# design 1

Fig. 1: design 1, cell density map
Scale bar: 20 microns. The die is cut into 7 by 7 equal tiles; black is low, pale yellow is high, 0 to 100% covered.
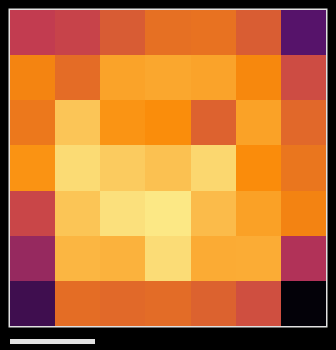
Fig. 2: design 1, port wiring
Scale bar: 20 microns.
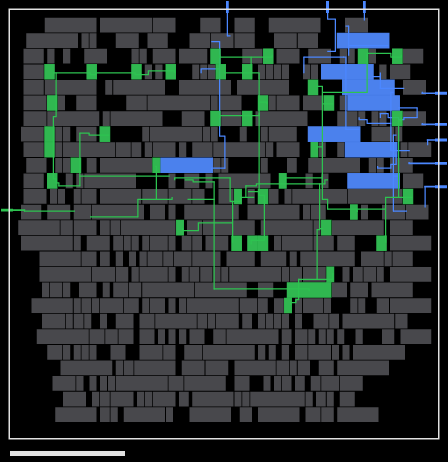
Fig. 3: design 1, cell classes on the final placement
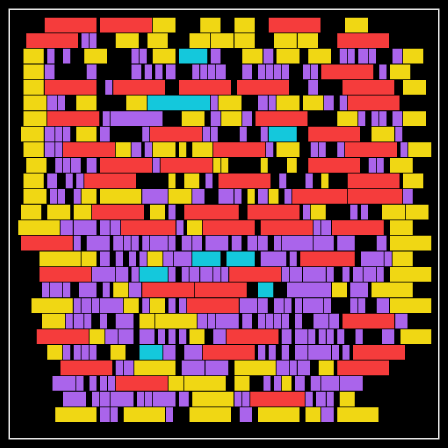
## config.mk

```make
export PLATFORM = sky130hd
export DESIGN_NAME = midway_vga_scan_timing
export DESIGN_NICKNAME = d
export VERILOG_FILES = /design/src/rtl/midway_vga_scan_timing.sv
export SDC_FILE = /design/constraint.sdc
export NUM_CORES = 1
export LEC_CHECK = 0
export ABC_AREA = 1
export CAP_MARGIN = 20
export CORE_UTILIZATION = 47
export DETAILED_ROUTE_END_ITERATION = 7
export GPL_TIMING_DRIVEN = 0
export PLACE_DENSITY = 0.83
export SLEW_MARGIN = 5
export SYNTH_ARGS = -nofsm -noshare
export SYNTH_HDL_FRONTEND = slang
export SYNTH_SLANG_ARGS = --single-unit
```

## constraint.sdc

```tcl
create_clock -name clk -period 2.3 [get_ports clk]
set_clock_uncertainty 0.15 [all_clocks]
set_input_delay 0.69 -clock clk [delete_from_list [all_inputs] [get_ports clk]]
set_output_delay 0.69 -clock clk [all_outputs]
set_load 0.1 [all_outputs]
```

## src/rtl/midway_vga_scan_timing.sv

```systemverilog
// Raster timing generator for the Midway 8080 memory adapter: scan addresses out, RGB back in,
// sync-aligned VGA pins. Optional colour-bar source under MIDWAY_SCAN_TEST_PATTERN_EN.
module midway_vga_scan_timing #(
  parameter int unsigned H_ACTIVE     = 640,
  parameter int unsigned H_FP         = 16,
  parameter int unsigned H_SYNC       = 96,
  parameter int unsigned H_BP         = 48,
  parameter int unsigned V_ACTIVE     = 480,
  parameter int unsigned V_FP         = 10,
  parameter int unsigned V_SYNC       = 2,
  parameter int unsigned V_BP         = 33,
  parameter int unsigned PIPE_LATENCY = 1
) (
  input  logic        clk,
  input  logic        reset,
  input  logic        pix_ce,
  output logic [9:0]  vga_x_address,
  output logic [8:0]  vga_y_address,
  input  logic [23:0] rgb_in,
`ifdef MIDWAY_SCAN_TEST_PATTERN_EN
  input  logic        pattern_sel,
`endif
  output logic [7:0]  vga_r,
  output logic [7:0]  vga_g,
  output logic [7:0]  vga_b,
  output logic        vga_hs_n,
  output logic        vga_vs_n,
  output logic        vga_blank_n,
  output logic        frame_start
);

  localparam logic [9:0] HActive  = 10'(H_ACTIVE);
  localparam logic [9:0] HLast    = 10'(H_ACTIVE + H_FP + H_SYNC + H_BP - 1);
  localparam logic [9:0] HsStart  = 10'(H_ACTIVE + H_FP);
  localparam logic [9:0] HsEnd    = 10'(H_ACTIVE + H_FP + H_SYNC);
  localparam logic [9:0] VActive  = 10'(V_ACTIVE);
  localparam logic [9:0] VLast    = 10'(V_ACTIVE + V_FP + V_SYNC + V_BP - 1);
  localparam logic [9:0] VsStart  = 10'(V_ACTIVE + V_FP);
  localparam logic [9:0] VsEnd    = 10'(V_ACTIVE + V_FP + V_SYNC);

  // Delay-line word: {bar[2:0], active, hs, vs} with the pattern, {active, hs, vs} without.
`ifdef MIDWAY_SCAN_TEST_PATTERN_EN
  localparam int unsigned PW = 6;
`else
  localparam int unsigned PW = 3;
`endif
  localparam logic [PW-1:0] PipeIdle = PW'(3'b011);

  logic [9:0]    h_count_q, h_count_d;
  logic [9:0]    v_count_q, v_count_d;
  logic          h_last, v_last;
  logic          h_act, v_act;
  logic          active_raw, hs_raw, vs_raw;
  logic [PW-1:0] pipe_in;
  logic [PW-1:0] pipe_q [PIPE_LATENCY];
  logic [PW-1:0] pipe_tail;
  logic [23:0]   rgb_src;

  always_comb begin
    h_last    = (h_count_q == HLast);
    v_last    = (v_count_q == VLast);
    h_count_d = h_count_q;
    v_count_d = v_count_q;
    if (pix_ce) begin
      if (h_last) begin
        h_count_d = '0;
        v_count_d = v_last ? '0 : v_count_q + 10'd1;
      end else begin
        h_count_d = h_count_q + 10'd1;
      end
    end
  end

  always_ff @(posedge clk or posedge reset) begin
    if (reset) begin
      h_count_q <= '0;
      v_count_q <= '0;
    end else begin
      h_count_q <= h_count_d;
      v_count_q <= v_count_d;
    end
  end

  always_comb begin
    h_act         = (h_count_q < HActive);
    v_act         = (v_count_q < VActive);
    vga_x_address = h_act ? h_count_q : '0;
    vga_y_address = v_act ? v_count_q[8:0] : '0;
    active_raw    = h_act && v_act;
    hs_raw        = !((h_count_q >= HsStart) && (h_count_q < HsEnd));
    vs_raw        = !((v_count_q >= VsStart) && (v_count_q < VsEnd));
    frame_start   = pix_ce && h_last && v_last;
`ifdef MIDWAY_SCAN_TEST_PATTERN_EN
    pipe_in       = {vga_x_address[9:7], active_raw, hs_raw, vs_raw};
`else
    pipe_in       = {active_raw, hs_raw, vs_raw};
`endif
  end

  // Stage count matches the adapter's read latency so the tail lines up with rgb_in.
  always_ff @(posedge clk or posedge reset) begin
    if (reset) begin
      for (int i = 0; i < int'(PIPE_LATENCY); i++) pipe_q[i] <= PipeIdle;
    end else if (pix_ce) begin
      pipe_q[0] <= pipe_in;
      for (int i = 1; i < int'(PIPE_LATENCY); i++) pipe_q[i] <= pipe_q[i-1];
    end
  end

  assign pipe_tail = pipe_q[PIPE_LATENCY-1];

  always_comb begin
    rgb_src = rgb_in;
`ifdef MIDWAY_SCAN_TEST_PATTERN_EN
    if (pattern_sel) begin
      rgb_src = {{8{pipe_tail[5]}}, {8{pipe_tail[4]}}, {8{pipe_tail[3]}}};
    end
`endif
  end

  always_ff @(posedge clk or posedge reset) begin
    if (reset) begin
      vga_r       <= '0;
      vga_g       <= '0;
      vga_b       <= '0;
      vga_hs_n    <= 1'b1;
      vga_vs_n    <= 1'b1;
      vga_blank_n <= 1'b0;
    end else if (pix_ce) begin
      vga_r       <= pipe_tail[2] ? rgb_src[23:16] : 8'h00;
      vga_g       <= pipe_tail[2] ? rgb_src[15:8]  : 8'h00;
      vga_b       <= pipe_tail[2] ? rgb_src[7:0]   : 8'h00;
      vga_blank_n <= pipe_tail[2];
      vga_hs_n    <= pipe_tail[1];
      vga_vs_n    <= pipe_tail[0];
    end
  end

endmodule

```

==> Changelog: implementation <==
### Implementation results

- Routed wl met3: 332 microns
- R2r endpoint: v_count_q[9]
- Final worst slack: -186 ps
- #FFs+latches synth: 50
- Yosys adder share: 2.01%
- Top layer in use: met4
- Nature of the critical path endpoint: primary output
- Met1 Track Usage GR: 31.9%
- Setup-failing EPs final: 9
- OpenROAD warning count: 32
- Simple Share, Synth: 33.7%
- P_sw: 2.88 mW
- Area of the mapped netlist: 2480 sq um
- Syn_nets: 344
- CP Cell Sequence: inv_2, ha_4, inv_1, nor2_1, nand4_1, nor2_4, buf_12
- Number of max-cap violations: 0
- Most frequent cell after synthesis: nand2_1
- Max-slew violations: 0
- Max clock buf depth: 2
- Avg WL per Cell: 15.0 microns
- Post-route ant nets: 0
- # diodes: 0
- CTS Buf Count: 5
- CP startpoint: v_count_q[0]
- Number of global-route vias before repair: 2332
- Synth area leader: dfrtp_1
- CTS sink count: 50
- Non-clock buffer share: 29.5%
- H-tree depth: 2
- Yosys stat cell total: 313
- Grt met3 use: 4.15%
- Cell Type Count: 30
- Place WS: -1510 ps
- Crit path max-delay family: flip-flops
- Hold depth: 2
- Logic area: 1180 sq um
- CP max stage cell: dfrtp_1
- Chip Footprint: 5580 sq um
- Failing checks: negative setup slack
- Outcome: complete, but fails checks
- Post-CTS setup buffers: 12
- Main flop type: dfrtp_1
- Die Ht: 74.7 microns
- Pwr Density: 1290 nW/um^2
- Total power: 5.10 mW
- Routed wl met2: 3780 microns
- Tap cells: 70
- Final WL: 7310 microns
- Register share of the cell area: 31.8%
- Pin count of the biggest net entering global routing: 38
- Power Internal: 2.21 mW
- RD Place Congestion: 0.867
- R2R depth: 9
- Total congestion overflow: 0
- R2R setup slack: 480 ps
- CP arrival: 1650 ps
- Nets: 447
- Reg2reg start: v_count_q[0]
Notes on Fig. 1 above:
- nearly empty tiles: 2.0%
- tiles over 75% full: 47%
- fullest tile: 95%
- mean over tiles: 69%
post-layout util: 77.5%
Core Region: 5110 sq um

Notes on Fig. 2 above:
- green: pix_ce (bits 1; direction input; edge left; end cells 38; buffers 6; wire 398 microns)
- blue: vga_b (bits 8; direction output; edge 5 right, 3 top; end cells 8; buffers 8; wire 166 microns)
Port Buffers: 73
num ports: 74

Notes on Fig. 3 above:
- red: registers (cells 50; share of their area 33%)
- yellow: remaining buffers and delay cells (cells 106; share of their area 30%)
- purple: remaining logic cells (cells 253; share of their area 34%)
- cyan: clock drivers and dummy loads (cells 8; share of their area 3.0%)


# design 2

<file path="src/rtl/msix_intr_ctrl.sv">
// MSI-X interrupt controller: per-vector table, pending bits, round-robin issue of dword writes.
// Optional MSIX_COAL_EN adds a hold-off state that spaces consecutive messages.
module msix_intr_ctrl #(
  parameter int NUM_VEC = 8,
  parameter int ADDR_W  = 64,
  parameter int DATA_W  = 32,
  parameter int HOLD_W  = 8,
  localparam int VW     = (NUM_VEC > 1) ? $clog2(NUM_VEC) : 1
) (
  input  logic               clk_i,
  input  logic               rst_i,
  input  logic [NUM_VEC-1:0] intr_req_i,
  input  logic               cfg_we_i,
  input  logic [VW-1:0]      cfg_vec_i,
  input  logic [ADDR_W-1:0]  cfg_addr_i,
  input  logic [DATA_W-1:0]  cfg_data_i,
  input  logic               cfg_mask_i,
  input  logic [HOLD_W-1:0]  cfg_holdoff_i,
  output logic               wr_valid_o,
  output logic [ADDR_W-1:0]  wr_addr_o,
  output logic [DATA_W-1:0]  wr_data_o,
  input  logic               wr_ready_i,
  output logic [NUM_VEC-1:0] pend_o,
  output logic [31:0]        msg_cnt_o
);
  localparam int IW = VW + 1;

  typedef enum logic [1:0] {IDLE, ISSUE, HOLD} state_e;

  state_e             state_q, state_d;
  logic [ADDR_W-1:0]  tab_addr_q [NUM_VEC];
  logic [DATA_W-1:0]  tab_data_q [NUM_VEC];
  logic [NUM_VEC-1:0] mask_q;
  logic [NUM_VEC-1:0] pend_q, pend_d;
  logic [VW-1:0]      ptr_q, ptr_d, cur_q, cur_d;
  logic               wr_valid_q, wr_valid_d;
  logic [ADDR_W-1:0]  wr_addr_q, wr_addr_d;
  logic [DATA_W-1:0]  wr_data_q, wr_data_d;
  logic [31:0]        cnt_q, cnt_d;
  logic               cfg_hit;
  logic [NUM_VEC-1:0] elig;
  logic [IW-1:0]      idx;
  logic [VW-1:0]      win_vec;
  logic               win_found;
`ifdef MSIX_COAL_EN
  logic [HOLD_W-1:0]  hold_q, hold_d;
`else
  logic               unused_holdoff;
  assign unused_holdoff = ^cfg_holdoff_i;
`endif

  assign cfg_hit = cfg_we_i && ({1'b0, cfg_vec_i} < IW'(NUM_VEC));

  always_ff @(posedge clk_i) begin
    if (rst_i) begin
      for (int i = 0; i < NUM_VEC; i++) begin
        tab_addr_q[i] <= ADDR_W'(1);
        tab_data_q[i] <= DATA_W'(32'h1234_5678);
      end
      mask_q <= '0;
    end else if (cfg_hit) begin
      tab_addr_q[cfg_vec_i] <= cfg_addr_i;
      tab_data_q[cfg_vec_i] <= cfg_data_i;
      mask_q[cfg_vec_i]     <= cfg_mask_i;
    end
  end

  // Rotating priority: scan from ptr_q upward, wrapping modulo NUM_VEC.
  assign elig = pend_q & ~mask_q;

  always_comb begin
    win_found = 1'b0;
    win_vec   = '0;
    idx       = '0;
    for (int i = 0; i < NUM_VEC; i++) begin
      idx = {1'b0, ptr_q} + IW'(i);
      if (idx >= IW'(NUM_VEC)) idx = idx - IW'(NUM_VEC);
      if (!win_found && elig[idx[VW-1:0]]) begin
        win_found = 1'b1;
        win_vec   = idx[VW-1:0];
      end
    end
  end

  always_comb begin
    state_d    = state_q;
    wr_valid_d = wr_valid_q;
    wr_addr_d  = wr_addr_q;
    wr_data_d  = wr_data_q;
    cur_d      = cur_q;
    ptr_d      = ptr_q;
    cnt_d      = cnt_q;
    pend_d     = pend_q | intr_req_i;
`ifdef MSIX_COAL_EN
    hold_d     = hold_q;
`endif
    case (state_q)
      IDLE: begin
        if (win_found) begin
          wr_valid_d = 1'b1;
          wr_addr_d  = tab_addr_q[win_vec];
          wr_data_d  = tab_data_q[win_vec];
          cur_d      = win_vec;
          state_d    = ISSUE;
        end
      end
      ISSUE: begin
        if (wr_ready_i) begin
          wr_valid_d    = 1'b0;
          cnt_d         = cnt_q + 32'd1;
          ptr_d         = (cur_q == VW'(NUM_VEC - 1)) ? '0 : cur_q + 1'b1;
          // A fresh event on the accept edge re-arms the bit as a new message.
          pend_d[cur_q] = intr_req_i[cur_q];
`ifdef MSIX_COAL_EN
          hold_d        = cfg_holdoff_i;
          state_d       = HOLD;
`else
          state_d       = IDLE;
`endif
        end
      end
`ifdef MSIX_COAL_EN
      HOLD: begin
        if (hold_q == '0) state_d = IDLE;
        else              hold_d  = hold_q - 1'b1;
      end
`endif
      default: state_d = IDLE;
    endcase
  end

  always_ff @(posedge clk_i) begin
    if (rst_i) begin
      state_q    <= IDLE;
      wr_valid_q <= 1'b0;
      wr_addr_q  <= '0;
      wr_data_q  <= '0;
      pend_q     <= '0;
      cnt_q      <= '0;
      ptr_q      <= '0;
      cur_q      <= '0;
`ifdef MSIX_COAL_EN
      hold_q     <= '0;
`endif
    end else begin
      state_q    <= state_d;
      wr_valid_q <= wr_valid_d;
      wr_addr_q  <= wr_addr_d;
      wr_data_q  <= wr_data_d;
      pend_q     <= pend_d;
      cnt_q      <= cnt_d;
      ptr_q      <= ptr_d;
      cur_q      <= cur_d;
`ifdef MSIX_COAL_EN
      hold_q     <= hold_d;
`endif
    end
  end

  assign wr_valid_o = wr_valid_q;
  assign wr_addr_o  = wr_addr_q;
  assign wr_data_o  = wr_data_q;
  assign pend_o     = pend_q;
  assign msg_cnt_o  = cnt_q;

endmodule

</file>
<file path="config.mk">
export PLATFORM = sky130hd
export DESIGN_NAME = msix_intr_ctrl
export DESIGN_NICKNAME = d
export VERILOG_FILES = /design/src/rtl/msix_intr_ctrl.sv
export SDC_FILE = /design/constraint.sdc
export NUM_CORES = 2
export LEC_CHECK = 0
export CORE_MARGIN = 4
export CORE_UTILIZATION = 45
export CTS_CLUSTER_DIAMETER = 200
export CTS_CLUSTER_SIZE = 10
export DETAILED_ROUTE_END_ITERATION = 10
export PLACE_DENSITY_LB_ADDON = 0.25
export SETUP_SLACK_MARGIN = 0.2
export SYNTH_ARGS = -nofsm -noshare
export SYNTH_HDL_FRONTEND = slang
export SYNTH_SLANG_ARGS = --single-unit
</file>
<file path="constraint.sdc">
create_clock -name clk_i -period 6.8 [get_ports clk_i]
set_clock_uncertainty 0.2 [all_clocks]
set_input_delay 1.02 -clock clk_i [delete_from_list [all_inputs] [get_ports clk_i]]
set_output_delay 1.02 -clock clk_i [all_outputs]
set_load 0.01 [all_outputs]
</file>
==> Changelog: implementation <==
### Implementation results

- Outcome: complete, no violations
- Routed wl met3: 8130 microns
- Least-Margin Pin Slew: 1090 ps
- Busiest metal layer after global routing: met2
- Non-clock buffer share: 6.68%
- Non-clock buffers: 308
- Initial DRC Count: 2544
- Die W: 311 microns
- CP endpoint: wr_addr_o[38]
- Met2 global-route usage: 38.4%
- Mux share: 8.53%
- RD Place Congestion: 0.824
- Gate Count Post-Synth: 3167
- Most frequent cell after synthesis: edfxtp_1
- Drt drc: 0
- TritonRoute pass-1 iters: 5
- Pwr Density: 347 nW/um^2
- YS warnings: 0
- CP arrival: 5750 ps
- CTS tree: built
- Final worst slack: 1410 ps
Fig. 4: design 2, cell classes on the final placement
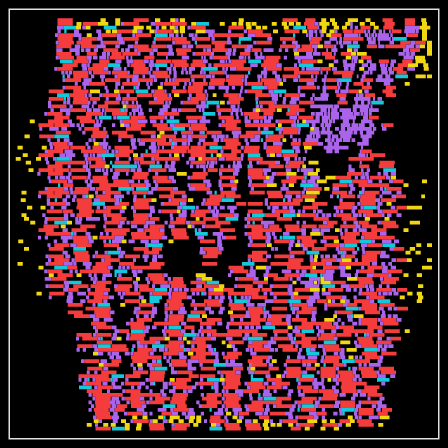
- purple: remaining logic cells (cells 2001; share of their area 31%)
- red: registers (cells 919; share of their area 56%)
- cyan: clock drivers and dummy loads (cells 175; share of their area 6.1%)
- yellow: remaining buffers and delay cells (cells 308; share of their area 6.9%)
design area: 48000 sq um
Core Region: 90400 sq um
register share of the cell area: 54.4%
Rows: 110

Fig. 5: design 2, floorplan with the power grid
Scale bar: 100 microns. Pins as bars on the die edge.
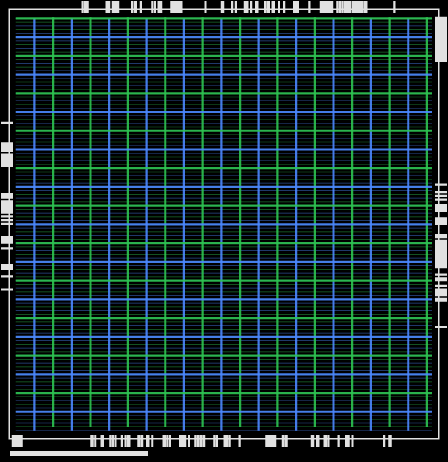
- green: VDD
- blue: VSS
- met1 rails: 111
- met4 straps: 22
- signal pins: 257
- met5 straps: 22

Fig. 6: design 2, routing congestion
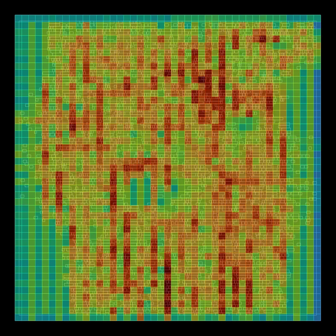
Avg WL per Cell: 25.2 microns
grt met3 use: 4.08%


# design 3

--- src/rtl/sub16bit_seq_if.sv ---
// Handshake/data bundle for the multi-cycle subtractor.
// Optional signed-overflow flag V is present when SUB16BIT_SEQ_OVF_EN is defined.
interface sub16bit_seq_if #(
    parameter int unsigned WIDTH = 16
);
    logic             in_valid;
    logic             in_ready;
    logic [WIDTH-1:0] A;
    logic [WIDTH-1:0] B;
    logic             Bin;
    logic             out_valid;
    logic             out_ready;
    logic [WIDTH-1:0] Y;
    logic             Bout;
`ifdef SUB16BIT_SEQ_OVF_EN
    logic             V;

    modport master (
        output in_valid, A, B, Bin, out_ready,
        input  in_ready, out_valid, Y, Bout, V
    );

    modport slave (
        input  in_valid, A, B, Bin, out_ready,
        output in_ready, out_valid, Y, Bout, V
    );
`else
    modport master (
        output in_valid, A, B, Bin, out_ready,
        input  in_ready, out_valid, Y, Bout
    );

    modport slave (
        input  in_valid, A, B, Bin, out_ready,
        output in_ready, out_valid, Y, Bout
    );
`endif
endinterface

--- src/rtl/sub16bit_seq.sv ---
// Multi-cycle subtractor: Y = A - B - Bin, one SLICE-bit slice per clock through a single slice adder.
// Define SUB16BIT_SEQ_OVF_EN to add the signed-overflow output V.
module sub16bit_seq #(
    parameter int unsigned WIDTH = 16,
    parameter int unsigned SLICE = 4
) (
    input  logic               clk,
    input  logic               rst_n,
    sub16bit_seq_if.slave      bus
);

    localparam int unsigned N  = WIDTH / SLICE;
    localparam int unsigned KW = (N > 1) ? $clog2(N) : 1;

    typedef enum logic [1:0] {
        IDLE = 2'd0,
        CALC = 2'd1,
        DONE = 2'd2
    } state_t;

    state_t            state, state_d;
    logic [WIDTH-1:0]  a_q, a_d;
    logic [WIDTH-1:0]  b_q, b_d;
    logic [WIDTH-1:0]  res_q, res_d;
    logic              carry_q, carry_d;
    logic [KW-1:0]     k_q, k_d;
    logic [WIDTH-1:0]  y_q, y_d;
    logic              bout_q, bout_d;
    logic              in_ready_q, in_ready_d;
    logic              out_valid_q, out_valid_d;

    logic [SLICE-1:0]  a_sl;
    logic [SLICE-1:0]  nb_sl;
    logic [SLICE:0]    slice_sum;
    logic [SLICE-1:0]  d;
    logic              c;

`ifdef SUB16BIT_SEQ_OVF_EN
    logic              v_q, v_d;
    assign bus.V = v_q;
`endif

    // Operands shift right so the active slice always sits in the low bits
    assign a_sl      = a_q[SLICE-1:0];
    assign nb_sl     = ~b_q[SLICE-1:0];
    assign slice_sum = {1'b0, a_sl} + {1'b0, nb_sl} + {{SLICE{1'b0}}, carry_q};
    assign d         = slice_sum[SLICE-1:0];
    assign c         = slice_sum[SLICE];

    always_ff @(posedge clk or negedge rst_n) begin
        if (!rst_n) begin
            state       <= IDLE;
            a_q         <= '0;
            b_q         <= '0;
            res_q       <= '0;
            carry_q     <= 1'b0;
            k_q         <= '0;
            y_q         <= '0;
            bout_q      <= 1'b0;
            in_ready_q  <= 1'b1;
            out_valid_q <= 1'b0;
`ifdef SUB16BIT_SEQ_OVF_EN
            v_q         <= 1'b0;
`endif
        end else begin
            state       <= state_d;
            a_q         <= a_d;
            b_q         <= b_d;
            res_q       <= res_d;
            carry_q     <= carry_d;
            k_q         <= k_d;
            y_q         <= y_d;
            bout_q      <= bout_d;
            in_ready_q  <= in_ready_d;
            out_valid_q <= out_valid_d;
`ifdef SUB16BIT_SEQ_OVF_EN
            v_q         <= v_d;
`endif
        end
    end

    always_comb begin
        state_d = state;
        a_d     = a_q;
        b_d     = b_q;
        res_d   = res_q;
        carry_d = carry_q;
        k_d     = k_q;
        y_d     = y_q;
        bout_d  = bout_q;
`ifdef SUB16BIT_SEQ_OVF_EN
        v_d     = v_q;
`endif
        case (state)
            IDLE: begin
                if (bus.in_valid) begin
                    a_d     = bus.A;
                    b_d     = bus.B;
                    carry_d = ~bus.Bin;
                    k_d     = '0;
                    state_d = CALC;
                end
            end
            CALC: begin
                // Result fills from the top; after N slices slice 0 lands in the low bits
                a_d     = a_q >> SLICE;
                b_d     = b_q >> SLICE;
                res_d   = {d, res_q[WIDTH-1:SLICE]};
                carry_d = c;
                k_d     = k_q + KW'(1);
                if (k_q == KW'(N - 1)) begin
                    y_d     = {d, res_q[WIDTH-1:SLICE]};
                    bout_d  = ~c;
`ifdef SUB16BIT_SEQ_OVF_EN
                    // Carry into MSB recovered from the MSB sum bit
                    v_d     = a_sl[SLICE-1] ^ nb_sl[SLICE-1] ^ d[SLICE-1] ^ c;
`endif
                    state_d = DONE;
                end
            end
            DONE: begin
                if (bus.out_ready) begin
                    state_d = IDLE;
                end
            end
            default: begin
                state_d = IDLE;
            end
        endcase
        in_ready_d  = (state_d == IDLE);
        out_valid_d = (state_d == DONE);
    end

    assign bus.in_ready  = in_ready_q;
    assign bus.out_valid = out_valid_q;
    assign bus.Y         = y_q;
    assign bus.Bout      = bout_q;

endmodule

--- src/flat_wrapper.sv ---
// flat-port wrapper written by rule: the top's interface ports become plain ports
module sub16bit_seq_flat 
#(
    parameter int unsigned WIDTH = 16,
    parameter int unsigned SLICE = 4
)
  (clk, rst_n, bus_in_valid, bus_A, bus_B, bus_Bin, bus_out_ready, bus_in_ready, bus_out_valid, bus_Y, bus_Bout);
  sub16bit_seq_if #(.WIDTH(WIDTH)) bus_i ();
  input  logic clk;
  input  logic rst_n;
  input wire logic [$bits(bus_i.in_valid)-1:0] bus_in_valid;
  input wire logic [$bits(bus_i.A)-1:0] bus_A;
  input wire logic [$bits(bus_i.B)-1:0] bus_B;
  input wire logic [$bits(bus_i.Bin)-1:0] bus_Bin;
  input wire logic [$bits(bus_i.out_ready)-1:0] bus_out_ready;
  output wire logic [$bits(bus_i.in_ready)-1:0] bus_in_ready;
  output wire logic [$bits(bus_i.out_valid)-1:0] bus_out_valid;
  output wire logic [$bits(bus_i.Y)-1:0] bus_Y;
  output wire logic [$bits(bus_i.Bout)-1:0] bus_Bout;
  assign bus_i.in_valid = bus_in_valid;
  assign bus_i.A = bus_A;
  assign bus_i.B = bus_B;
  assign bus_i.Bin = bus_Bin;
  assign bus_i.out_ready = bus_out_ready;
  assign bus_in_ready = bus_i.in_ready;
  assign bus_out_valid = bus_i.out_valid;
  assign bus_Y = bus_i.Y;
  assign bus_Bout = bus_i.Bout;
  sub16bit_seq #(.WIDTH(WIDTH), .SLICE(SLICE)) u_core (.clk(clk), .rst_n(rst_n), .bus(bus_i));
endmodule
--- config.mk ---
export PLATFORM = sky130hd
export DESIGN_NAME = sub16bit_seq_flat
export DESIGN_NICKNAME = d
export VERILOG_FILES = /design/src/rtl/sub16bit_seq_if.sv /design/src/rtl/sub16bit_seq.sv /design/src/flat_wrapper.sv
export SDC_FILE = /design/constraint.sdc
export NUM_CORES = 1
export LEC_CHECK = 0
export ABC_AREA = 1
export ABC_CLOCK_PERIOD_IN_PS = 2400
export CAP_MARGIN = 20
export CORE_MARGIN = 3
export CORE_UTILIZATION = 52
export CTS_BUF_LIST = sky130_fd_sc_hd__clkbuf_16
export CTS_CLUSTER_SIZE = 16
export DETAILED_ROUTE_END_ITERATION = 10
export PLACE_DENSITY = 0.82
export SETUP_SLACK_MARGIN = 0.05
export SLEW_MARGIN = 25
export SYNTH_ARGS = -nofsm -noshare
export SYNTH_HDL_FRONTEND = slang
export SYNTH_SLANG_ARGS = --single-unit
--- constraint.sdc ---
create_clock -name clk -period 2.4 [get_ports clk]
set_clock_uncertainty 0.2 [all_clocks]
set_input_delay 0.6 -clock clk [delete_from_list [all_inputs] [get_ports clk]]
set_output_delay 0.6 -clock clk [all_outputs]
set_load 0.05 [all_outputs]
==> Changelog: implementation <==
### Implementation results

- Shortest period the worst path allows: 2300 ps
- Dpl hpwl: 4020 microns
- Top cells by count: nand2_1 (89), dfrtp_1 (67), inv_1 (41), o21ai_0 (41), o21ai_1 (35)
- R2r endpoint: u_core.res_q[14]
- Invs w/o clock: 44
- Non-clock buffer share: 15.8%
- Share of layout cells above drive strength 1: 8.44%
- Busiest metal layer after global routing: met2
- Power Internal: 3.72 mW
- Gate Count Post-Synth: 344
- Number of max-cap violations: 0
- Tap cells: 72
- Max-slew violations: 0
- Top cell category: sequential cells
- Flip-flops with a built-in enable: 0
- Placed Instances: 459
- P_comb: 2.94 mW
- Main flop type: dfrtp_1
- Pwr Density: 1600 nW/um^2
- Least-Margin Pin Slew: 528 ps
- Fin crit share: 95.8%
- Routed wl met3: 270 microns
- Sum Neg Setup Slack: 0 ps
- Die W: 82.5 microns
- TritonRoute pass-1 iters: 4
- Port Buffers: 55
- Drt drc: 0
- Routed wl met2: 3010 microns
- Final WL: 5990 microns
- Logic area: 1050 sq um
- H-tree depth: 3
- Total congestion overflow: 0
- Post-synth seq share: 56.0%
- Mean Syn Cell Area: 8.84 sq um
- Final worst slack: 102 ps
- Clk slew on worst S/H paths: 50 ps
- Syn_nets: 387
- Vias: 2361
- Yosys adder share: 2.96%
- Crit path max-delay family: buffers and inverters
- Post-Place Cell Area: 3630 sq um
- Flop Count: 68
- Finished Layout Cells: 475
- P_clk: 1.48 mW
- Hold violation total from the final report: 0
- Yosys stat area: 3040 sq um
- Avg WL per Cell: 12.6 microns
- FFs w/ async S/R, synth: 100%
- Chip Footprint: 6800 sq um
- XOR-XNOR Cells, Area Fraction: 0.288%
- Grt met3 use: 4.88%
- Area of the mapped netlist: 3040 sq um
- Register share of the cell area: 42.9%
- Nature of the critical path endpoint: primary output
- Hold Crit Class: input pin to asynchronous set/reset pin
- CTS sink count: 68
- Buf/Inv on CP: 1
- Largest stage delay, worst path: 810 ps
- Number of global-route vias before repair: 2327
- # clk buffers: 9
- #FFs+latches synth: 68
- Peak supply drop: 0.791 mV
- CP Depth: 1
- Most frequent cell after synthesis: nand2_1
- Initial antenna violation count: 0
- Post-DR vias/cell: 4.97
- Post-route ant nets: 0
- Outcome: complete, no violations
- CTS Buf Count: 9
Fig. 7: design 3, floorplan with the power grid
Scale bar: 20 microns. Pins as bars on the die edge.
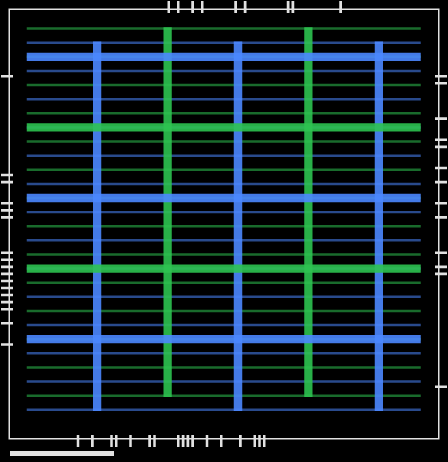
- blue: VSS
- green: VDD
- met5 straps: 5
- met1 rails: 28
- signal pins: 56
- rows: 27
- met4 straps: 5


# design 4

Fig. 8: design 4, port wiring
Scale bar: 20 microns.
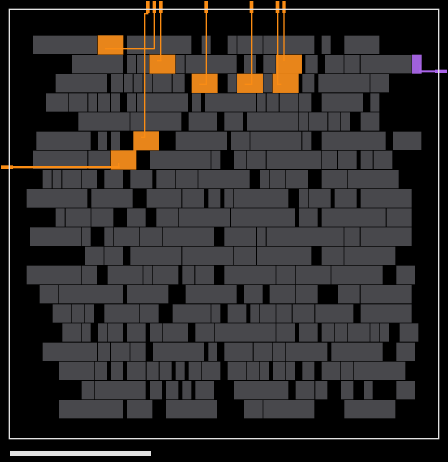
## src/rtl/calc_pkg.sv

```systemverilog
// Shared types and constants for the calculator result path.
// Holds the BCD digit type, encoder FSM states and the double-dabble adjust constants.
// pow10 sizes the decimal range for the elaboration-time digit-count check.
package calc_pkg;

   typedef logic [3:0] bcd_digit_t;

   typedef enum logic {IDLE, CONV} enc_state_t;

   localparam bcd_digit_t BCD_ADJ_THRESH = 4'd5;
   localparam bcd_digit_t BCD_ADJ_ADD    = 4'd3;

   // Decimal range covered by n BCD digits (10**n), evaluated at elaboration.
   function automatic longint unsigned pow10(input int n);
      longint unsigned p;
      p = 64'd1;
      for (int i = 0; i < n; i++) begin
         p = p * 64'd10;
      end
      return p;
   endfunction

endpackage

```

## src/rtl/bcd_result_encoder_if.sv

```systemverilog
// Request/result bundle between the add/sub result and the BCD encoder.
// The master drives start/bin_in; the slave (encoder) returns busy/done/bcd_out/neg.
// done is a one-cycle pulse; start is only honoured while busy is low.
interface bcd_result_encoder_if #(
   parameter int WIDTH  = 8,
   parameter int DIGITS = 3
);
   logic                  start;
   logic [WIDTH-1:0]      bin_in;
   logic                  busy;
   logic                  done;
   logic [4*DIGITS-1:0]   bcd_out;
   logic                  neg;

   modport master (output start, output bin_in,
                   input  busy,  input  done, input bcd_out, input neg);

   modport slave  (input  start, input  bin_in,
                   output busy,  output done, output bcd_out, output neg);
endinterface

```

## src/rtl/bcd_digit_adj.sv

```systemverilog
// Double-dabble digit correction: adds 3 to a BCD digit of 5 or more.
// Purely combinational, zero latency.
// No handshake; applied to every scratch digit before each shift.
module bcd_digit_adj
   import calc_pkg::*;
(
   input  bcd_digit_t d,
   output bcd_digit_t q
);

   // Pre-shift correction so the following doubling carries into the next digit.
   always_comb begin
      q = (d >= BCD_ADJ_THRESH) ? (d + BCD_ADJ_ADD) : d;
   end

endmodule

```

## src/rtl/bcd_result_encoder.sv

```systemverilog
// Sequential binary-to-BCD encoder (shift-add-3, one bit per clock); optional SIGNED_RESULT_EN build.
// Latency: done pulses WIDTH cycles after the edge that accepts start.
// Backpressure: start is ignored (not queued) while busy; accepted again in the done cycle.
module bcd_result_encoder
   import calc_pkg::*;
#(
   parameter int WIDTH  = 8,
   parameter int DIGITS = 3
)(
   input  logic                 clk,
   input  logic                 reset,
   bcd_result_encoder_if.slave  bus
);

   localparam int              CW      = $clog2(WIDTH + 1);
   localparam int              SW      = 4 * DIGITS;
   localparam logic [CW-1:0]   LAST    = CW'(WIDTH - 1);
   localparam longint unsigned MAX_BIN = (64'd1 << WIDTH) - 64'd1;

   // Reject configurations that cannot represent every input value.
   if (WIDTH < 2) begin : g_bad_width
      $error("bcd_result_encoder: WIDTH must be at least 2");
   end
   if (pow10(DIGITS) <= MAX_BIN) begin : g_bad_digits
      $error("bcd_result_encoder: DIGITS too small for WIDTH");
   end

   enc_state_t          state;
   enc_state_t          state_nxt;
   logic [CW-1:0]       cnt;
   logic [WIDTH-1:0]    shreg;
   logic [SW-1:0]       scratch;
   logic [SW-1:0]       scratch_adj;
   logic [SW+WIDTH-1:0] sh_all;
   logic [WIDTH-1:0]    mag;
   logic [SW-1:0]       bcd_q;
   logic                done_q;
   logic                accept;

   // One adjuster per scratch digit.
   for (genvar g = 0; g < DIGITS; g++) begin : g_adj
      bcd_digit_adj u_adj (
         .d (scratch[4*g +: 4]),
         .q (scratch_adj[4*g +: 4])
      );
   end

   assign accept = (state == IDLE) && bus.start;
   assign sh_all = {scratch_adj, shreg} << 1;

   // Value loaded into the shift register on acceptance.
`ifdef SIGNED_RESULT_EN
   logic pend_sign;
   logic neg_q;

   always_comb begin
      mag = bus.bin_in[WIDTH-1] ? (WIDTH'(0) - bus.bin_in) : bus.bin_in;
   end
`else
   always_comb begin
      mag = bus.bin_in;
   end
`endif

   // State register.
   always_ff @(posedge clk) begin
      if (reset) state <= IDLE;
      else       state <= state_nxt;
   end

   // Next-state: leave IDLE on start, return after the WIDTH-th shift.
   always_comb begin
      state_nxt = state;
      case (state)
         IDLE:    if (bus.start)   state_nxt = CONV;
         CONV:    if (cnt == LAST) state_nxt = IDLE;
         default: state_nxt = IDLE;
      endcase
   end

   // Datapath: capture, adjust-and-shift, and load the visible result only at the end.
   always_ff @(posedge clk) begin
      if (reset) begin
         cnt     <= '0;
         shreg   <= '0;
         scratch <= '0;
         bcd_q   <= '0;
         done_q  <= 1'b0;
`ifdef SIGNED_RESULT_EN
         pend_sign <= 1'b0;
         neg_q     <= 1'b0;
`endif
      end else begin
         done_q <= 1'b0;
         if (accept) begin
            shreg   <= mag;
            scratch <= '0;
            cnt     <= '0;
`ifdef SIGNED_RESULT_EN
            pend_sign <= bus.bin_in[WIDTH-1];
`endif
         end else if (state == CONV) begin
            scratch <= sh_all[SW+WIDTH-1:WIDTH];
            shreg   <= sh_all[WIDTH-1:0];
            cnt     <= cnt + CW'(1);
            if (cnt == LAST) begin
               bcd_q  <= sh_all[SW+WIDTH-1:WIDTH];
               done_q <= 1'b1;
`ifdef SIGNED_RESULT_EN
               neg_q  <= pend_sign;
`endif
            end
         end
      end
   end

   // Outputs: busy follows the state, the rest are registered.
   always_comb begin
      bus.busy    = (state == CONV);
      bus.done    = done_q;
      bus.bcd_out = bcd_q;
`ifdef SIGNED_RESULT_EN
      bus.neg     = neg_q;
`else
      bus.neg     = 1'b0;
`endif
   end

endmodule

```

## src/flat_wrapper.sv

```systemverilog
// flat-port wrapper written by rule: the top's interface ports become plain ports
module bcd_result_encoder_flat import calc_pkg::*;
#(
   parameter int WIDTH  = 8,
   parameter int DIGITS = 3
)
  (clk, reset, bus_start, bus_bin_in, bus_busy, bus_done, bus_bcd_out, bus_neg);
  bcd_result_encoder_if #(.WIDTH(WIDTH), .DIGITS(DIGITS)) bus_i ();
  input  logic clk;
  input  logic reset;
  input wire logic [$bits(bus_i.start)-1:0] bus_start;
  input wire logic [$bits(bus_i.bin_in)-1:0] bus_bin_in;
  output wire logic [$bits(bus_i.busy)-1:0] bus_busy;
  output wire logic [$bits(bus_i.done)-1:0] bus_done;
  output wire logic [$bits(bus_i.bcd_out)-1:0] bus_bcd_out;
  output wire logic [$bits(bus_i.neg)-1:0] bus_neg;
  assign bus_i.start = bus_start;
  assign bus_i.bin_in = bus_bin_in;
  assign bus_busy = bus_i.busy;
  assign bus_done = bus_i.done;
  assign bus_bcd_out = bus_i.bcd_out;
  assign bus_neg = bus_i.neg;
  bcd_result_encoder #(.WIDTH(WIDTH), .DIGITS(DIGITS)) u_core (.clk(clk), .reset(reset), .bus(bus_i));
endmodule
```

## config.mk

```make
export PLATFORM = sky130hd
export DESIGN_NAME = bcd_result_encoder_flat
export DESIGN_NICKNAME = d
export VERILOG_FILES = /design/src/rtl/calc_pkg.sv /design/src/rtl/bcd_result_encoder_if.sv /design/src/rtl/bcd_digit_adj.sv /design/src/rtl/bcd_result_encoder.sv /design/src/flat_wrapper.sv
export SDC_FILE = /design/constraint.sdc
export NUM_CORES = 1
export LEC_CHECK = 0
export ABC_CLOCK_PERIOD_IN_PS = 1300
export CORE_MARGIN = 2
export CORE_UTILIZATION = 55
export CTS_CLUSTER_DIAMETER = 200
export CTS_CLUSTER_SIZE = 8
export DETAILED_ROUTE_END_ITERATION = 8
export DONT_BUFFER_PORTS = 1
export PLACE_DENSITY = 0.73
export SLEW_MARGIN = 25
export SYNTH_ARGS = -nofsm -noshare
export SYNTH_HDL_FRONTEND = slang
export SYNTH_SLANG_ARGS = --single-unit
export TNS_END_PERCENT = 5
```

## constraint.sdc

```tcl
create_clock -name clk -period 1.3 [get_ports clk]
set_input_delay 0.26 -clock clk [delete_from_list [all_inputs] [get_ports clk]]
set_output_delay 0.26 -clock clk [all_outputs]
set_load 0.1 [all_outputs]
```

==> Changelog: implementation <==
### Implementation results

- Num ports: 26
- Shortest period the worst path allows: 1380 ps
- Reg2reg start: u_core.scratch[1]
- Post-layout util: 81.4%
- Chip Footprint: 3690 sq um
- Clk slew on worst S/H paths: 120 ps
- CP Launch Type: flop
- Simple Share, Synth: 16.5%
- Final worst slack: -77.7 ps
- Wire length of the first global-routing pass: 6910 microns
- Cell Type Count: 39
- Setup-failing EPs final: 13
- Failing checks: negative setup slack
- Commonest Layout Cell: buf_4
- Top cells by count: dfxtp_1 (38), nor2_1 (24), a21oi_1 (20)
- Routed wl met2: 2420 microns
- Outcome: complete, but fails checks
About Fig. 8:
- purple: bus_neg (bits 1; direction output; edge right; end cells 1; buffers 0; wire 2.90 microns)
- orange: bus_bin_in (bits 8; direction input; edge 7 top, 1 left; end cells 8; buffers 0; wire 93.9 microns)


# design 5

Fig. 9: design 5, port wiring
Scale bar: 20 microns.
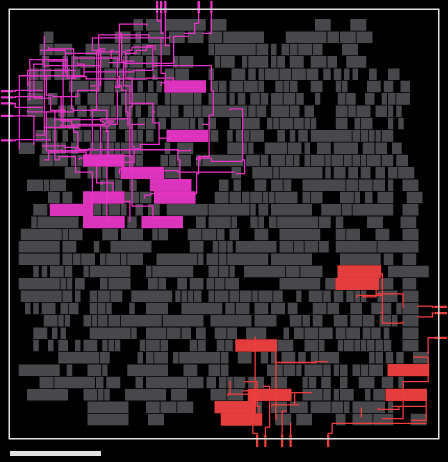
<file path="config.mk">
export PLATFORM = sky130hd
export DESIGN_NAME = player_executor
export DESIGN_NICKNAME = d
export VERILOG_FILES = /design/src/rtl/player_executor.sv
export SDC_FILE = /design/constraint.sdc
export NUM_CORES = 1
export LEC_CHECK = 0
export CAP_MARGIN = 10
export CORE_MARGIN = 1.5
export CORE_UTILIZATION = 60
export DETAILED_ROUTE_END_ITERATION = 6
export GPL_ROUTABILITY_DRIVEN = 0
export PLACE_DENSITY = 0.8
export SYNTH_ARGS = -nofsm -noshare
export SYNTH_HDL_FRONTEND = slang
export SYNTH_SLANG_ARGS = --single-unit
export TNS_END_PERCENT = 100
</file>
<file path="constraint.sdc">
create_clock -name clk -period 7.6 [get_ports clk]
set_clock_uncertainty 0.05 [all_clocks]
set_input_delay 1.14 -clock clk [delete_from_list [all_inputs] [get_ports clk]]
set_output_delay 1.14 -clock clk [all_outputs]
set_load 0.01 [all_outputs]
</file>
<file path="src/rtl/player_executor.sv">
// Player-instruction consumer: decodes the 16-bit bus from the game state machine and
// owns the soul position inside the dodge box, the player HP and the death state.
module player_executor #(
    parameter logic [9:0]  BOX_X_MIN = 10'd220,
    parameter logic [9:0]  BOX_X_MAX = 10'd420,
    parameter logic [9:0]  BOX_Y_MIN = 10'd240,
    parameter logic [9:0]  BOX_Y_MAX = 10'd400,
    parameter logic [3:0]  STEP      = 4'd2,
    parameter logic [19:0] MOVE_DIV  = 20'd100000,
    parameter logic [7:0]  HP_MAX    = 8'd100
) (
    input  logic        clk,
    input  logic        reset,
    input  logic [15:0] playerInstruction,
    output logic [9:0]  playerX,
    output logic [9:0]  playerY,
    output logic [7:0]  playerHP,
    output logic        isMove,
    output logic        isDeath,
    output logic [1:0]  execState
);

    typedef enum logic [1:0] {
        S_IDLE   = 2'b00,
        S_ACTIVE = 2'b01,
        S_DEAD   = 2'b10
    } state_t;

    localparam logic [3:0] OP_HPY = 4'd1;
    localparam logic [3:0] OP_DPY = 4'd2;
    localparam logic [3:0] OP_IDG = 4'd3;
    localparam logic [3:0] OP_SDG = 4'd4;
    localparam logic [3:0] OP_MOV = 4'd5;
    localparam logic [3:0] OP_SHP = 4'd6;

    localparam logic [10:0] X_SUM   = {1'b0, BOX_X_MIN} + {1'b0, BOX_X_MAX};
    localparam logic [10:0] Y_SUM   = {1'b0, BOX_Y_MIN} + {1'b0, BOX_Y_MAX};
    localparam logic [9:0]  X_CTR   = X_SUM[10:1];
    localparam logic [9:0]  Y_CTR   = Y_SUM[10:1];
    localparam logic [9:0]  STEP10  = {6'd0, STEP};
    localparam logic [10:0] STEP11  = {7'd0, STEP};

    state_t      state_q, state_d;
    logic [15:0] prev_instr_q, prev_instr_d;
    logic [9:0]  x_q, x_d, y_q, y_d;
    logic [7:0]  hp_q, hp_d;
    logic [19:0] cnt_q, cnt_d;
    logic        is_move_q, is_move_d;

    logic [3:0]  opcode, dir;
    logic [7:0]  operand;
    logic        is_new;
    logic [9:0]  x_step, y_step;
    logic [7:0]  hp_dmg, hp_set;

    assign opcode  = playerInstruction[15:12];
    assign dir     = playerInstruction[11:8];
    assign operand = playerInstruction[7:0];
    assign is_new  = (playerInstruction != prev_instr_q);
    assign hp_dmg  = (hp_q > operand) ? (hp_q - operand) : 8'd0;
    assign hp_set  = (operand > HP_MAX) ? HP_MAX : operand;

    // Wall comparisons are 11-bit so a decrement near zero clamps instead of wrapping.
    always_comb begin
        x_step = x_q;
        y_step = y_q;
        case (dir)
            4'd0: y_step = ({1'b0, y_q} < ({1'b0, BOX_Y_MIN} + STEP11)) ? BOX_Y_MIN : (y_q - STEP10);
            4'd1: x_step = (({1'b0, x_q} + STEP11) > {1'b0, BOX_X_MAX}) ? BOX_X_MAX : (x_q + STEP10);
            4'd2: y_step = (({1'b0, y_q} + STEP11) > {1'b0, BOX_Y_MAX}) ? BOX_Y_MAX : (y_q + STEP10);
            4'd3: x_step = ({1'b0, x_q} < ({1'b0, BOX_X_MIN} + STEP11)) ? BOX_X_MIN : (x_q - STEP10);
            default: ;
        endcase
    end

    always_comb begin
        state_d      = state_q;
        prev_instr_d = playerInstruction;
        x_d          = x_q;
        y_d          = y_q;
        hp_d         = hp_q;
        cnt_d        = 20'd0;
        is_move_d    = 1'b0;

        if (state_q == S_DEAD) begin
            if (is_new && opcode == OP_HPY && operand != 8'd0) begin
                hp_d    = hp_set;
                state_d = S_IDLE;
            end
        end else begin
            if (is_new) begin
                case (opcode)
                    OP_HPY: begin
                        hp_d = hp_set;
                        if (operand == 8'd0) state_d = S_DEAD;
                    end
                    OP_DPY: begin
                        hp_d = hp_dmg;
                        if (hp_dmg == 8'd0) state_d = S_DEAD;
                    end
                    OP_IDG: begin
                        x_d     = X_CTR;
                        y_d     = Y_CTR;
                        state_d = S_IDLE;
                    end
                    OP_SDG: state_d = S_ACTIVE;
                    OP_SHP: hp_d = HP_MAX;
                    default: ;
                endcase
            end
            // MOV is level-sensitive; the counter survives direction changes while held.
            if (state_q == S_ACTIVE && opcode == OP_MOV) begin
                if (cnt_q == MOVE_DIV - 20'd1) begin
                    x_d       = x_step;
                    y_d       = y_step;
                    is_move_d = (x_step != x_q) || (y_step != y_q);
                end else begin
                    cnt_d = cnt_q + 20'd1;
                end
            end
        end
    end

    always_ff @(posedge clk or posedge reset) begin
        if (reset) begin
            state_q      <= S_IDLE;
            prev_instr_q <= 16'h0000;
            x_q          <= X_CTR;
            y_q          <= Y_CTR;
            hp_q         <= HP_MAX;
            cnt_q        <= 20'd0;
            is_move_q    <= 1'b0;
        end else begin
            state_q      <= state_d;
            prev_instr_q <= prev_instr_d;
            x_q          <= x_d;
            y_q          <= y_d;
            hp_q         <= hp_d;
            cnt_q        <= cnt_d;
            is_move_q    <= is_move_d;
        end
    end

    assign playerX   = x_q;
    assign playerY   = y_q;
    assign playerHP  = hp_q;
    assign isMove    = is_move_q;
    assign isDeath   = (state_q == S_DEAD);
    assign execState = state_q;

endmodule

</file>
==> Changelog: implementation <==
### Implementation results

- Fin crit share: 53.3%
- R2R setup slack: 4050 ps
- Routed wl met3: 1180 microns
- Cell Type Count: 81
- Power Internal: 0.753 mW
- Max-slew violations: 0
- Dpl hpwl: 9620 microns
- Sw Ratio: 39.5%
- Met2 global-route usage: 48.8%
- CTS Buf Count: 9
- Share of power burned in registers: 37.2%
- Number of global-route vias before repair: 4598
- # clk buffers: 9
- Top layer in use: met4
- Crit path max-delay family: simple AND/OR/NAND/NOR gates
- TritonRoute pass-1 iters: 5
- Outcome: complete, no violations
- Max reg flops: 20
- Top cell category: multi-input combinational cells
- Final WL: 13400 microns
- GRT Total Usage: 31.6%
- CP Cell Sequence: clkdlybuf4s50_1, xnor2_1, nand4_1, nor4_1, nor4_1, nor2_1, a21oi_1, nor2_1, a21oi_1
- Main flop type: dfrtp_1
- Leakage power total: 2.21 nW
- Syn_nets: 638
- Avg WL per Cell: 17.9 microns
- Yosys top cell area share: 30.0%
- Final worst slack: 3550 ps
- Invs w/o clock: 33
- Wire length of the first global-routing pass: 22200 microns
- Worst Setup Path Type: input pin to flop
## Picture notes: Fig. 9
- red: playerHP (bits 8; direction output; edge 5 bottom, 3 right; end cells 8; buffers 8; wire 238 microns)
- magenta: playerY (bits 10; direction output; edge 5 left, 5 top; end cells 10; buffers 10; wire 1030 microns)
Port Buffers: 49
num ports: 50


# design 6

Fig. 10: design 6, cell density map
Scale bar: 20 microns. The die is cut into 8 by 7 equal tiles; black is low, pale yellow is high, 0 to 100% covered.
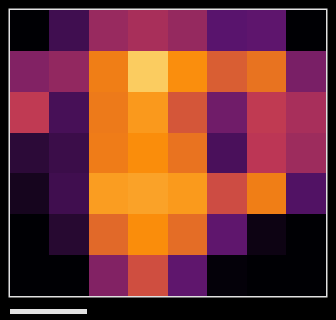
Fig. 11: design 6, port wiring
Scale bar: 20 microns.
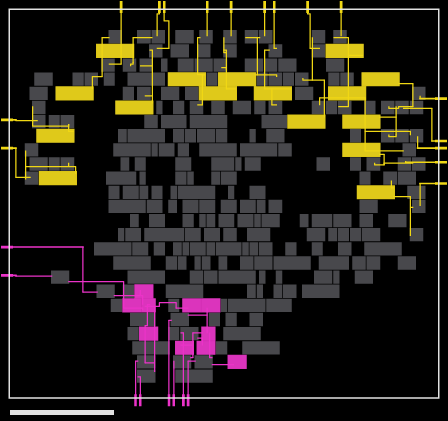
`config.mk`:
```
export PLATFORM = sky130hd
export DESIGN_NAME = f16_dot_seq
export DESIGN_NICKNAME = d
export VERILOG_FILES = /design/src/rtl/f16_dot_seq.sv
export SDC_FILE = /design/constraint.sdc
export NUM_CORES = 1
export LEC_CHECK = 0
export CAP_MARGIN = 30
export CORE_ASPECT_RATIO = 0.9
export CORE_MARGIN = 2
export CORE_UTILIZATION = 38
export CTS_BUF_LIST = sky130_fd_sc_hd__clkbuf_8
export DETAILED_ROUTE_END_ITERATION = 10
export PLACE_DENSITY = 0.82
export SLEW_MARGIN = 25
export SYNTH_ARGS = -nofsm -noshare
export SYNTH_HDL_FRONTEND = slang
export SYNTH_SLANG_ARGS = --single-unit
```
`constraint.sdc`:
```
create_clock -name clk -period 2.25 [get_ports clk]
set_input_delay 0.45 -clock clk [delete_from_list [all_inputs] [get_ports clk]]
set_output_delay 0.45 -clock clk [all_outputs]
set_load 0.1 [all_outputs]
```
`src/rtl/f16_dot_seq.sv`:
```
// Sequential FP16 dot product that steers an external combinational FMA unit.
// Optional macro F16_DOT_BIAS_EN adds a bias port that seeds the accumulator.
module f16_dot_seq #(
   parameter int LEN_W = 8
) (
   input  logic             clk,
   input  logic             rst_n,
   input  logic             start,
   input  logic [LEN_W-1:0] len,
`ifdef F16_DOT_BIAS_EN
   input  logic [15:0]      bias,
`endif
   input  logic             abort,
   input  logic             in_valid,
   output logic             in_ready,
   input  logic [15:0]      in_x,
   input  logic [15:0]      in_y,
   output logic [15:0]      fmac_x,
   output logic [15:0]      fmac_y,
   output logic [15:0]      fmac_z,
   input  logic [15:0]      fmac_result,
   output logic             out_valid,
   input  logic             out_ready,
   output logic [15:0]      out_data,
   output logic             busy,
   output logic             ovf
);

   typedef enum logic [1:0] {
      IDLE = 2'd0,
      RUN  = 2'd1,
      DONE = 2'd2
   } state_t;

   localparam logic [LEN_W-1:0] LEN_ONE = LEN_W'(1);

   state_t           state_reg, state_next;
   logic [15:0]      acc_reg, acc_next;
   logic [LEN_W-1:0] count_reg, count_next;
   logic [LEN_W-1:0] len_reg, len_next;
   logic             ovf_reg, ovf_next;
   logic [15:0]      init_acc;
   logic             beat;

`ifdef F16_DOT_BIAS_EN
   assign init_acc = bias;
`else
   assign init_acc = 16'h0000;
`endif

   // abort masks in_ready, so an aborting cycle can never also accept a beat
   assign in_ready  = (state_reg == RUN) && !abort;
   assign beat      = in_valid && in_ready;

   assign fmac_x    = in_x;
   assign fmac_y    = in_y;
   assign fmac_z    = acc_reg;

   assign out_valid = (state_reg == DONE);
   assign out_data  = acc_reg;
   assign busy      = (state_reg != IDLE);
   assign ovf       = ovf_reg;

   always_ff @(posedge clk) begin
      if (!rst_n) begin
         state_reg <= IDLE;
         acc_reg   <= 16'h0000;
         count_reg <= '0;
         len_reg   <= '0;
         ovf_reg   <= 1'b0;
      end else begin
         state_reg <= state_next;
         acc_reg   <= acc_next;
         count_reg <= count_next;
         len_reg   <= len_next;
         ovf_reg   <= ovf_next;
      end
   end

   always_comb begin
      state_next = state_reg;
      acc_next   = acc_reg;
      count_next = count_reg;
      len_next   = len_reg;
      ovf_next   = ovf_reg;
      case (state_reg)
         IDLE: begin
            if (start && !abort) begin
               acc_next   = init_acc;
               count_next = '0;
               ovf_next   = 1'b0;
               if (len == '0) begin
                  state_next = DONE;
               end else begin
                  state_next = RUN;
                  len_next   = len;
               end
            end
         end
         RUN: begin
            if (abort) begin
               state_next = IDLE;
            end else if (beat) begin
               acc_next   = fmac_result;
               count_next = count_reg + LEN_ONE;
               ovf_next   = ovf_reg | (&fmac_result[14:10]);
               // leave at len-1 so the count never needs to reach 2^LEN_W
               if (count_reg == len_reg - LEN_ONE) begin
                  state_next = DONE;
               end
            end
         end
         DONE: begin
            if (abort || out_ready) begin
               state_next = IDLE;
            end
         end
         default: begin
            state_next = IDLE;
         end
      endcase
   end

endmodule
```
==> Changelog: implementation <==
### Implementation results

- Nets: 317
- Hold violation total from the final report: 0
- Shortest period the worst path allows: 1950 ps
- Placed Instances: 313
- CP startpoint: len_reg[1]
- Ao+oa area frac: 13.1%
- Top Layout Cells: buf_4 (42), dfxtp_1 (35), clkdlybuf4s50_1 (29), nor2b_1 (26), a22oi_1 (17)
- Finished Layout Cells: 321
- CP arrival: 2120 ps
- Syn_nets: 297
- Area growth syn-to-layout: 18.7%
- Most frequent cell after synthesis: buf_4
- Hold Crit Class: flop to flop
- Yosys stat area: 2100 sq um
- CTS resizes: 0
- Max clock buf depth: 2
- #FFs+latches synth: 35
- Max-slew violations: 0
- Tap cells: 67
- Sum Neg Setup Slack: 0 ps
- Hold depth: 2
- Wire length of the first global-routing pass: 6620 microns
- P_sw: 0.436 mW
- Root Driver: clkbuf_8
- H-tree depth: 2
- Outcome: complete, no violations
- Top cells by count: buf_4 (50), dfxtp_1 (35), nor2b_1 (26)
- Cell area leaders: dfxtp_1 (33%), buf_4 (18%), nor2b_1 (7.7%)
- Leakage power total: 0.975 nW
- Non-clock buffer share: 25.9%
- CP Depth: 7
- Flop Count: 35
- # diodes: 0
- Grt met3 use: 5.58%
- Share of layout cells above drive strength 1: 22.8%
- Multi-input gate count: 134
- Max FO, Critical Path: 8
Notes on Fig. 10 above:
- tiles over 75% full: 14%
- mean over tiles: 39%
- emptiest ninth of the die: lower right
- fullest tile: 89%
- densest ninth of the die: centre
- nearly empty tiles: 16%
post-layout util: 47.1%
Core Region: 5290 sq um
FP Core Util: 39.7%

Notes on Fig. 11 above:
- yellow: out_data (bits 16; direction output; edge 9 top, 5 right, 2 left; end cells 16; buffers 16; wire 367 microns)
- magenta: len (bits 8; direction input; edge 6 bottom, 2 left; end cells 10; buffers 8; wire 180 microns)
Port Buffers: 65
num ports: 130


# design 7

===== src/rtl/bias_group_scheduler_pkg.sv =====
// Shared layer constants, state encoding and saturation limits for the
// bias group scheduler.
package bias_group_scheduler_pkg;

  localparam int W            = 18;
  localparam int N_ADDER_TREE = 16;
  localparam int N_GROUPS     = 4;
  localparam int GW           = (N_GROUPS > 1) ? $clog2(N_GROUPS) : 1;
  localparam int BEAT_BITS    = N_ADDER_TREE * W;
  localparam int BANK_BITS    = N_GROUPS * BEAT_BITS;

  localparam logic [W-1:0] SAT_MAX = {1'b0, {(W-1){1'b1}}};
  localparam logic [W-1:0] SAT_MIN = {1'b1, {(W-1){1'b0}}};

  typedef enum logic [1:0] {
    ST_IDLE  = 2'd0,
    ST_RUN   = 2'd1,
    ST_FLUSH = 2'd2
  } state_e;

endpackage


===== src/rtl/bias_group_scheduler_if.sv =====
// Adder-tree input stream and biased output stream of the bias group scheduler.
interface bias_group_scheduler_if;
  import bias_group_scheduler_pkg::*;

  logic                 acc_valid;
  logic                 acc_ready;
  logic [BEAT_BITS-1:0] acc_data;
  logic                 out_valid;
  logic                 out_ready;
  logic [BEAT_BITS-1:0] out_data;
  logic [GW-1:0]        group_idx;

  modport slave (
    input  acc_valid, acc_data, out_ready,
    output acc_ready, out_valid, out_data, group_idx
  );

  modport master (
    output acc_valid, acc_data, out_ready,
    input  acc_ready, out_valid, out_data, group_idx
  );

endinterface


===== src/rtl/bias_sat_add.sv =====
// Single-lane signed W-bit adder that clamps to the representable range
// instead of wrapping.
module bias_sat_add
  import bias_group_scheduler_pkg::*;
(
  input  logic [W-1:0] a,
  input  logic [W-1:0] b,
  output logic [W-1:0] y
);

  logic [W:0] sum_s;

  // Overflow shows up as disagreement between the two top bits of the W+1-bit sum.
  always_comb begin
    sum_s = {a[W-1], a} + {b[W-1], b};
    if (sum_s[W] != sum_s[W-1]) begin
      if (sum_s[W] == 1'b0) begin
        y = SAT_MAX;
      end else begin
        y = SAT_MIN;
      end
    end else begin
      y = sum_s[W-1:0];
    end
  end

endmodule


===== src/rtl/bias_group_scheduler.sv =====
// Walks the bias banks group by group, adding each group's bias to the
// adder-tree beats and presenting the results through one output register.
module bias_group_scheduler
  import bias_group_scheduler_pkg::*;
(
  input  logic                  clk,
  input  logic                  rst_n,
  input  logic                  start,
  input  logic [15:0]           pix_per_group,
  input  logic [BANK_BITS-1:0]  bias_bank,
  output logic                  busy,
  output logic                  done,
  bias_group_scheduler_if.slave bus
);

  state_e               state_q, state_d;
  logic [GW-1:0]        g_q, g_d;
  logic [15:0]          p_q, p_d;
  logic [15:0]          ppg_q, ppg_d;
  logic                 out_valid_q, out_valid_d;
  logic [BEAT_BITS-1:0] out_data_q, out_data_d;
  logic [GW-1:0]        group_idx_q, group_idx_d;
  logic                 busy_q, busy_d;
  logic                 done_q, done_d;

  logic                 drain_s, acc_ready_s, accept_s, start_ok_s, last_beat_s;
  logic [BEAT_BITS-1:0] bank_s, sum_s;

  assign bank_s = bias_bank[g_q*BEAT_BITS +: BEAT_BITS];

  for (genvar i = 0; i < N_ADDER_TREE; i++) begin : g_lane
    bias_sat_add u_add (
      .a (bus.acc_data[i*W +: W]),
      .b (bank_s[i*W +: W]),
      .y (sum_s[i*W +: W])
    );
  end

  assign last_beat_s = (g_q == GW'(N_GROUPS - 1)) && (p_q == ppg_q - 16'd1);

  // State register.
  always_ff @(posedge clk or negedge rst_n) begin
    if (!rst_n) begin
      state_q <= ST_IDLE;
    end else begin
      state_q <= state_d;
    end
  end

  // Next-state logic.
  always_comb begin
    state_d = state_q;
    case (state_q)
      ST_IDLE: begin
        if (start_ok_s) state_d = ST_RUN;
        else            state_d = ST_IDLE;
      end
      ST_RUN: begin
        if (accept_s && last_beat_s) state_d = ST_FLUSH;
        else                         state_d = ST_RUN;
      end
      ST_FLUSH: begin
        if (drain_s) state_d = ST_IDLE;
        else         state_d = ST_FLUSH;
      end
      default: state_d = ST_IDLE;
    endcase
  end

  // FSM outputs; a zero-length layer completes straight from IDLE.
  always_comb begin
    drain_s     = !out_valid_q || bus.out_ready;
    acc_ready_s = (state_q == ST_RUN) && drain_s;
    accept_s    = bus.acc_valid && acc_ready_s;
    start_ok_s  = (state_q == ST_IDLE) && start && (pix_per_group != 16'd0);
    done_d      = ((state_q == ST_IDLE) && start && (pix_per_group == 16'd0)) ||
                  ((state_q == ST_FLUSH) && drain_s);
    if (start_ok_s) begin
      busy_d = 1'b1;
    end else if ((state_q == ST_FLUSH) && drain_s) begin
      busy_d = 1'b0;
    end else begin
      busy_d = busy_q;
    end
  end

  // Group/pixel counters and the output register.
  always_comb begin
    g_d         = g_q;
    p_d         = p_q;
    ppg_d       = ppg_q;
    out_valid_d = out_valid_q;
    out_data_d  = out_data_q;
    group_idx_d = group_idx_q;
    if (start_ok_s) begin
      g_d   = {GW{1'b0}};
      p_d   = 16'd0;
      ppg_d = pix_per_group;
    end else if (accept_s) begin
      if (p_q == ppg_q - 16'd1) begin
        p_d = 16'd0;
        g_d = g_q + 1'b1;
      end else begin
        p_d = p_q + 16'd1;
      end
    end else begin
      p_d = p_q;
    end
    if (accept_s) begin
      out_valid_d = 1'b1;
      out_data_d  = sum_s;
      group_idx_d = g_q;
    end else if (bus.out_ready) begin
      out_valid_d = 1'b0;
    end else begin
      out_valid_d = out_valid_q;
    end
  end

  // Datapath and status flops.
  always_ff @(posedge clk or negedge rst_n) begin
    if (!rst_n) begin
      g_q         <= {GW{1'b0}};
      p_q         <= 16'd0;
      ppg_q       <= 16'd0;
      out_valid_q <= 1'b0;
      out_data_q  <= {BEAT_BITS{1'b0}};
      group_idx_q <= {GW{1'b0}};
      busy_q      <= 1'b0;
      done_q      <= 1'b0;
    end else begin
      g_q         <= g_d;
      p_q         <= p_d;
      ppg_q       <= ppg_d;
      out_valid_q <= out_valid_d;
      out_data_q  <= out_data_d;
      group_idx_q <= group_idx_d;
      busy_q      <= busy_d;
      done_q      <= done_d;
    end
  end

  assign bus.acc_ready = acc_ready_s;
  assign bus.out_valid = out_valid_q;
  assign bus.out_data  = out_data_q;
  assign bus.group_idx = group_idx_q;
  assign busy          = busy_q;
  assign done          = done_q;

endmodule

===== src/flat_wrapper.sv =====
// flat-port wrapper written by rule: the top's interface ports become plain ports
module bias_group_scheduler_flat import bias_group_scheduler_pkg::*;
  (clk, rst_n, start, pix_per_group, bias_bank, busy, done, bus_acc_valid, bus_acc_data, bus_out_ready, bus_acc_ready, bus_out_valid, bus_out_data, bus_group_idx);
  bias_group_scheduler_if bus_i ();
  input  logic clk;
  input  logic rst_n;
  input  logic start;
  input  logic [15:0] pix_per_group;
  input  logic [BANK_BITS-1:0] bias_bank;
  output logic busy;
  output logic done;
  input wire logic [$bits(bus_i.acc_valid)-1:0] bus_acc_valid;
  input wire logic [$bits(bus_i.acc_data)-1:0] bus_acc_data;
  input wire logic [$bits(bus_i.out_ready)-1:0] bus_out_ready;
  output wire logic [$bits(bus_i.acc_ready)-1:0] bus_acc_ready;
  output wire logic [$bits(bus_i.out_valid)-1:0] bus_out_valid;
  output wire logic [$bits(bus_i.out_data)-1:0] bus_out_data;
  output wire logic [$bits(bus_i.group_idx)-1:0] bus_group_idx;
  assign bus_i.acc_valid = bus_acc_valid;
  assign bus_i.acc_data = bus_acc_data;
  assign bus_i.out_ready = bus_out_ready;
  assign bus_acc_ready = bus_i.acc_ready;
  assign bus_out_valid = bus_i.out_valid;
  assign bus_out_data = bus_i.out_data;
  assign bus_group_idx = bus_i.group_idx;
  bias_group_scheduler u_core (.clk(clk), .rst_n(rst_n), .start(start), .pix_per_group(pix_per_group), .bias_bank(bias_bank), .busy(busy), .done(done), .bus(bus_i));
endmodule

===== config.mk =====
export PLATFORM = sky130hd
export DESIGN_NAME = bias_group_scheduler_flat
export DESIGN_NICKNAME = d
export VERILOG_FILES = /design/src/rtl/bias_group_scheduler_pkg.sv /design/src/rtl/bias_group_scheduler_if.sv /design/src/rtl/bias_sat_add.sv /design/src/rtl/bias_group_scheduler.sv /design/src/flat_wrapper.sv
export SDC_FILE = /design/constraint.sdc
export NUM_CORES = 2
export LEC_CHECK = 0
export ABC_AREA = 1
export CAP_MARGIN = 10
export CORE_AREA = 3 3 681 683
export DETAILED_ROUTE_END_ITERATION = 6
export DIE_AREA = 0 0 684 686
export GPL_TIMING_DRIVEN = 0
export PLACE_DENSITY = 0.3
export SETUP_SLACK_MARGIN = 0.5
export SYNTH_ARGS = -nofsm -noshare
export SYNTH_HDL_FRONTEND = slang
export SYNTH_SLANG_ARGS = --single-unit

===== constraint.sdc =====
create_clock -name clk -period 3.7 [get_ports clk]
set_input_delay 1.11 -clock clk [delete_from_list [all_inputs] [get_ports clk]]
set_output_delay 1.11 -clock clk [all_outputs]
set_load 0.02 [all_outputs]

Fig. 12: design 7, cell density map
Scale bar: 200 microns. The die is cut into 34 by 34 equal tiles; black is low, pale yellow is high, 0 to 100% covered.
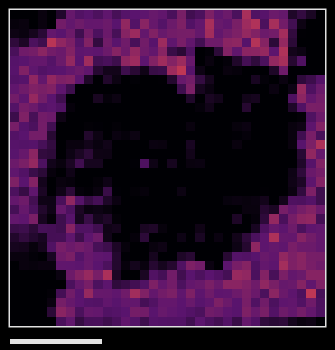
- densest ninth of the die: lower right
- nearly empty tiles: 36%
- mean over tiles: 14%
- emptiest ninth of the die: centre

==> Changelog: implementation <==
### Implementation results

- Number of global-route vias before repair: 52719
- Non-clock buffers: 2206
- Met2 global-route usage: 32.9%
- Core Region: 459000 sq um
- Multi-input gate count: 5066
- P_clk: 6.15 mW
- Slew headroom: 37.8%
- Synth area leader: dfrtp_1
- Power Internal: 33.7 mW
- Area of the mapped netlist: 39400 sq um
- Top pwr grp: combinational logic
- Nature of the critical path endpoint: flop
- Final worst slack: -298 ps
- Failing checks: negative setup slack
- Fin crit share: 108%
- Clk ins delay skew pair: 730 ps
- Post-synth seq share: 20.9%
- Post-layout util: 16.3%
- Worst Setup Path Type: flop to flop
- Top Layout Cells: clkdlybuf4s50_1 (1752), nand2_1 (1322), nor2_1 (786), o21ai_0 (525), inv_1 (424)
- Port Buffers: 1754
- Post-CTS setup buffers: 51
- Most frequent cell after synthesis: nand2_1
- Wire length of the first global-routing pass: 561000 microns
- Number of max-cap violations: 0
- Mean Syn Cell Area: 6.43 sq um
- Non-clock buffer share: 30.2%
- Setup-failing EPs final: 254
- Invs w/o clock: 453
- YS warnings: 0
- Shortest period the worst path allows: 4000 ps
- Least-Margin Pin Slew: 930 ps
- ClkCell Share: 2.72%
- RSZ-0062 raised after global routing: true
- Post-Place Cell Area: 65600 sq um
- Routed wl met2: 227000 microns
- CTS Buf Count: 55
- R2r endpoint: u_core.bus.out_data[102]
- Max-slew violations: 0
- Grt met3 use: 4.92%
- CP Depth: 21
- Leakage power total: 30.4 nW
- Outcome: complete, but fails checks
- Ao+oa area frac: 24.2%
- Layout fillers: 52817
- Top comb family, area: simple AND/OR/NAND/NOR gates
- Syn_nets: 7890
- Rows: 249
- XOR-XNOR Cells, Area Fraction: 5.01%
- Clk slew on worst S/H paths: 60 ps
- R2R setup slack: -300 ps
- FP Core Util: 8.58%
- Vias: 52399
- FFs w/ async S/R, synth: 100%
- Hold violation total from the final report: 0
- Avg WL per Cell: 31.2 microns
- Root Driver: clkbuf_16
- Commonest Layout Cell: clkdlybuf4s50_1
- P_comb: 66.4 mW
- Total congestion overflow: 0
- Register Area: 8240 sq um
- Hold Crit Class: input pin to asynchronous set/reset pin

# design 8

Fig. 13: design 8, cell classes on the final placement
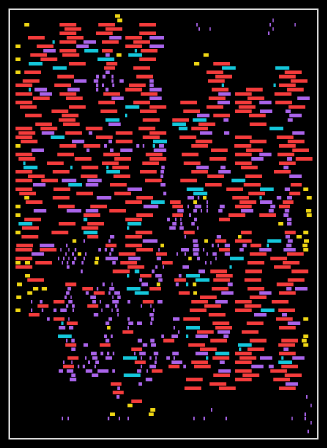
Fig. 14: design 8, floorplan with the power grid
Scale bar: 50 microns. Pins as bars on the die edge.
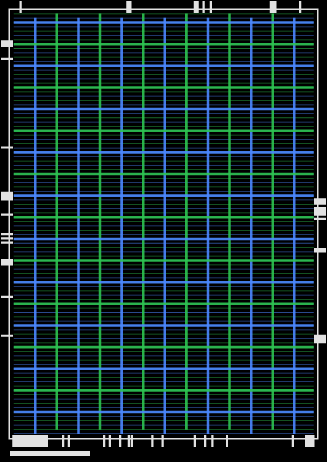
### config.mk
export PLATFORM = sky130hd
export DESIGN_NAME = tty_ctrl_flat
export DESIGN_NICKNAME = d
export VERILOG_FILES = /design/src/rtl/tty_pkg.sv /design/src/rtl/tty_if.sv /design/src/rtl/tty_fifo.sv /design/src/rtl/tty_ctrl.sv /design/src/flat_wrapper.sv
export SDC_FILE = /design/constraint.sdc
export NUM_CORES = 1
export LEC_CHECK = 0
export ABC_AREA = 0
export CELL_PAD_IN_SITES_DETAIL_PLACEMENT = 2
export CELL_PAD_IN_SITES_GLOBAL_PLACEMENT = 2
export CORE_AREA = 2 2 191 267
export CTS_CLUSTER_DIAMETER = 80
export DETAILED_ROUTE_END_ITERATION = 8
export DIE_AREA = 0 0 193 269
export GPL_ROUTABILITY_DRIVEN = 1
export PLACE_DENSITY_LB_ADDON = 0.1
export SETUP_SLACK_MARGIN = 0.15
export SYNTH_ARGS = -nofsm -noshare
export SYNTH_HDL_FRONTEND = slang
export SYNTH_SLANG_ARGS = --single-unit
export TNS_END_PERCENT = 20
### constraint.sdc
create_clock -name clk_50mhz -period 6.97 [get_ports clk_50mhz]
set_clock_uncertainty 0.1 [all_clocks]
set_input_delay 0.697 -clock clk_50mhz [delete_from_list [all_inputs] [get_ports clk_50mhz]]
set_output_delay 0.697 -clock clk_50mhz [all_outputs]
set_load 0.02 [all_outputs]
### src/rtl/tty_pkg.sv
// tty_pkg: register map, status/ctrl bit positions and TX drain FSM states for tty_ctrl.
package tty_pkg;
  localparam logic [1:0] A_RXDATA = 2'd0;
  localparam logic [1:0] A_TXDATA = 2'd1;
  localparam logic [1:0] A_STATUS = 2'd2;
  localparam logic [1:0] A_CTRL   = 2'd3;
  localparam int ST_RX_VALID = 0;
  localparam int ST_RX_FULL  = 1;
  localparam int ST_TX_FULL  = 2;
  localparam int ST_TX_EMPTY = 3;
  localparam int ST_OVERRUN  = 4;
  localparam int CT_IRQ_EN  = 0;
  localparam int CT_CLR_OVR = 1;
  localparam logic [7:0] EMPTY_CODE_DEF = 8'hFF;
  typedef enum logic [1:0] {IDLE, WRITE, GAP} tx_state_e;
endpackage

### src/rtl/tty_if.sv
// tty_if: CPU register bus between a bus master and tty_ctrl.
interface tty_if #(parameter int DATA_W = 32);
  logic [1:0]        bus_addr;
  logic [DATA_W-1:0] bus_wdata;
  logic              bus_wr;
  logic              bus_rd;
  logic [DATA_W-1:0] bus_rdata;
  modport master (output bus_addr, bus_wdata, bus_wr, bus_rd, input bus_rdata);
  modport slave  (input bus_addr, bus_wdata, bus_wr, bus_rd, output bus_rdata);
endinterface

### src/rtl/tty_fifo.sv
// tty_fifo: synchronous FIFO; a push on a full FIFO lands only when a pop frees a slot in the same cycle.
module tty_fifo #(
  parameter int W = 8,
  parameter int DEPTH = 16,
  localparam int AW = $clog2(DEPTH)
) (
  input  logic         clk,
  input  logic         rst_n,
  input  logic         push_i,
  input  logic         pop_i,
  input  logic [W-1:0] wdata_i,
  output logic [W-1:0] rdata_o,
  output logic         full_o,
  output logic         empty_o,
  output logic [AW:0]  count_o
);
  logic [W-1:0] mem_q [DEPTH];
  logic [AW-1:0] rd_q, wr_q;
  logic [AW:0] cnt_q;
  logic do_pop, do_push;
  assign empty_o = cnt_q == '0;
  assign full_o = cnt_q == (AW+1)'(DEPTH);
  assign count_o = cnt_q;
  assign rdata_o = mem_q[rd_q];
  assign do_pop = pop_i & ~empty_o;
  assign do_push = push_i & (~full_o | do_pop);
  always_ff @(posedge clk) begin
    if (!rst_n) begin
      rd_q <= '0;
      wr_q <= '0;
      cnt_q <= '0;
    end else begin
      rd_q <= rd_q + AW'(do_pop);
      wr_q <= wr_q + AW'(do_push);
      cnt_q <= cnt_q + (AW+1)'(do_push) - (AW+1)'(do_pop);
    end
  end
  always_ff @(posedge clk) if (do_push) mem_q[wr_q] <= wdata_i;
endmodule

### src/rtl/tty_ctrl.sv
// tty_ctrl: keyboard RX FIFO, CPU TX FIFO drained to the video engine, 4-register bus map.
// Optional: define TTY_LOCAL_ECHO_EN to echo every RX byte into the TX FIFO.
module tty_ctrl import tty_pkg::*; #(
  parameter int DATA_W = 32,
  parameter int RX_DEPTH = 16,
  parameter int TX_DEPTH = 16,
  parameter logic [7:0] EMPTY_CODE = EMPTY_CODE_DEF
) (
  input  logic       clk_50mhz,
  input  logic       rst_n,
  tty_if.slave       bus,
  input  logic [7:0] kb_ascii,
  input  logic       kb_released,
  output logic [7:0] vm_data,
  output logic       vm_write,
  input  logic       vm_busy,
  output logic       irq
);
  localparam int RAW = $clog2(RX_DEPTH);
  localparam int TAW = $clog2(TX_DEPTH);
  logic kb_q, irq_q, irq_d, irq_en_q, irq_en_d, ovr_q, ovr_d;
  logic [DATA_W-1:0] rdata_q, rdata_d;
  logic [7:0] vm_data_q, vm_data_d, status, rx_head, tx_head, tx_wdata;
  tx_state_e state_q, state_d;
  logic kb_rise, rd_rx, wr_tx, wr_ctrl, ovr_set;
  logic rx_full, rx_empty, tx_full, tx_empty, tx_push, tx_pop;
  logic [RAW:0] rx_cnt;
  logic [TAW:0] tx_cnt;
  assign kb_rise = kb_released & ~kb_q;
  assign rd_rx = bus.bus_rd & (bus.bus_addr == A_RXDATA);
  assign wr_tx = bus.bus_wr & (bus.bus_addr == A_TXDATA);
  assign wr_ctrl = bus.bus_wr & (bus.bus_addr == A_CTRL);
  assign ovr_set = kb_rise & rx_full & ~rd_rx;
  tty_fifo #(.W(8), .DEPTH(RX_DEPTH)) u_rx (
    .clk(clk_50mhz), .rst_n(rst_n), .push_i(kb_rise), .pop_i(rd_rx), .wdata_i(kb_ascii),
    .rdata_o(rx_head), .full_o(rx_full), .empty_o(rx_empty), .count_o(rx_cnt)
  );
  tty_fifo #(.W(8), .DEPTH(TX_DEPTH)) u_tx (
    .clk(clk_50mhz), .rst_n(rst_n), .push_i(tx_push), .pop_i(tx_pop), .wdata_i(tx_wdata),
    .rdata_o(tx_head), .full_o(tx_full), .empty_o(tx_empty), .count_o(tx_cnt)
  );
`ifdef TTY_LOCAL_ECHO_EN
  logic rx_pushed, pend_q, pend_d;
  logic [7:0] pend_byte_q, pend_byte_d;
  assign rx_pushed = kb_rise & (~rx_full | rd_rx);
  // CPU write wins the TX port; an echo byte colliding with it is parked for one cycle.
  always_comb begin
    tx_push = wr_tx | pend_q | rx_pushed;
    tx_wdata = wr_tx ? bus.bus_wdata[7:0] : pend_q ? pend_byte_q : kb_ascii;
    pend_d = wr_tx & (pend_q | rx_pushed);
    pend_byte_d = (wr_tx & ~pend_q & rx_pushed) ? kb_ascii : pend_byte_q;
  end
  always_ff @(posedge clk_50mhz) begin
    if (!rst_n) begin
      pend_q <= 1'b0;
      pend_byte_q <= '0;
    end else begin
      pend_q <= pend_d;
      pend_byte_q <= pend_byte_d;
    end
  end
`else
  assign tx_push = wr_tx;
  assign tx_wdata = bus.bus_wdata[7:0];
`endif
  always_comb begin
    status = '0;
    status[ST_RX_VALID] = |rx_cnt;
    status[ST_RX_FULL] = rx_full;
    status[ST_TX_FULL] = tx_full;
    status[ST_TX_EMPTY] = tx_cnt == '0;
    status[ST_OVERRUN] = ovr_q;
    rdata_d = ~bus.bus_rd ? rdata_q
            : bus.bus_addr == A_RXDATA ? DATA_W'(rx_empty ? EMPTY_CODE : rx_head)
            : bus.bus_addr == A_STATUS ? DATA_W'(status)
            : bus.bus_addr == A_CTRL ? DATA_W'(irq_en_q) : '0;
    irq_en_d = wr_ctrl ? bus.bus_wdata[CT_IRQ_EN] : irq_en_q;
    ovr_d = (ovr_q & ~(wr_ctrl & bus.bus_wdata[CT_CLR_OVR])) | ovr_set;
    irq_d = irq_en_q & (~rx_empty | ovr_q);
  end
  // The head is popped on entry to WRITE so vm_data is already registered during the pulse.
  always_comb begin
    tx_pop = (state_q == IDLE) & ~tx_empty & ~vm_busy;
    state_d = tx_pop ? WRITE : (state_q == WRITE) ? GAP : IDLE;
    vm_data_d = tx_pop ? tx_head : vm_data_q;
  end
  always_ff @(posedge clk_50mhz) begin
    if (!rst_n) begin
      kb_q <= 1'b0;
      irq_q <= 1'b0;
      irq_en_q <= 1'b0;
      ovr_q <= 1'b0;
      rdata_q <= '0;
      vm_data_q <= '0;
      state_q <= IDLE;
    end else begin
      kb_q <= kb_released;
      irq_q <= irq_d;
      irq_en_q <= irq_en_d;
      ovr_q <= ovr_d;
      rdata_q <= rdata_d;
      vm_data_q <= vm_data_d;
      state_q <= state_d;
    end
  end
  assign bus.bus_rdata = rdata_q;
  assign vm_data = vm_data_q;
  assign vm_write = rst_n & (state_q == WRITE);
  assign irq = irq_q;
endmodule
### src/flat_wrapper.sv
// flat-port wrapper written by rule: the top's interface ports become plain ports
module tty_ctrl_flat import tty_pkg::*;
#(
  parameter int DATA_W = 32,
  parameter int RX_DEPTH = 16,
  parameter int TX_DEPTH = 16,
  parameter logic [7:0] EMPTY_CODE = EMPTY_CODE_DEF
)
  (clk_50mhz, rst_n, kb_ascii, kb_released, vm_data, vm_write, vm_busy, irq, bus_bus_addr, bus_bus_wdata, bus_bus_wr, bus_bus_rd, bus_bus_rdata);
  tty_if #(.DATA_W(DATA_W)) bus_i ();
  input  logic clk_50mhz;
  input  logic rst_n;
  input  logic [7:0] kb_ascii;
  input  logic kb_released;
  output logic [7:0] vm_data;
  output logic vm_write;
  input  logic vm_busy;
  output logic irq;
  input wire logic [$bits(bus_i.bus_addr)-1:0] bus_bus_addr;
  input wire logic [$bits(bus_i.bus_wdata)-1:0] bus_bus_wdata;
  input wire logic [$bits(bus_i.bus_wr)-1:0] bus_bus_wr;
  input wire logic [$bits(bus_i.bus_rd)-1:0] bus_bus_rd;
  output wire logic [$bits(bus_i.bus_rdata)-1:0] bus_bus_rdata;
  assign bus_i.bus_addr = bus_bus_addr;
  assign bus_i.bus_wdata = bus_bus_wdata;
  assign bus_i.bus_wr = bus_bus_wr;
  assign bus_i.bus_rd = bus_bus_rd;
  assign bus_bus_rdata = bus_i.bus_rdata;
  tty_ctrl #(.DATA_W(DATA_W), .RX_DEPTH(RX_DEPTH), .TX_DEPTH(TX_DEPTH), .EMPTY_CODE(EMPTY_CODE)) u_core (.clk_50mhz(clk_50mhz), .rst_n(rst_n), .bus(bus_i), .kb_ascii(kb_ascii), .kb_released(kb_released), .vm_data(vm_data), .vm_write(vm_write), .vm_busy(vm_busy), .irq(irq));
endmodule
==> Changelog: implementation <==
### Implementation results

- Hold-fix buffers at CTS: 0
- Outcome: complete, no violations
- Combinational Power Share: 16.9%
- #FFs+latches synth: 304
- Area of the mapped netlist: 12300 sq um
- Final worst slack: 3420 ps
- FP Core Util: 24.6%
- GRT Total Usage: 12.5%
- Pwr Density: 322 nW/um^2
- Main flop type: edfxtp_1
- Flop Count: 304
- Max-slew violations: 0
- Buf/Inv on CP: 2
- Post-Place Cell Area: 13400 sq um
- Chip Footprint: 51900 sq um
- Slew headroom: 20.8%
- P_comb: 0.788 mW
- Top layer in use: met4
- Comb area share: 23.1%
- Nature of the critical path endpoint: primary output
- Setup-failing EPs final: 0
- ClkCell Share: 7.68%
- CP startpoint: rst_n
- Register Area: 8650 sq um
- Sw Ratio: 25.8%
- Busiest metal layer after global routing: met2
- Dpl hpwl: 21300 microns
- Num ports: 90
- Top cells by count: edfxtp_1 (256), mux4_2 (56), dfxtp_1 (48)
- R2r endpoint: u_core.u_tx.count_o[4]
- Finished Layout Cells: 1403
- XOR-XNOR Cells, Area Fraction: 1.14%
- Wire length on met1: 11900 microns
- Hold depth: 1
- Routed wl met3: 1080 microns
- Fin crit share: 50.9%
- CTS resizes: 0
- Commonest Layout Cell: edfxtp_1
- Mean Syn Cell Area: 18.2 sq um
- Cell area leaders: edfxtp_1 (63%), mux4_2 (10%), dfxtp_1 (7.8%)
About Fig. 13:
- yellow: remaining buffers and delay cells (cells 55; share of their area 3.8%)
- purple: remaining logic cells (cells 338; share of their area 25%)
- red: registers (cells 304; share of their area 63%)
- cyan: clock drivers and dummy loads (cells 63; share of their area 8.1%)
design area: 14500 sq um
Rows: 97
Core Region: 49800 sq um
post-layout util: 29.1%

About Fig. 14:
- blue: VSS
- green: VDD
- met5 straps: 19
- met1 rails: 98
- rows: 97
- met4 straps: 13
Die W: 193 microns
Peak supply drop: 0.195 mV


# design 9

Fig. 15: design 9, cell density map
Scale bar: 50 microns. The die is cut into 15 by 15 equal tiles; black is low, pale yellow is high, 0 to 100% covered.
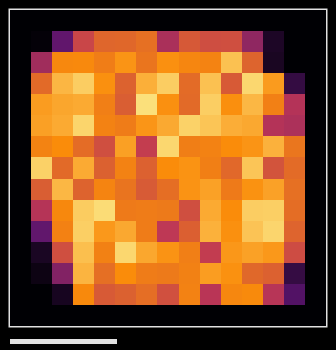
File: config.mk
export PLATFORM = sky130hd
export DESIGN_NAME = axis_pattern_gen
export DESIGN_NICKNAME = d
export VERILOG_FILES = /design/src/rtl/axis_pattern_gen.sv
export SDC_FILE = /design/constraint.sdc
export NUM_CORES = 1
export LEC_CHECK = 0
export ABC_AREA = 1
export ABC_CLOCK_PERIOD_IN_PS = 6440
export CAP_MARGIN = 30
export CORE_MARGIN = 10
export CORE_UTILIZATION = 56
export DETAILED_ROUTE_END_ITERATION = 8
export HOLD_SLACK_MARGIN = 0.1
export PLACE_DENSITY = 0.85
export RECOVER_POWER = 50
export SYNTH_ARGS = -nofsm -noshare
export SYNTH_HDL_FRONTEND = slang
export SYNTH_SLANG_ARGS = --single-unit
File: constraint.sdc
create_clock -name clk -period 6.44 [get_ports clk]
set_input_delay 1.932 -clock clk [delete_from_list [all_inputs] [get_ports clk]]
set_output_delay 1.932 -clock clk [all_outputs]
set_load 0.01 [all_outputs]
File: src/rtl/axis_pattern_gen.sv
// axis_pattern_gen: AXI-Stream source emitting packets of incrementing words.
//
// Ports:
//   clk, rst         clock, asynchronous active-high reset
//   enable           level start/continue request
//   pkt_len          beats per packet (0 behaves as 1), latched at start
//   gap_len          idle cycles between packets, latched at start
//   num_pkts         packets per run (0 = run until enable drops), latched at start
//   m_axis_tdata     word counter, zero-extended
//   m_axis_tvalid    beat valid (SEND state only)
//   m_axis_tlast     last beat of packet
//   m_axis_tready    sink ready
//   busy             high whenever not IDLE
//   done             one-cycle pulse after num_pkts packets
//   pkt_count        packets completed since the last start
module axis_pattern_gen #(
    parameter int DATAWIDTH = 64,
    parameter int LENWIDTH  = 16,
    parameter int GAPWIDTH  = 8
) (
    input  logic                 clk,
    input  logic                 rst,
    input  logic                 enable,
    input  logic [LENWIDTH-1:0]  pkt_len,
    input  logic [GAPWIDTH-1:0]  gap_len,
    input  logic [15:0]          num_pkts,
    output logic [DATAWIDTH-1:0] m_axis_tdata,
    output logic                 m_axis_tvalid,
    output logic                 m_axis_tlast,
    input  logic                 m_axis_tready,
    output logic                 busy,
    output logic                 done,
    output logic [15:0]          pkt_count
);

    typedef enum logic [1:0] {S_IDLE, S_SEND, S_GAP, S_DONE} state_t;

    state_t               state_q, state_d;
    logic [DATAWIDTH-1:0] word_q, word_d;
    logic [LENWIDTH-1:0]  beat_q, beat_d;
    logic [GAPWIDTH-1:0]  gap_q, gap_d;
    logic [LENWIDTH-1:0]  len_q, len_d;
    logic [GAPWIDTH-1:0]  glen_q, glen_d;
    logic [15:0]          npkts_q, npkts_d;
    logic [15:0]          pkt_count_q, pkt_count_d;

    logic xfer;
    logic last_beat;

    // tvalid depends only on registered state, so tready never reaches it
    // combinationally; data and tlast hold while stalled because the
    // counters only move on a transfer.
    assign m_axis_tvalid = (state_q == S_SEND);
    assign m_axis_tdata  = word_q;
    assign last_beat     = (beat_q == len_q - LENWIDTH'(1));
    assign m_axis_tlast  = m_axis_tvalid && last_beat;
    assign busy          = (state_q != S_IDLE);
    assign done          = (state_q == S_DONE);
    assign pkt_count     = pkt_count_q;
    assign xfer          = m_axis_tvalid && m_axis_tready;

    always_comb begin
        state_d     = state_q;
        word_d      = word_q;
        beat_d      = beat_q;
        gap_d       = gap_q;
        len_d       = len_q;
        glen_d      = glen_q;
        npkts_d     = npkts_q;
        pkt_count_d = pkt_count_q;

        case (state_q)
            S_IDLE: begin
                if (enable) begin
                    len_d       = (pkt_len == '0) ? LENWIDTH'(1) : pkt_len;
                    glen_d      = gap_len;
                    npkts_d     = num_pkts;
                    pkt_count_d = '0;
                    word_d      = '0;
                    beat_d      = '0;
                    gap_d       = '0;
                    state_d     = S_SEND;
                end
            end
            S_SEND: begin
                if (xfer) begin
                    word_d = word_q + DATAWIDTH'(1);
                    if (last_beat) begin
                        beat_d      = '0;
                        pkt_count_d = pkt_count_q + 16'd1;
                        gap_d       = '0;
                        // Run completion wins over enable; enable only
                        // stops the stream at a packet boundary.
                        if (npkts_q != 16'd0 && (pkt_count_q + 16'd1) == npkts_q)
                            state_d = S_DONE;
                        else if (!enable)
                            state_d = S_IDLE;
                        else if (glen_q != '0)
                            state_d = S_GAP;
                        else
                            state_d = S_SEND;
                    end else begin
                        beat_d = beat_q + LENWIDTH'(1);
                    end
                end
            end
            S_GAP: begin
                // Entered with gap_q = 0; leaves after exactly glen_q cycles.
                if (gap_q == glen_q - GAPWIDTH'(1)) begin
                    gap_d   = '0;
                    state_d = enable ? S_SEND : S_IDLE;
                end else begin
                    gap_d = gap_q + GAPWIDTH'(1);
                end
            end
            S_DONE: begin
                state_d = S_IDLE;
            end
            default: state_d = S_IDLE;
        endcase
    end

    always_ff @(posedge clk or posedge rst) begin
        if (rst) begin
            state_q     <= S_IDLE;
            word_q      <= '0;
            beat_q      <= '0;
            gap_q       <= '0;
            len_q       <= '0;
            glen_q      <= '0;
            npkts_q     <= '0;
            pkt_count_q <= '0;
        end else begin
            state_q     <= state_d;
            word_q      <= word_d;
            beat_q      <= beat_d;
            gap_q       <= gap_d;
            len_q       <= len_d;
            glen_q      <= glen_d;
            npkts_q     <= npkts_d;
            pkt_count_q <= pkt_count_d;
        end
    end

endmodule

==> Changelog: implementation <==
### Implementation results

- CTS Buf Count: 17
- Area of the mapped netlist: 9120 sq um
- Number of max-cap violations: 3
- Non-clock buffer share: 11.6%
- CTS sink count: 146
- Mean Syn Cell Area: 7.09 sq um
- YS warnings: 0
- FFs w/ async S/R, synth: 100%
- Number of global-route vias before repair: 8704
- Clk ins delay skew pair: 430 ps
- Hold violation total from the final report: 0
- Outcome: complete, but fails checks
- Combinational Power Share: 29.5%
- Place WS: 1660 ps
- Buf/Inv on CP: 3
- R2r endpoint: m_axis_tdata[58]
- Max-slew violations: 212
- Multi-input gate count: 953
- Peak supply drop: 0.219 mV
- Comb area share: 42.2%
- Mux share: 0%
- Failing checks: max-capacitance violations, max-slew violations
## Picture notes: Fig. 15
- mean over tiles: 50%
- nearly empty tiles: 27%
- densest ninth of the die: centre
FP Core Util: 57.2%
Core Region: 15900 sq um
post-layout util: 70.1%


# design 10

--- src/rtl/bist_scheduler_pkg.sv ---
// Shared types and default widths for the BIST scheduler.
package bist_scheduler_pkg;

  localparam int unsigned DEF_CNT_W = 8;
  localparam int unsigned DEF_SIG_W = 16;

  typedef enum logic [2:0] {
    IDLE,
    ARB,
    LAUNCH,
    WAIT_RUN,
    RUN,
    CHECK,
    RELEASE
  } state_t;

endpackage

--- src/rtl/bist_scheduler_rr_arbiter.sv ---
// Round-robin selector: combinational pick starting after the registered
// pointer; the pointer moves to the winner when update is asserted.
module rr_arbiter #(
  parameter int unsigned N_REQ = 4,
  localparam int unsigned IW = (N_REQ > 1) ? $clog2(N_REQ) : 1
) (
  input  logic             clk,
  input  logic             reset,
  input  logic [N_REQ-1:0] req,
  input  logic             update,
  output logic [N_REQ-1:0] gnt,
  output logic [IW-1:0]    gnt_idx,
  output logic             any
);

  logic [IW-1:0] ptr;

  // Search from the core after the last winner, wrapping around.
  always_comb begin
    any     = 1'b0;
    gnt_idx = '0;
    for (int unsigned i = 1; i <= N_REQ; i++) begin
      if (!any && req[IW'((32'(ptr) + i) % N_REQ)]) begin
        any     = 1'b1;
        gnt_idx = IW'((32'(ptr) + i) % N_REQ);
      end
    end
    gnt = any ? (N_REQ'(1) << gnt_idx) : '0;
  end

  // Pointer starts at the last core so the first search begins at core 0.
  always_ff @(posedge clk or posedge reset) begin
    if (reset)
      ptr <= IW'(N_REQ - 1);
    else if (update && any)
      ptr <= gnt_idx;
  end

endmodule

--- src/rtl/bist_scheduler.sv ---
// Schedules BIST sessions of several cores onto one shared engine,
// checks the resulting MISR signature and keeps per-core verdicts.
module bist_scheduler
  import bist_scheduler_pkg::*;
#(
  parameter int unsigned N_REQ = 4,
  parameter int unsigned CNT_W = DEF_CNT_W,
  parameter int unsigned SIG_W = DEF_SIG_W,
  parameter int unsigned TMO   = 255
) (
  input  logic                   clk,
  input  logic                   reset,
  input  logic [N_REQ-1:0]       req,
  input  logic [CNT_W-1:0]       pat_count,
  input  logic [N_REQ*SIG_W-1:0] exp_sig,
  output logic                   eng_start,
  output logic [CNT_W-1:0]       eng_nclock,
  input  logic                   eng_init,
  input  logic                   eng_running,
  input  logic                   eng_finish,
  input  logic [SIG_W-1:0]       misr_sig,
  output logic [N_REQ-1:0]       grant,
  output logic                   busy,
  output logic [N_REQ-1:0]       done,
  output logic [N_REQ-1:0]       pass,
  output logic [N_REQ-1:0]       fail,
  output logic                   tmo_err
);

  localparam int unsigned IW   = (N_REQ > 1) ? $clog2(N_REQ) : 1;
  localparam int unsigned WD_W = (TMO > 0) ? $clog2(TMO + 1) : 1;

  state_t           state, state_nx;
  logic             arb_load, sig_load, chk_en, tmo_hit;
  logic [N_REQ-1:0] arb_gnt;
  logic [IW-1:0]    arb_idx, gidx;
  logic             arb_any;
  logic [WD_W-1:0]  wdog;
  logic             wd_expire;
  logic [SIG_W-1:0] sig_q;
  logic             sig_match;

  // The engine init phase needs no action from the scheduler.
  logic unused_init;
  assign unused_init = eng_init;

  assign wd_expire = (32'(wdog) + 32'd1) >= TMO;
  assign sig_match = (sig_q == exp_sig[32'(gidx)*SIG_W +: SIG_W]);

  rr_arbiter #(.N_REQ(N_REQ)) u_rr (
    .clk     (clk),
    .reset   (reset),
    .req     (req),
    .update  (arb_load),
    .gnt     (arb_gnt),
    .gnt_idx (arb_idx),
    .any     (arb_any)
  );

  // State register.
  always_ff @(posedge clk or posedge reset) begin
    if (reset)
      state <= IDLE;
    else
      state <= state_nx;
  end

  // Next-state logic and per-state strobes.
  always_comb begin
    state_nx  = state;
    arb_load  = 1'b0;
    sig_load  = 1'b0;
    chk_en    = 1'b0;
    tmo_hit   = 1'b0;
    eng_start = (state == LAUNCH);
    busy      = (state != IDLE);
    case (state)
      IDLE:     if (|req) state_nx = ARB;
      ARB: begin
        if (arb_any) begin
          arb_load = 1'b1;
          state_nx = LAUNCH;
        end else begin
          state_nx = IDLE;
        end
      end
      LAUNCH:   state_nx = WAIT_RUN;
      WAIT_RUN: begin
        if (eng_running && eng_finish) begin
          sig_load = 1'b1;
          state_nx = CHECK;
        end else if (wd_expire) begin
          tmo_hit  = 1'b1;
          state_nx = RELEASE;
        end else if (eng_running) begin
          state_nx = RUN;
        end
      end
      RUN: begin
        if (eng_finish) begin
          sig_load = 1'b1;
          state_nx = CHECK;
        end else if (wd_expire) begin
          tmo_hit  = 1'b1;
          state_nx = RELEASE;
        end
      end
      CHECK: begin
        chk_en   = 1'b1;
        state_nx = RELEASE;
      end
      RELEASE:  state_nx = IDLE;
      default:  state_nx = IDLE;
    endcase
  end

  // Session datapath: grant/count latch, watchdog, signature and verdicts.
  // The signature is captured with eng_finish so CHECK does not depend on
  // the engine holding misr_sig for an extra cycle.
  always_ff @(posedge clk or posedge reset) begin
    if (reset) begin
      grant      <= '0;
      gidx       <= '0;
      eng_nclock <= '0;
      wdog       <= '0;
      sig_q      <= '0;
      done       <= '0;
      pass       <= '0;
      fail       <= '0;
      tmo_err    <= 1'b0;
    end else begin
      done <= '0;
      if (arb_load) begin
        grant      <= arb_gnt;
        gidx       <= arb_idx;
        eng_nclock <= (pat_count == '0) ? CNT_W'(1) : pat_count;
      end
      if (state == LAUNCH)
        wdog <= '0;
      else if ((state == WAIT_RUN || state == RUN) && !wd_expire)
        wdog <= wdog + WD_W'(1);
      if (sig_load)
        sig_q <= misr_sig;
      if (chk_en) begin
        grant      <= '0;
        done[gidx] <= 1'b1;
        pass[gidx] <= sig_match;
        fail[gidx] <= !sig_match;
      end
      if (tmo_hit) begin
        grant      <= '0;
        done[gidx] <= 1'b1;
        pass[gidx] <= 1'b0;
        fail[gidx] <= 1'b1;
        tmo_err    <= 1'b1;
      end
    end
  end

endmodule

--- config.mk ---
export PLATFORM = sky130hd
export DESIGN_NAME = bist_scheduler
export DESIGN_NICKNAME = d
export VERILOG_FILES = /design/src/rtl/bist_scheduler_pkg.sv /design/src/rtl/bist_scheduler_rr_arbiter.sv /design/src/rtl/bist_scheduler.sv
export SDC_FILE = /design/constraint.sdc
export NUM_CORES = 1
export LEC_CHECK = 0
export CAP_MARGIN = 40
export CORE_MARGIN = 3
export CORE_UTILIZATION = 40
export CTS_BUF_LIST = sky130_fd_sc_hd__clkbuf_16
export DETAILED_ROUTE_END_ITERATION = 6
export GPL_TIMING_DRIVEN = 0
export PLACE_DENSITY = 0.79
export SLEW_MARGIN = 20
export SYNTH_ARGS = -nofsm -noshare
export SYNTH_HDL_FRONTEND = slang
export SYNTH_SLANG_ARGS = --single-unit
export TNS_END_PERCENT = 30
--- constraint.sdc ---
create_clock -name clk -period 1.9 [get_ports clk]
set_input_delay 0.57 -clock clk [delete_from_list [all_inputs] [get_ports clk]]
set_output_delay 0.57 -clock clk [all_outputs]
set_load 0.01 [all_outputs]
==> Changelog: implementation <==
### Implementation results

- Outcome: complete, but fails checks
- Failing checks: negative setup slack
- Hold-fix buffers at CTS: 0
- Leakage power total: 2.27 nW
- Tap cells: 102
- CTS sink count: 56
- Ao+oa area frac: 13.7%
- Design area: 5090 sq um
- Yosys stat cell total: 297
- Simple Share, Synth: 15.9%
- Dpl hpwl: 6740 microns
- Setup-failing EPs final: 22
- Non-clock buffer share: 27.9%
- CP Launch Type: input pin
- ClkCell Share: 2.90%
- Area of the mapped netlist: 3200 sq um
- Multi-input gate count: 221
- Synth area leader: dfrtp_1
- Buf/Inv on CP: 1
- Combinational Power Share: 55.0%
- Most frequent cell after synthesis: dfrtp_1
- Hold Crit Class: flop to flop
- # clk buffers: 5
- Final worst slack: -405 ps
- Yosys adder share: 0.781%
- Routed wl met2: 4890 microns
- Num ports: 124
- Shortest period the worst path allows: 2310 ps
- Mux share: 17.1%
- Hold violation total from the final report: 0
- Finished Layout Cells: 539
- Top cell category: multi-input combinational cells
- Number of max-cap violations: 0
- Cell Type Count: 54
- Flop Count: 56
- Pin count of the biggest net entering global routing: 31
- Register Area: 1410 sq um
- Invs w/o clock: 7
- Max clock buf depth: 2
Fig. 16: design 10, cell density map
Scale bar: 20 microns. The die is cut into 10 by 10 equal tiles; black is low, pale yellow is high, 0 to 100% covered.
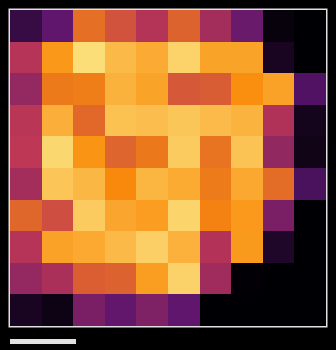
- densest ninth of the die: centre
- tiles over 75% full: 39%
- mean over tiles: 54%
FP Core Util: 41.3%
Core Region: 7770 sq um
post-layout util: 65.5%

Fig. 17: design 10, routing congestion
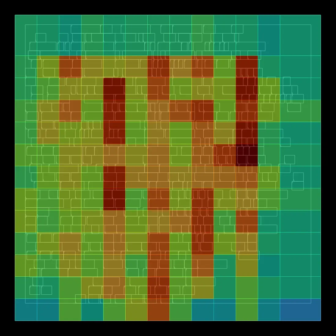
met1 Track Usage GR: 25.4%
met2 global-route usage: 34.9%


# design 11

==> src/rtl/numeric_code_detonator_param.sv <==
// Programmable CODE_DIGITS-digit code detonator with retry lockout and fire countdown.
// Define NCD_LOCK_TIMEOUT_EN to make LOCKED expire after LOCK_CYCLES cycles.
module numeric_code_detonator_param #(
    parameter int CODE_DIGITS = 4,
    parameter int MAX_TRIES   = 3,
    parameter int FIRE_DELAY  = 8,
    parameter int LOCK_CYCLES = 64
) (
    input  logic        clk,
    input  logic        rst_n,
    input  logic        setup,
    input  logic        ready,
    input  logic        sure,
    input  logic        fire,
    input  logic        wait_t,
    input  logic [9:0]  A,
    output logic [3:0]  m_disp,
    output logic [2:0]  state_o,
    output logic        lt,
    output logic        bt,
    output logic        rt,
    output logic        lb
);
    localparam int CW  = 4 * CODE_DIGITS;
    localparam int DCW = $clog2(CODE_DIGITS + 1);
    localparam int FCW = $clog2(FIRE_DELAY + 1);

    typedef enum logic [2:0] {
        S_IDLE   = 3'd0,
        S_SET    = 3'd1,
        S_ENTER  = 3'd2,
        S_ARMED  = 3'd3,
        S_COUNT  = 3'd4,
        S_BOOM   = 3'd5,
        S_LOCKED = 3'd6
    } state_e;

    state_e          state_q, state_d;
    logic [CW-1:0]   buf_q, buf_d;
    logic [CW-1:0]   code_q, code_d;
    logic            code_valid_q, code_valid_d;
    logic [DCW-1:0]  dig_cnt_q, dig_cnt_d;
    logic [3:0]      last_q, last_d;
    logic [3:0]      tries_q, tries_d;
    logic [FCW-1:0]  cnt_q, cnt_d;
    logic [9:0]      a_prev_q;
    logic [3:0]      m_disp_q, m_disp_d;
    logic            lt_q, bt_q, rt_q, lb_q;

`ifdef NCD_LOCK_TIMEOUT_EN
    localparam int LCW = $clog2(LOCK_CYCLES + 1);
    logic [LCW-1:0]  lock_cnt_q, lock_cnt_d;
`else
    logic            lock_cycles_unused;
    assign lock_cycles_unused = (LOCK_CYCLES < 1);
`endif

    logic        key_hot, key_ok, dig_full;
    logic [3:0]  key_val;
    logic [31:0] cnt_ext;

    // A key is taken only on the first cycle of a clean single press.
    always_comb begin
        key_hot = (A != '0) && ((A & (A - 10'd1)) == '0);
        key_ok  = key_hot && (a_prev_q == '0);
        key_val = '0;
        for (int i = 0; i < 10; i++) begin
            if (A[i]) key_val = 4'(i);
        end
        dig_full = (dig_cnt_q == DCW'(CODE_DIGITS));
    end

    always_comb begin
        state_d      = state_q;
        buf_d        = buf_q;
        code_d       = code_q;
        code_valid_d = code_valid_q;
        dig_cnt_d    = dig_cnt_q;
        last_d       = last_q;
        tries_d      = tries_q;
        cnt_d        = cnt_q;
`ifdef NCD_LOCK_TIMEOUT_EN
        lock_cnt_d   = lock_cnt_q;
`endif
        case (state_q)
            S_IDLE: begin
                if (!wait_t && !sure && (setup || (ready && code_valid_q))) begin
                    state_d   = setup ? S_SET : S_ENTER;
                    buf_d     = '0;
                    dig_cnt_d = '0;
                    last_d    = '0;
                end
            end
            S_SET: begin
                if (wait_t) begin
                    state_d = S_IDLE;
                end else if (sure) begin
                    if (dig_full) begin
                        code_d       = buf_q;
                        code_valid_d = 1'b1;
                        state_d      = S_IDLE;
                    end
                    buf_d     = '0;
                    dig_cnt_d = '0;
                end else if (key_ok && !dig_full) begin
                    buf_d     = (buf_q << 4) | CW'(key_val);
                    dig_cnt_d = dig_cnt_q + 1'b1;
                    last_d    = key_val;
                end
            end
            S_ENTER: begin
                if (wait_t) begin
                    state_d = S_IDLE;
                end else if (sure) begin
                    if (dig_full && buf_q == code_q) begin
                        state_d = S_ARMED;
                        tries_d = '0;
                    end else begin
                        tries_d = tries_q + 1'b1;
                        if (tries_d >= 4'(MAX_TRIES)) begin
                            state_d = S_LOCKED;
`ifdef NCD_LOCK_TIMEOUT_EN
                            lock_cnt_d = LCW'(LOCK_CYCLES);
`endif
                        end
                    end
                    buf_d     = '0;
                    dig_cnt_d = '0;
                end else if (key_ok && !dig_full) begin
                    buf_d     = (buf_q << 4) | CW'(key_val);
                    dig_cnt_d = dig_cnt_q + 1'b1;
                    last_d    = key_val;
                end
            end
            S_ARMED: begin
                if (wait_t) begin
                    state_d = S_IDLE;
                end else if (fire) begin
                    state_d = S_COUNT;
                    cnt_d   = FCW'(FIRE_DELAY);
                end
            end
            S_COUNT: begin
                if (wait_t) begin
                    state_d = S_ARMED;
                    cnt_d   = '0;
                end else begin
                    cnt_d = cnt_q - 1'b1;
                    if (cnt_q == FCW'(1)) state_d = S_BOOM;
                end
            end
            S_BOOM: ;
            S_LOCKED: begin
`ifdef NCD_LOCK_TIMEOUT_EN
                // Lockout lasts exactly LOCK_CYCLES cycles; wait_t cannot cut it short.
                lock_cnt_d = lock_cnt_q - 1'b1;
                if (lock_cnt_q <= LCW'(1)) begin
                    state_d    = S_IDLE;
                    tries_d    = '0;
                    lock_cnt_d = '0;
                end
`endif
            end
            default: state_d = S_IDLE;
        endcase
    end

    // Outputs are registered from next-state values so they line up with state_q.
    always_comb begin
        cnt_ext = 32'(cnt_d);
        case (state_d)
            S_SET, S_ENTER: m_disp_d = last_d;
            S_COUNT:        m_disp_d = (cnt_ext > 32'd9) ? 4'd9 : cnt_ext[3:0];
            default:        m_disp_d = '0;
        endcase
    end

    always_ff @(posedge clk or negedge rst_n) begin
        if (!rst_n) begin
            state_q      <= S_IDLE;
            buf_q        <= '0;
            code_q       <= '0;
            code_valid_q <= 1'b0;
            dig_cnt_q    <= '0;
            last_q       <= '0;
            tries_q      <= '0;
            cnt_q        <= '0;
            a_prev_q     <= '0;
            m_disp_q     <= '0;
            lt_q         <= 1'b0;
            bt_q         <= 1'b0;
            rt_q         <= 1'b0;
            lb_q         <= 1'b0;
`ifdef NCD_LOCK_TIMEOUT_EN
            lock_cnt_q   <= '0;
`endif
        end else begin
            state_q      <= state_d;
            buf_q        <= buf_d;
            code_q       <= code_d;
            code_valid_q <= code_valid_d;
            dig_cnt_q    <= dig_cnt_d;
            last_q       <= last_d;
            tries_q      <= tries_d;
            cnt_q        <= cnt_d;
            a_prev_q     <= A;
            m_disp_q     <= m_disp_d;
            lt_q         <= (state_d == S_ENTER);
            bt_q         <= (state_d == S_ARMED) || (state_d == S_COUNT);
            rt_q         <= (state_d == S_BOOM);
            lb_q         <= (state_d == S_LOCKED);
`ifdef NCD_LOCK_TIMEOUT_EN
            lock_cnt_q   <= lock_cnt_d;
`endif
        end
    end

    assign m_disp  = m_disp_q;
    assign state_o = state_q;
    assign lt      = lt_q;
    assign bt      = bt_q;
    assign rt      = rt_q;
    assign lb      = lb_q;

endmodule

==> config.mk <==
export PLATFORM = sky130hd
export DESIGN_NAME = numeric_code_detonator_param
export DESIGN_NICKNAME = d
export VERILOG_FILES = /design/src/rtl/numeric_code_detonator_param.sv
export SDC_FILE = /design/constraint.sdc
export NUM_CORES = 1
export LEC_CHECK = 0
export CAP_MARGIN = 25
export CORE_MARGIN = 2
export CORE_UTILIZATION = 40
export CTS_CLUSTER_DIAMETER = 30
export DETAILED_ROUTE_END_ITERATION = 10
export MAX_ROUTING_LAYER = met4
export PLACE_DENSITY = 0.61
export SLEW_MARGIN = 0
export SYNTH_ARGS = -nofsm -noshare
export SYNTH_HDL_FRONTEND = slang
export SYNTH_SLANG_ARGS = --single-unit
==> constraint.sdc <==
create_clock -name clk -period 1.74 [get_ports clk]
set_input_delay 0.261 -clock clk [delete_from_list [all_inputs] [get_ports clk]]
set_output_delay 0.261 -clock clk [all_outputs]
set_load 0.02 [all_outputs]
Fig. 18: design 11, port wiring
Scale bar: 20 microns.
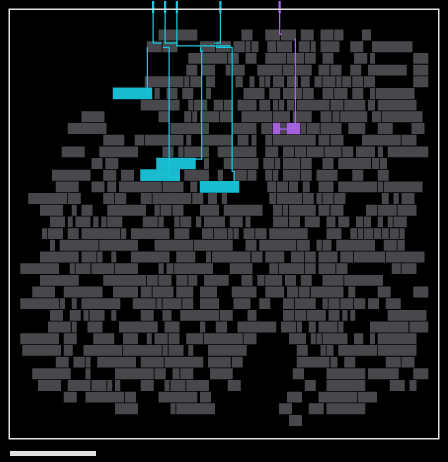
- cyan: m_disp (bits 4; direction output; edge top; end cells 4; buffers 4; wire 159 microns)
- purple: ready (bits 1; direction input; edge top; end cells 2; buffers 1; wire 31.0 microns)

Fig. 19: design 11, routing congestion
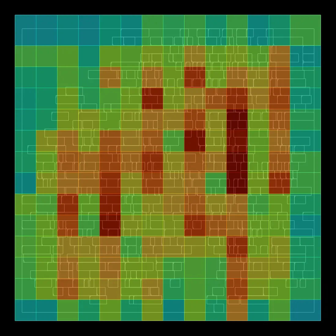
met2 global-route usage: 34.4%
GRT Total Usage: 21.0%
busiest metal layer after global routing: met2

Fig. 20: design 11, cell classes on the final placement
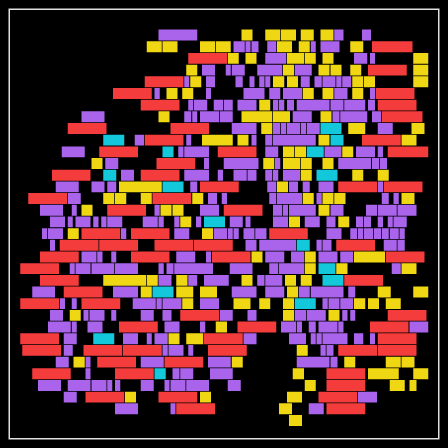
- purple: remaining logic cells (cells 268; share of their area 42%)
- cyan: clock drivers and dummy loads (cells 16; share of their area 3.6%)
- red: registers (cells 69; share of their area 33%)
- yellow: remaining buffers and delay cells (cells 125; share of their area 21%)
post-layout util: 61.1%
Core Region: 8810 sq um
Rows: 34
design area: 5380 sq um
register share of the cell area: 32.2%

==> Changelog: implementation <==
### Implementation results

- Hold Crit Class: input pin to flop
- Buf/Inv on CP: 2
- Die W: 99.7 microns
- H-tree depth: 3
- Area growth syn-to-layout: 47.0%
- Initial DRC Count: 111
- Avg WL per Cell: 16.4 microns
- Flop Count: 69
- Clock power share: 39.4%
- Fin crit share: 110%
- Most frequent cell after synthesis: dfrtp_1
- Port Buffers: 27
- Post-route ant nets: 0
- Vias: 3040
- Hold violation total from the final report: 0
- Failing checks: negative setup slack
- Final worst slack: -177 ps
- Post-CTS setup buffers: 14
- R2r endpoint: buf_q[2]
- Outcome: complete, but fails checks
- Tap cells: 108
- OpenROAD warning count: 32
- Max clock buf depth: 2
- Multi-input gate count: 233
- Simple Share, Synth: 19.5%
- Grt met3 use: 4.01%
- Setup-failing EPs final: 46
- FP Core Util: 41.6%
- Top cell category: multi-input combinational cells

# design 12

## src/rtl/motion_update_broadcaster.sv

```systemverilog
// Motion-update broadcaster: sweeps every cell cache, computes pos + vel per particle and
// broadcasts the updated particle with its destination cell to all caches.
module motion_update_broadcaster #(
  parameter int DATA_WIDTH    = 32,
  parameter int ADDR_WIDTH    = 8,
  parameter int CELL_ID_WIDTH = 4,
  parameter int NUM_CELL_X    = 4,
  parameter int NUM_CELL_Y    = 4,
  parameter int NUM_CELL_Z    = 4,
  parameter int CELL_BITS     = 2
) (
  input  logic                       clk,
  input  logic                       rst,
  input  logic                       start,
  output logic [3*CELL_ID_WIDTH-1:0] out_rd_cell,
  output logic [ADDR_WIDTH-1:0]      out_rd_address,
  output logic                       out_rden,
  input  logic [3*DATA_WIDTH-1:0]    in_pos_data,
  input  logic [3*DATA_WIDTH-1:0]    in_vel_data,
  output logic                       motion_update_enable,
  output logic                       out_data_valid,
  output logic [3*CELL_ID_WIDTH-1:0] out_dst_cell,
  output logic [3*DATA_WIDTH-1:0]    out_pos_data,
  output logic [3*DATA_WIDTH-1:0]    out_vel_data,
  output logic                       done
);

  localparam logic [CELL_ID_WIDTH-1:0] CELL_ONE = CELL_ID_WIDTH'(1);
  localparam logic [CELL_ID_WIDTH-1:0] LAST_X   = CELL_ID_WIDTH'(NUM_CELL_X);
  localparam logic [CELL_ID_WIDTH-1:0] LAST_Y   = CELL_ID_WIDTH'(NUM_CELL_Y);
  localparam logic [CELL_ID_WIDTH-1:0] LAST_Z   = CELL_ID_WIDTH'(NUM_CELL_Z);

  typedef enum logic [2:0] {
    IDLE, RD_COUNT, WAIT_COUNT, RD_PART, DRAIN, NEXT_CELL, FLUSH
  } state_t;

  state_t                   state_reg, state_next;
  logic [CELL_ID_WIDTH-1:0] cx_reg, cy_reg, cz_reg, cx_next, cy_next, cz_next;
  logic [ADDR_WIDTH-1:0]    addr_reg, addr_next, count_reg, count_next;
  logic [1:0]               wait_reg, wait_next;
  logic                     enable_reg, enable_next, done_reg, done_next;
  logic                     last_cell;

  assign last_cell            = (cx_reg == LAST_X) && (cy_reg == LAST_Y) && (cz_reg == LAST_Z);
  assign out_rd_cell          = {cx_reg, cy_reg, cz_reg};
  assign out_rden             = (state_reg == RD_COUNT) || (state_reg == RD_PART);
  assign out_rd_address       = (state_reg == RD_PART) ? addr_reg : '0;
  assign motion_update_enable = enable_reg;
  assign done                 = done_reg;

  always_ff @(posedge clk or negedge rst) begin
    if (!rst) begin
      state_reg  <= IDLE;
      cx_reg     <= CELL_ONE;
      cy_reg     <= CELL_ONE;
      cz_reg     <= CELL_ONE;
      addr_reg   <= '0;
      count_reg  <= '0;
      wait_reg   <= '0;
      enable_reg <= 1'b0;
      done_reg   <= 1'b0;
    end else begin
      state_reg  <= state_next;
      cx_reg     <= cx_next;
      cy_reg     <= cy_next;
      cz_reg     <= cz_next;
      addr_reg   <= addr_next;
      count_reg  <= count_next;
      wait_reg   <= wait_next;
      enable_reg <= enable_next;
      done_reg   <= done_next;
    end
  end

  always_comb begin
    state_next  = state_reg;
    cx_next     = cx_reg;
    cy_next     = cy_reg;
    cz_next     = cz_reg;
    addr_next   = addr_reg;
    count_next  = count_reg;
    wait_next   = wait_reg;
    enable_next = enable_reg;
    done_next   = 1'b0;
    case (state_reg)
      IDLE: begin
        if (start) begin
          enable_next = 1'b1;
          cx_next     = CELL_ONE;
          cy_next     = CELL_ONE;
          cz_next     = CELL_ONE;
          state_next  = RD_COUNT;
        end
      end
      RD_COUNT: begin
        wait_next  = '0;
        state_next = WAIT_COUNT;
      end
      WAIT_COUNT: begin
        // Count word arrives on the second wait cycle.
        if (wait_reg == 2'd1) begin
          wait_next  = '0;
          count_next = in_pos_data[ADDR_WIDTH-1:0];
          addr_next  = ADDR_WIDTH'(1);
          state_next = (in_pos_data[ADDR_WIDTH-1:0] == '0) ? NEXT_CELL : RD_PART;
        end else begin
          wait_next = wait_reg + 2'd1;
        end
      end
      RD_PART: begin
        if (addr_reg == count_reg) begin
          wait_next  = '0;
          state_next = DRAIN;
        end else begin
          addr_next = addr_reg + ADDR_WIDTH'(1);
        end
      end
      DRAIN: begin
        if (wait_reg == 2'd2) begin
          wait_next  = '0;
          state_next = NEXT_CELL;
        end else begin
          wait_next = wait_reg + 2'd1;
        end
      end
      NEXT_CELL: begin
        if (last_cell) begin
          enable_next = 1'b0;
          wait_next   = '0;
          state_next  = FLUSH;
        end else begin
          state_next = RD_COUNT;
          if (cz_reg != LAST_Z) begin
            cz_next = cz_reg + CELL_ONE;
          end else begin
            cz_next = CELL_ONE;
            if (cy_reg != LAST_Y) begin
              cy_next = cy_reg + CELL_ONE;
            end else begin
              cy_next = CELL_ONE;
              cx_next = cx_reg + CELL_ONE;
            end
          end
        end
      end
      FLUSH: begin
        // Gives the caches time to write their particle count and swap buffers.
        if (wait_reg == 2'd2) begin
          wait_next  = '0;
          done_next  = 1'b1;
          state_next = IDLE;
        end else begin
          wait_next = wait_reg + 2'd1;
        end
      end
      default: state_next = IDLE;
    endcase
  end

  logic                       v1_reg, v2_reg;
  logic [3*DATA_WIDTH-1:0]    pos_sum;
  logic [3*CELL_ID_WIDTH-1:0] dst_calc;

  // Wrap-around of the sum is the periodic boundary; the top bits pick the cell.
  generate
    for (genvar gi = 0; gi < 3; gi++) begin : g_axis
      logic [DATA_WIDTH-1:0] new_pos;
      assign new_pos = in_pos_data[gi*DATA_WIDTH +: DATA_WIDTH] + in_vel_data[gi*DATA_WIDTH +: DATA_WIDTH];
      assign pos_sum[gi*DATA_WIDTH +: DATA_WIDTH] = new_pos;
      assign dst_calc[(2-gi)*CELL_ID_WIDTH +: CELL_ID_WIDTH] =
        CELL_ID_WIDTH'(new_pos[DATA_WIDTH-1 -: CELL_BITS]) + CELL_ONE;
    end
  endgenerate

  always_ff @(posedge clk or negedge rst) begin
    if (!rst) begin
      v1_reg         <= 1'b0;
      v2_reg         <= 1'b0;
      out_data_valid <= 1'b0;
      out_pos_data   <= '0;
      out_vel_data   <= '0;
      out_dst_cell   <= '0;
    end else begin
      v1_reg         <= (state_reg == RD_PART);
      v2_reg         <= v1_reg;
      out_data_valid <= v2_reg;
      out_pos_data   <= v2_reg ? pos_sum : '0;
      out_vel_data   <= v2_reg ? in_vel_data : '0;
      out_dst_cell   <= v2_reg ? dst_calc : '0;
    end
  end

endmodule

```

## config.mk

```make
export PLATFORM = sky130hd
export DESIGN_NAME = motion_update_broadcaster
export DESIGN_NICKNAME = d
export VERILOG_FILES = /design/src/rtl/motion_update_broadcaster.sv
export SDC_FILE = /design/constraint.sdc
export NUM_CORES = 1
export LEC_CHECK = 0
export CORE_MARGIN = 2
export CORE_UTILIZATION = 47
export DETAILED_ROUTE_END_ITERATION = 8
export GPL_TIMING_DRIVEN = 1
export HOLD_SLACK_MARGIN = 0.05
export PLACE_DENSITY = 0.87
export SYNTH_ARGS = -nofsm -noshare
export SYNTH_HDL_FRONTEND = slang
export SYNTH_SLANG_ARGS = --single-unit
```

## constraint.sdc

```tcl
create_clock -name clk -period 2.45 [get_ports clk]
set_input_delay 0.245 -clock clk [delete_from_list [all_inputs] [get_ports clk]]
set_output_delay 0.245 -clock clk [all_outputs]
set_load 0.01 [all_outputs]
```

Fig. 21: design 12, cell classes on the final placement
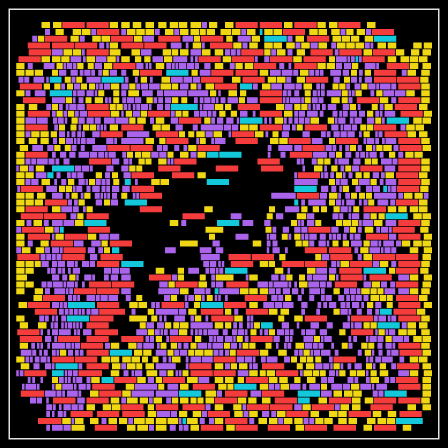
- cyan: clock drivers and dummy loads (cells 48; share of their area 4.6%)
- red: registers (cells 239; share of their area 29%)
- purple: remaining logic cells (cells 1024; share of their area 35%)
- yellow: remaining buffers and delay cells (cells 688; share of their area 31%)

Fig. 22: design 12, floorplan with the power grid
Scale bar: 50 microns. Pins as bars on the die edge.
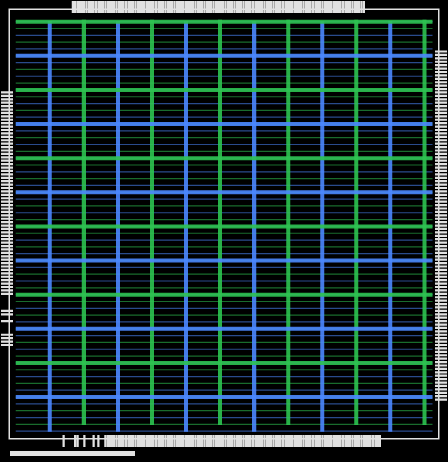
- blue: VSS
- green: VDD
- signal pins: 423
- met4 straps: 12

==> Changelog: implementation <==
### Implementation results

- P_sw: 5.87 mW
- Design area: 21000 sq um
- Met2 global-route usage: 51.9%
- Dpl hpwl: 33900 microns
- F_max: 409 MHz
- #FFs+latches synth: 239
- P_clk: 4.25 mW
- Largest stage delay, worst path: 510 ps
- Synth area leader: dfrtp_1
- Tap cells: 372
- Clk ins delay skew pair: 540 ps
- Rows: 60
- Mean Syn Cell Area: 9.93 sq um
- Max clock buf depth: 3
- Post-synth seq share: 45.9%
- Peak supply drop: 0.673 mV
- Pwr Density: 826 nW/um^2
- Area growth syn-to-layout: 60.7%
- Crit path max-delay family: AND-OR/OR-AND gates
- Num ports: 423
- CTS resizes: 21
- YS warnings: 0
- Top comb family, area: simple AND/OR/NAND/NOR gates
- Fin crit share: 99.9%
- Hold Slack: 40.7 ps
- Post-layout util: 77.3%
- Drt drc: 0
- WP data required: 2870 ps
- Outcome: complete, no violations
- Clk slew on worst S/H paths: 60 ps
- Hold wc startpoint: in_vel_data[67]
- Shortest period the worst path allows: 2450 ps
- Placed Instances: 2299
- Power Internal: 11.4 mW
- RD Place Congestion: 0.927
- Non-clock buffer share: 30.2%
- Clock power share: 24.6%
- Routed wl met2: 22700 microns
- Multi-input gate count: 987
- Nature of the critical path endpoint: flop
- Post-route ant nets: 0
- Initial antenna violation count: 7
- Grt met3 use: 5.20%
- Number of max-cap violations: 0
- Hold-fix buffers at CTS: 1
- Yosys stat area: 13000 sq um


==> layout pictures side by side <==
Port wiring.
image #1
Scale bar: 200 microns.
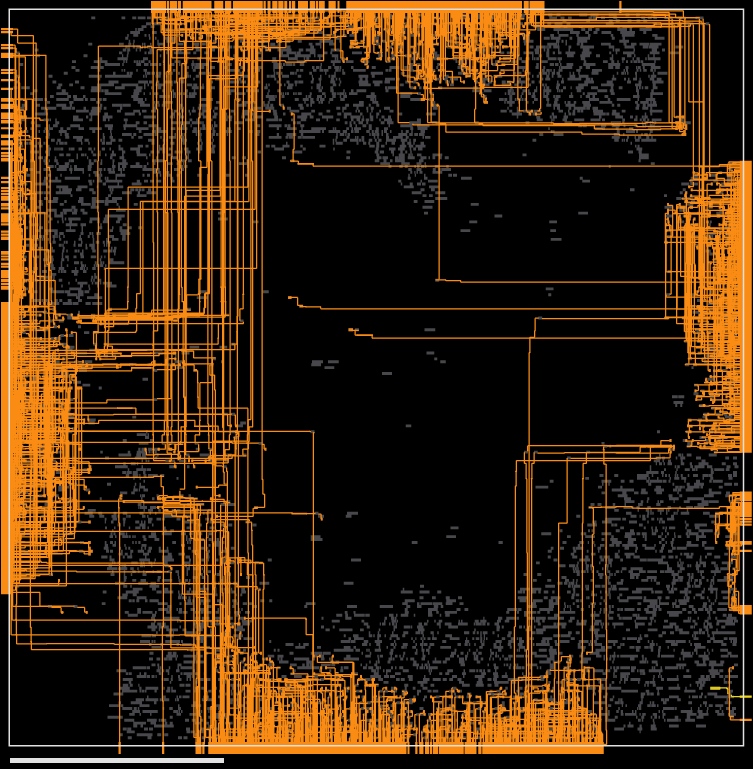
image #2
Scale bar: 20 microns.
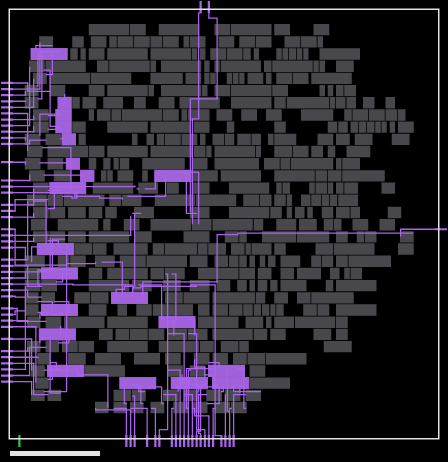
image #3
Scale bar: 20 microns.
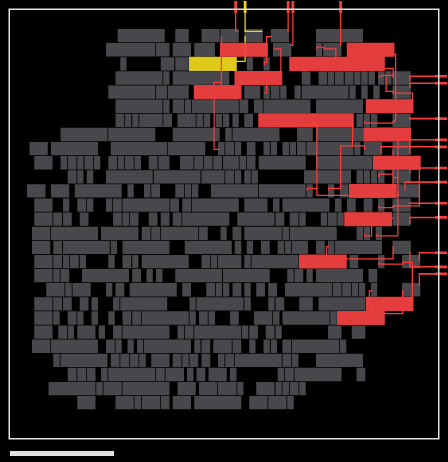
image #4
Scale bar: 100 microns.
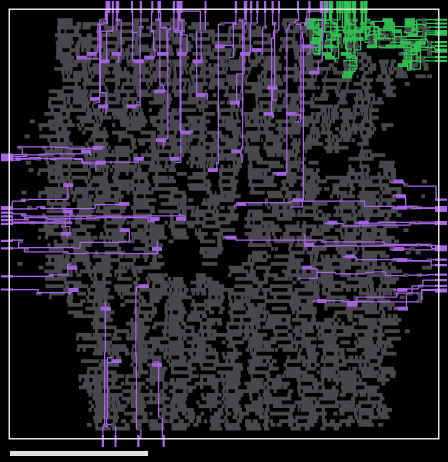
image #5
Scale bar: 50 microns.
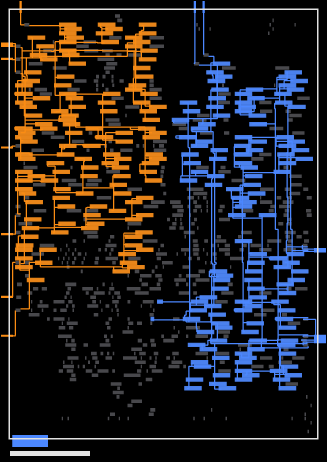
image #6
Scale bar: 50 microns.
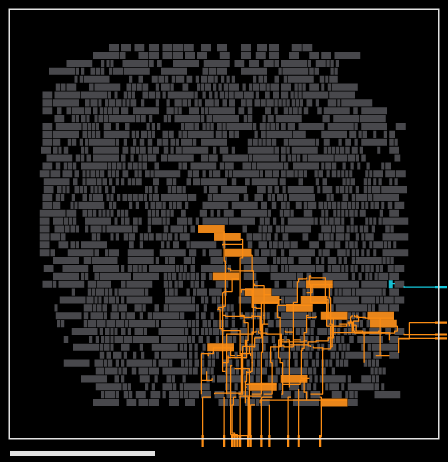
Design 9 is image #6.
Design 8 is image #5.
Design 2 is image #4.
Design 3 is image #3.
Design 7 is image #1.
Design 10 is image #2.


==> gallery <==
Routing congestion.
(a)
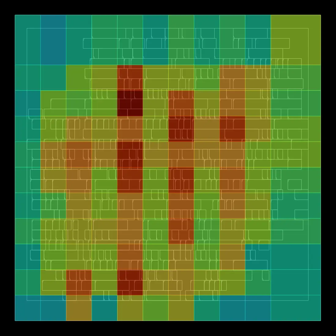
(b)
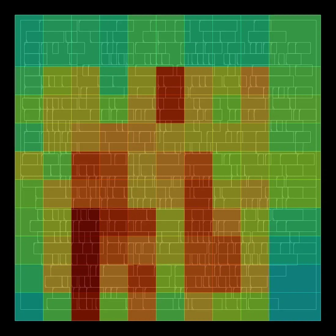
(c)
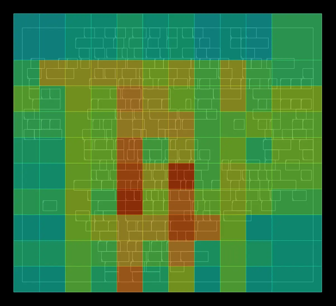
(d)
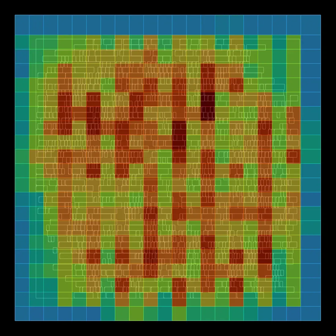
(e)
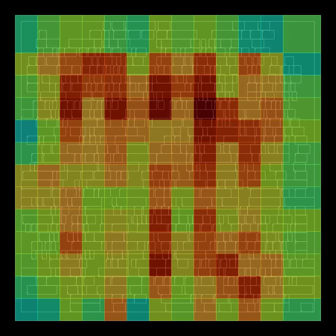
(f)
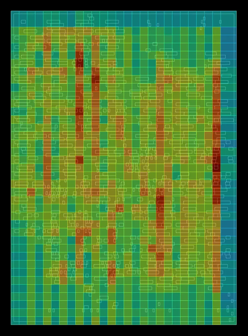
design 5: (e)
design 3: (a)
design 9: (d)
design 8: (f)
design 6: (c)
design 1: (b)
Of these, lowest utilization: (f)
Of these, most wire per cell: (f)

Power is estimated from default activity; no workload was simulated.
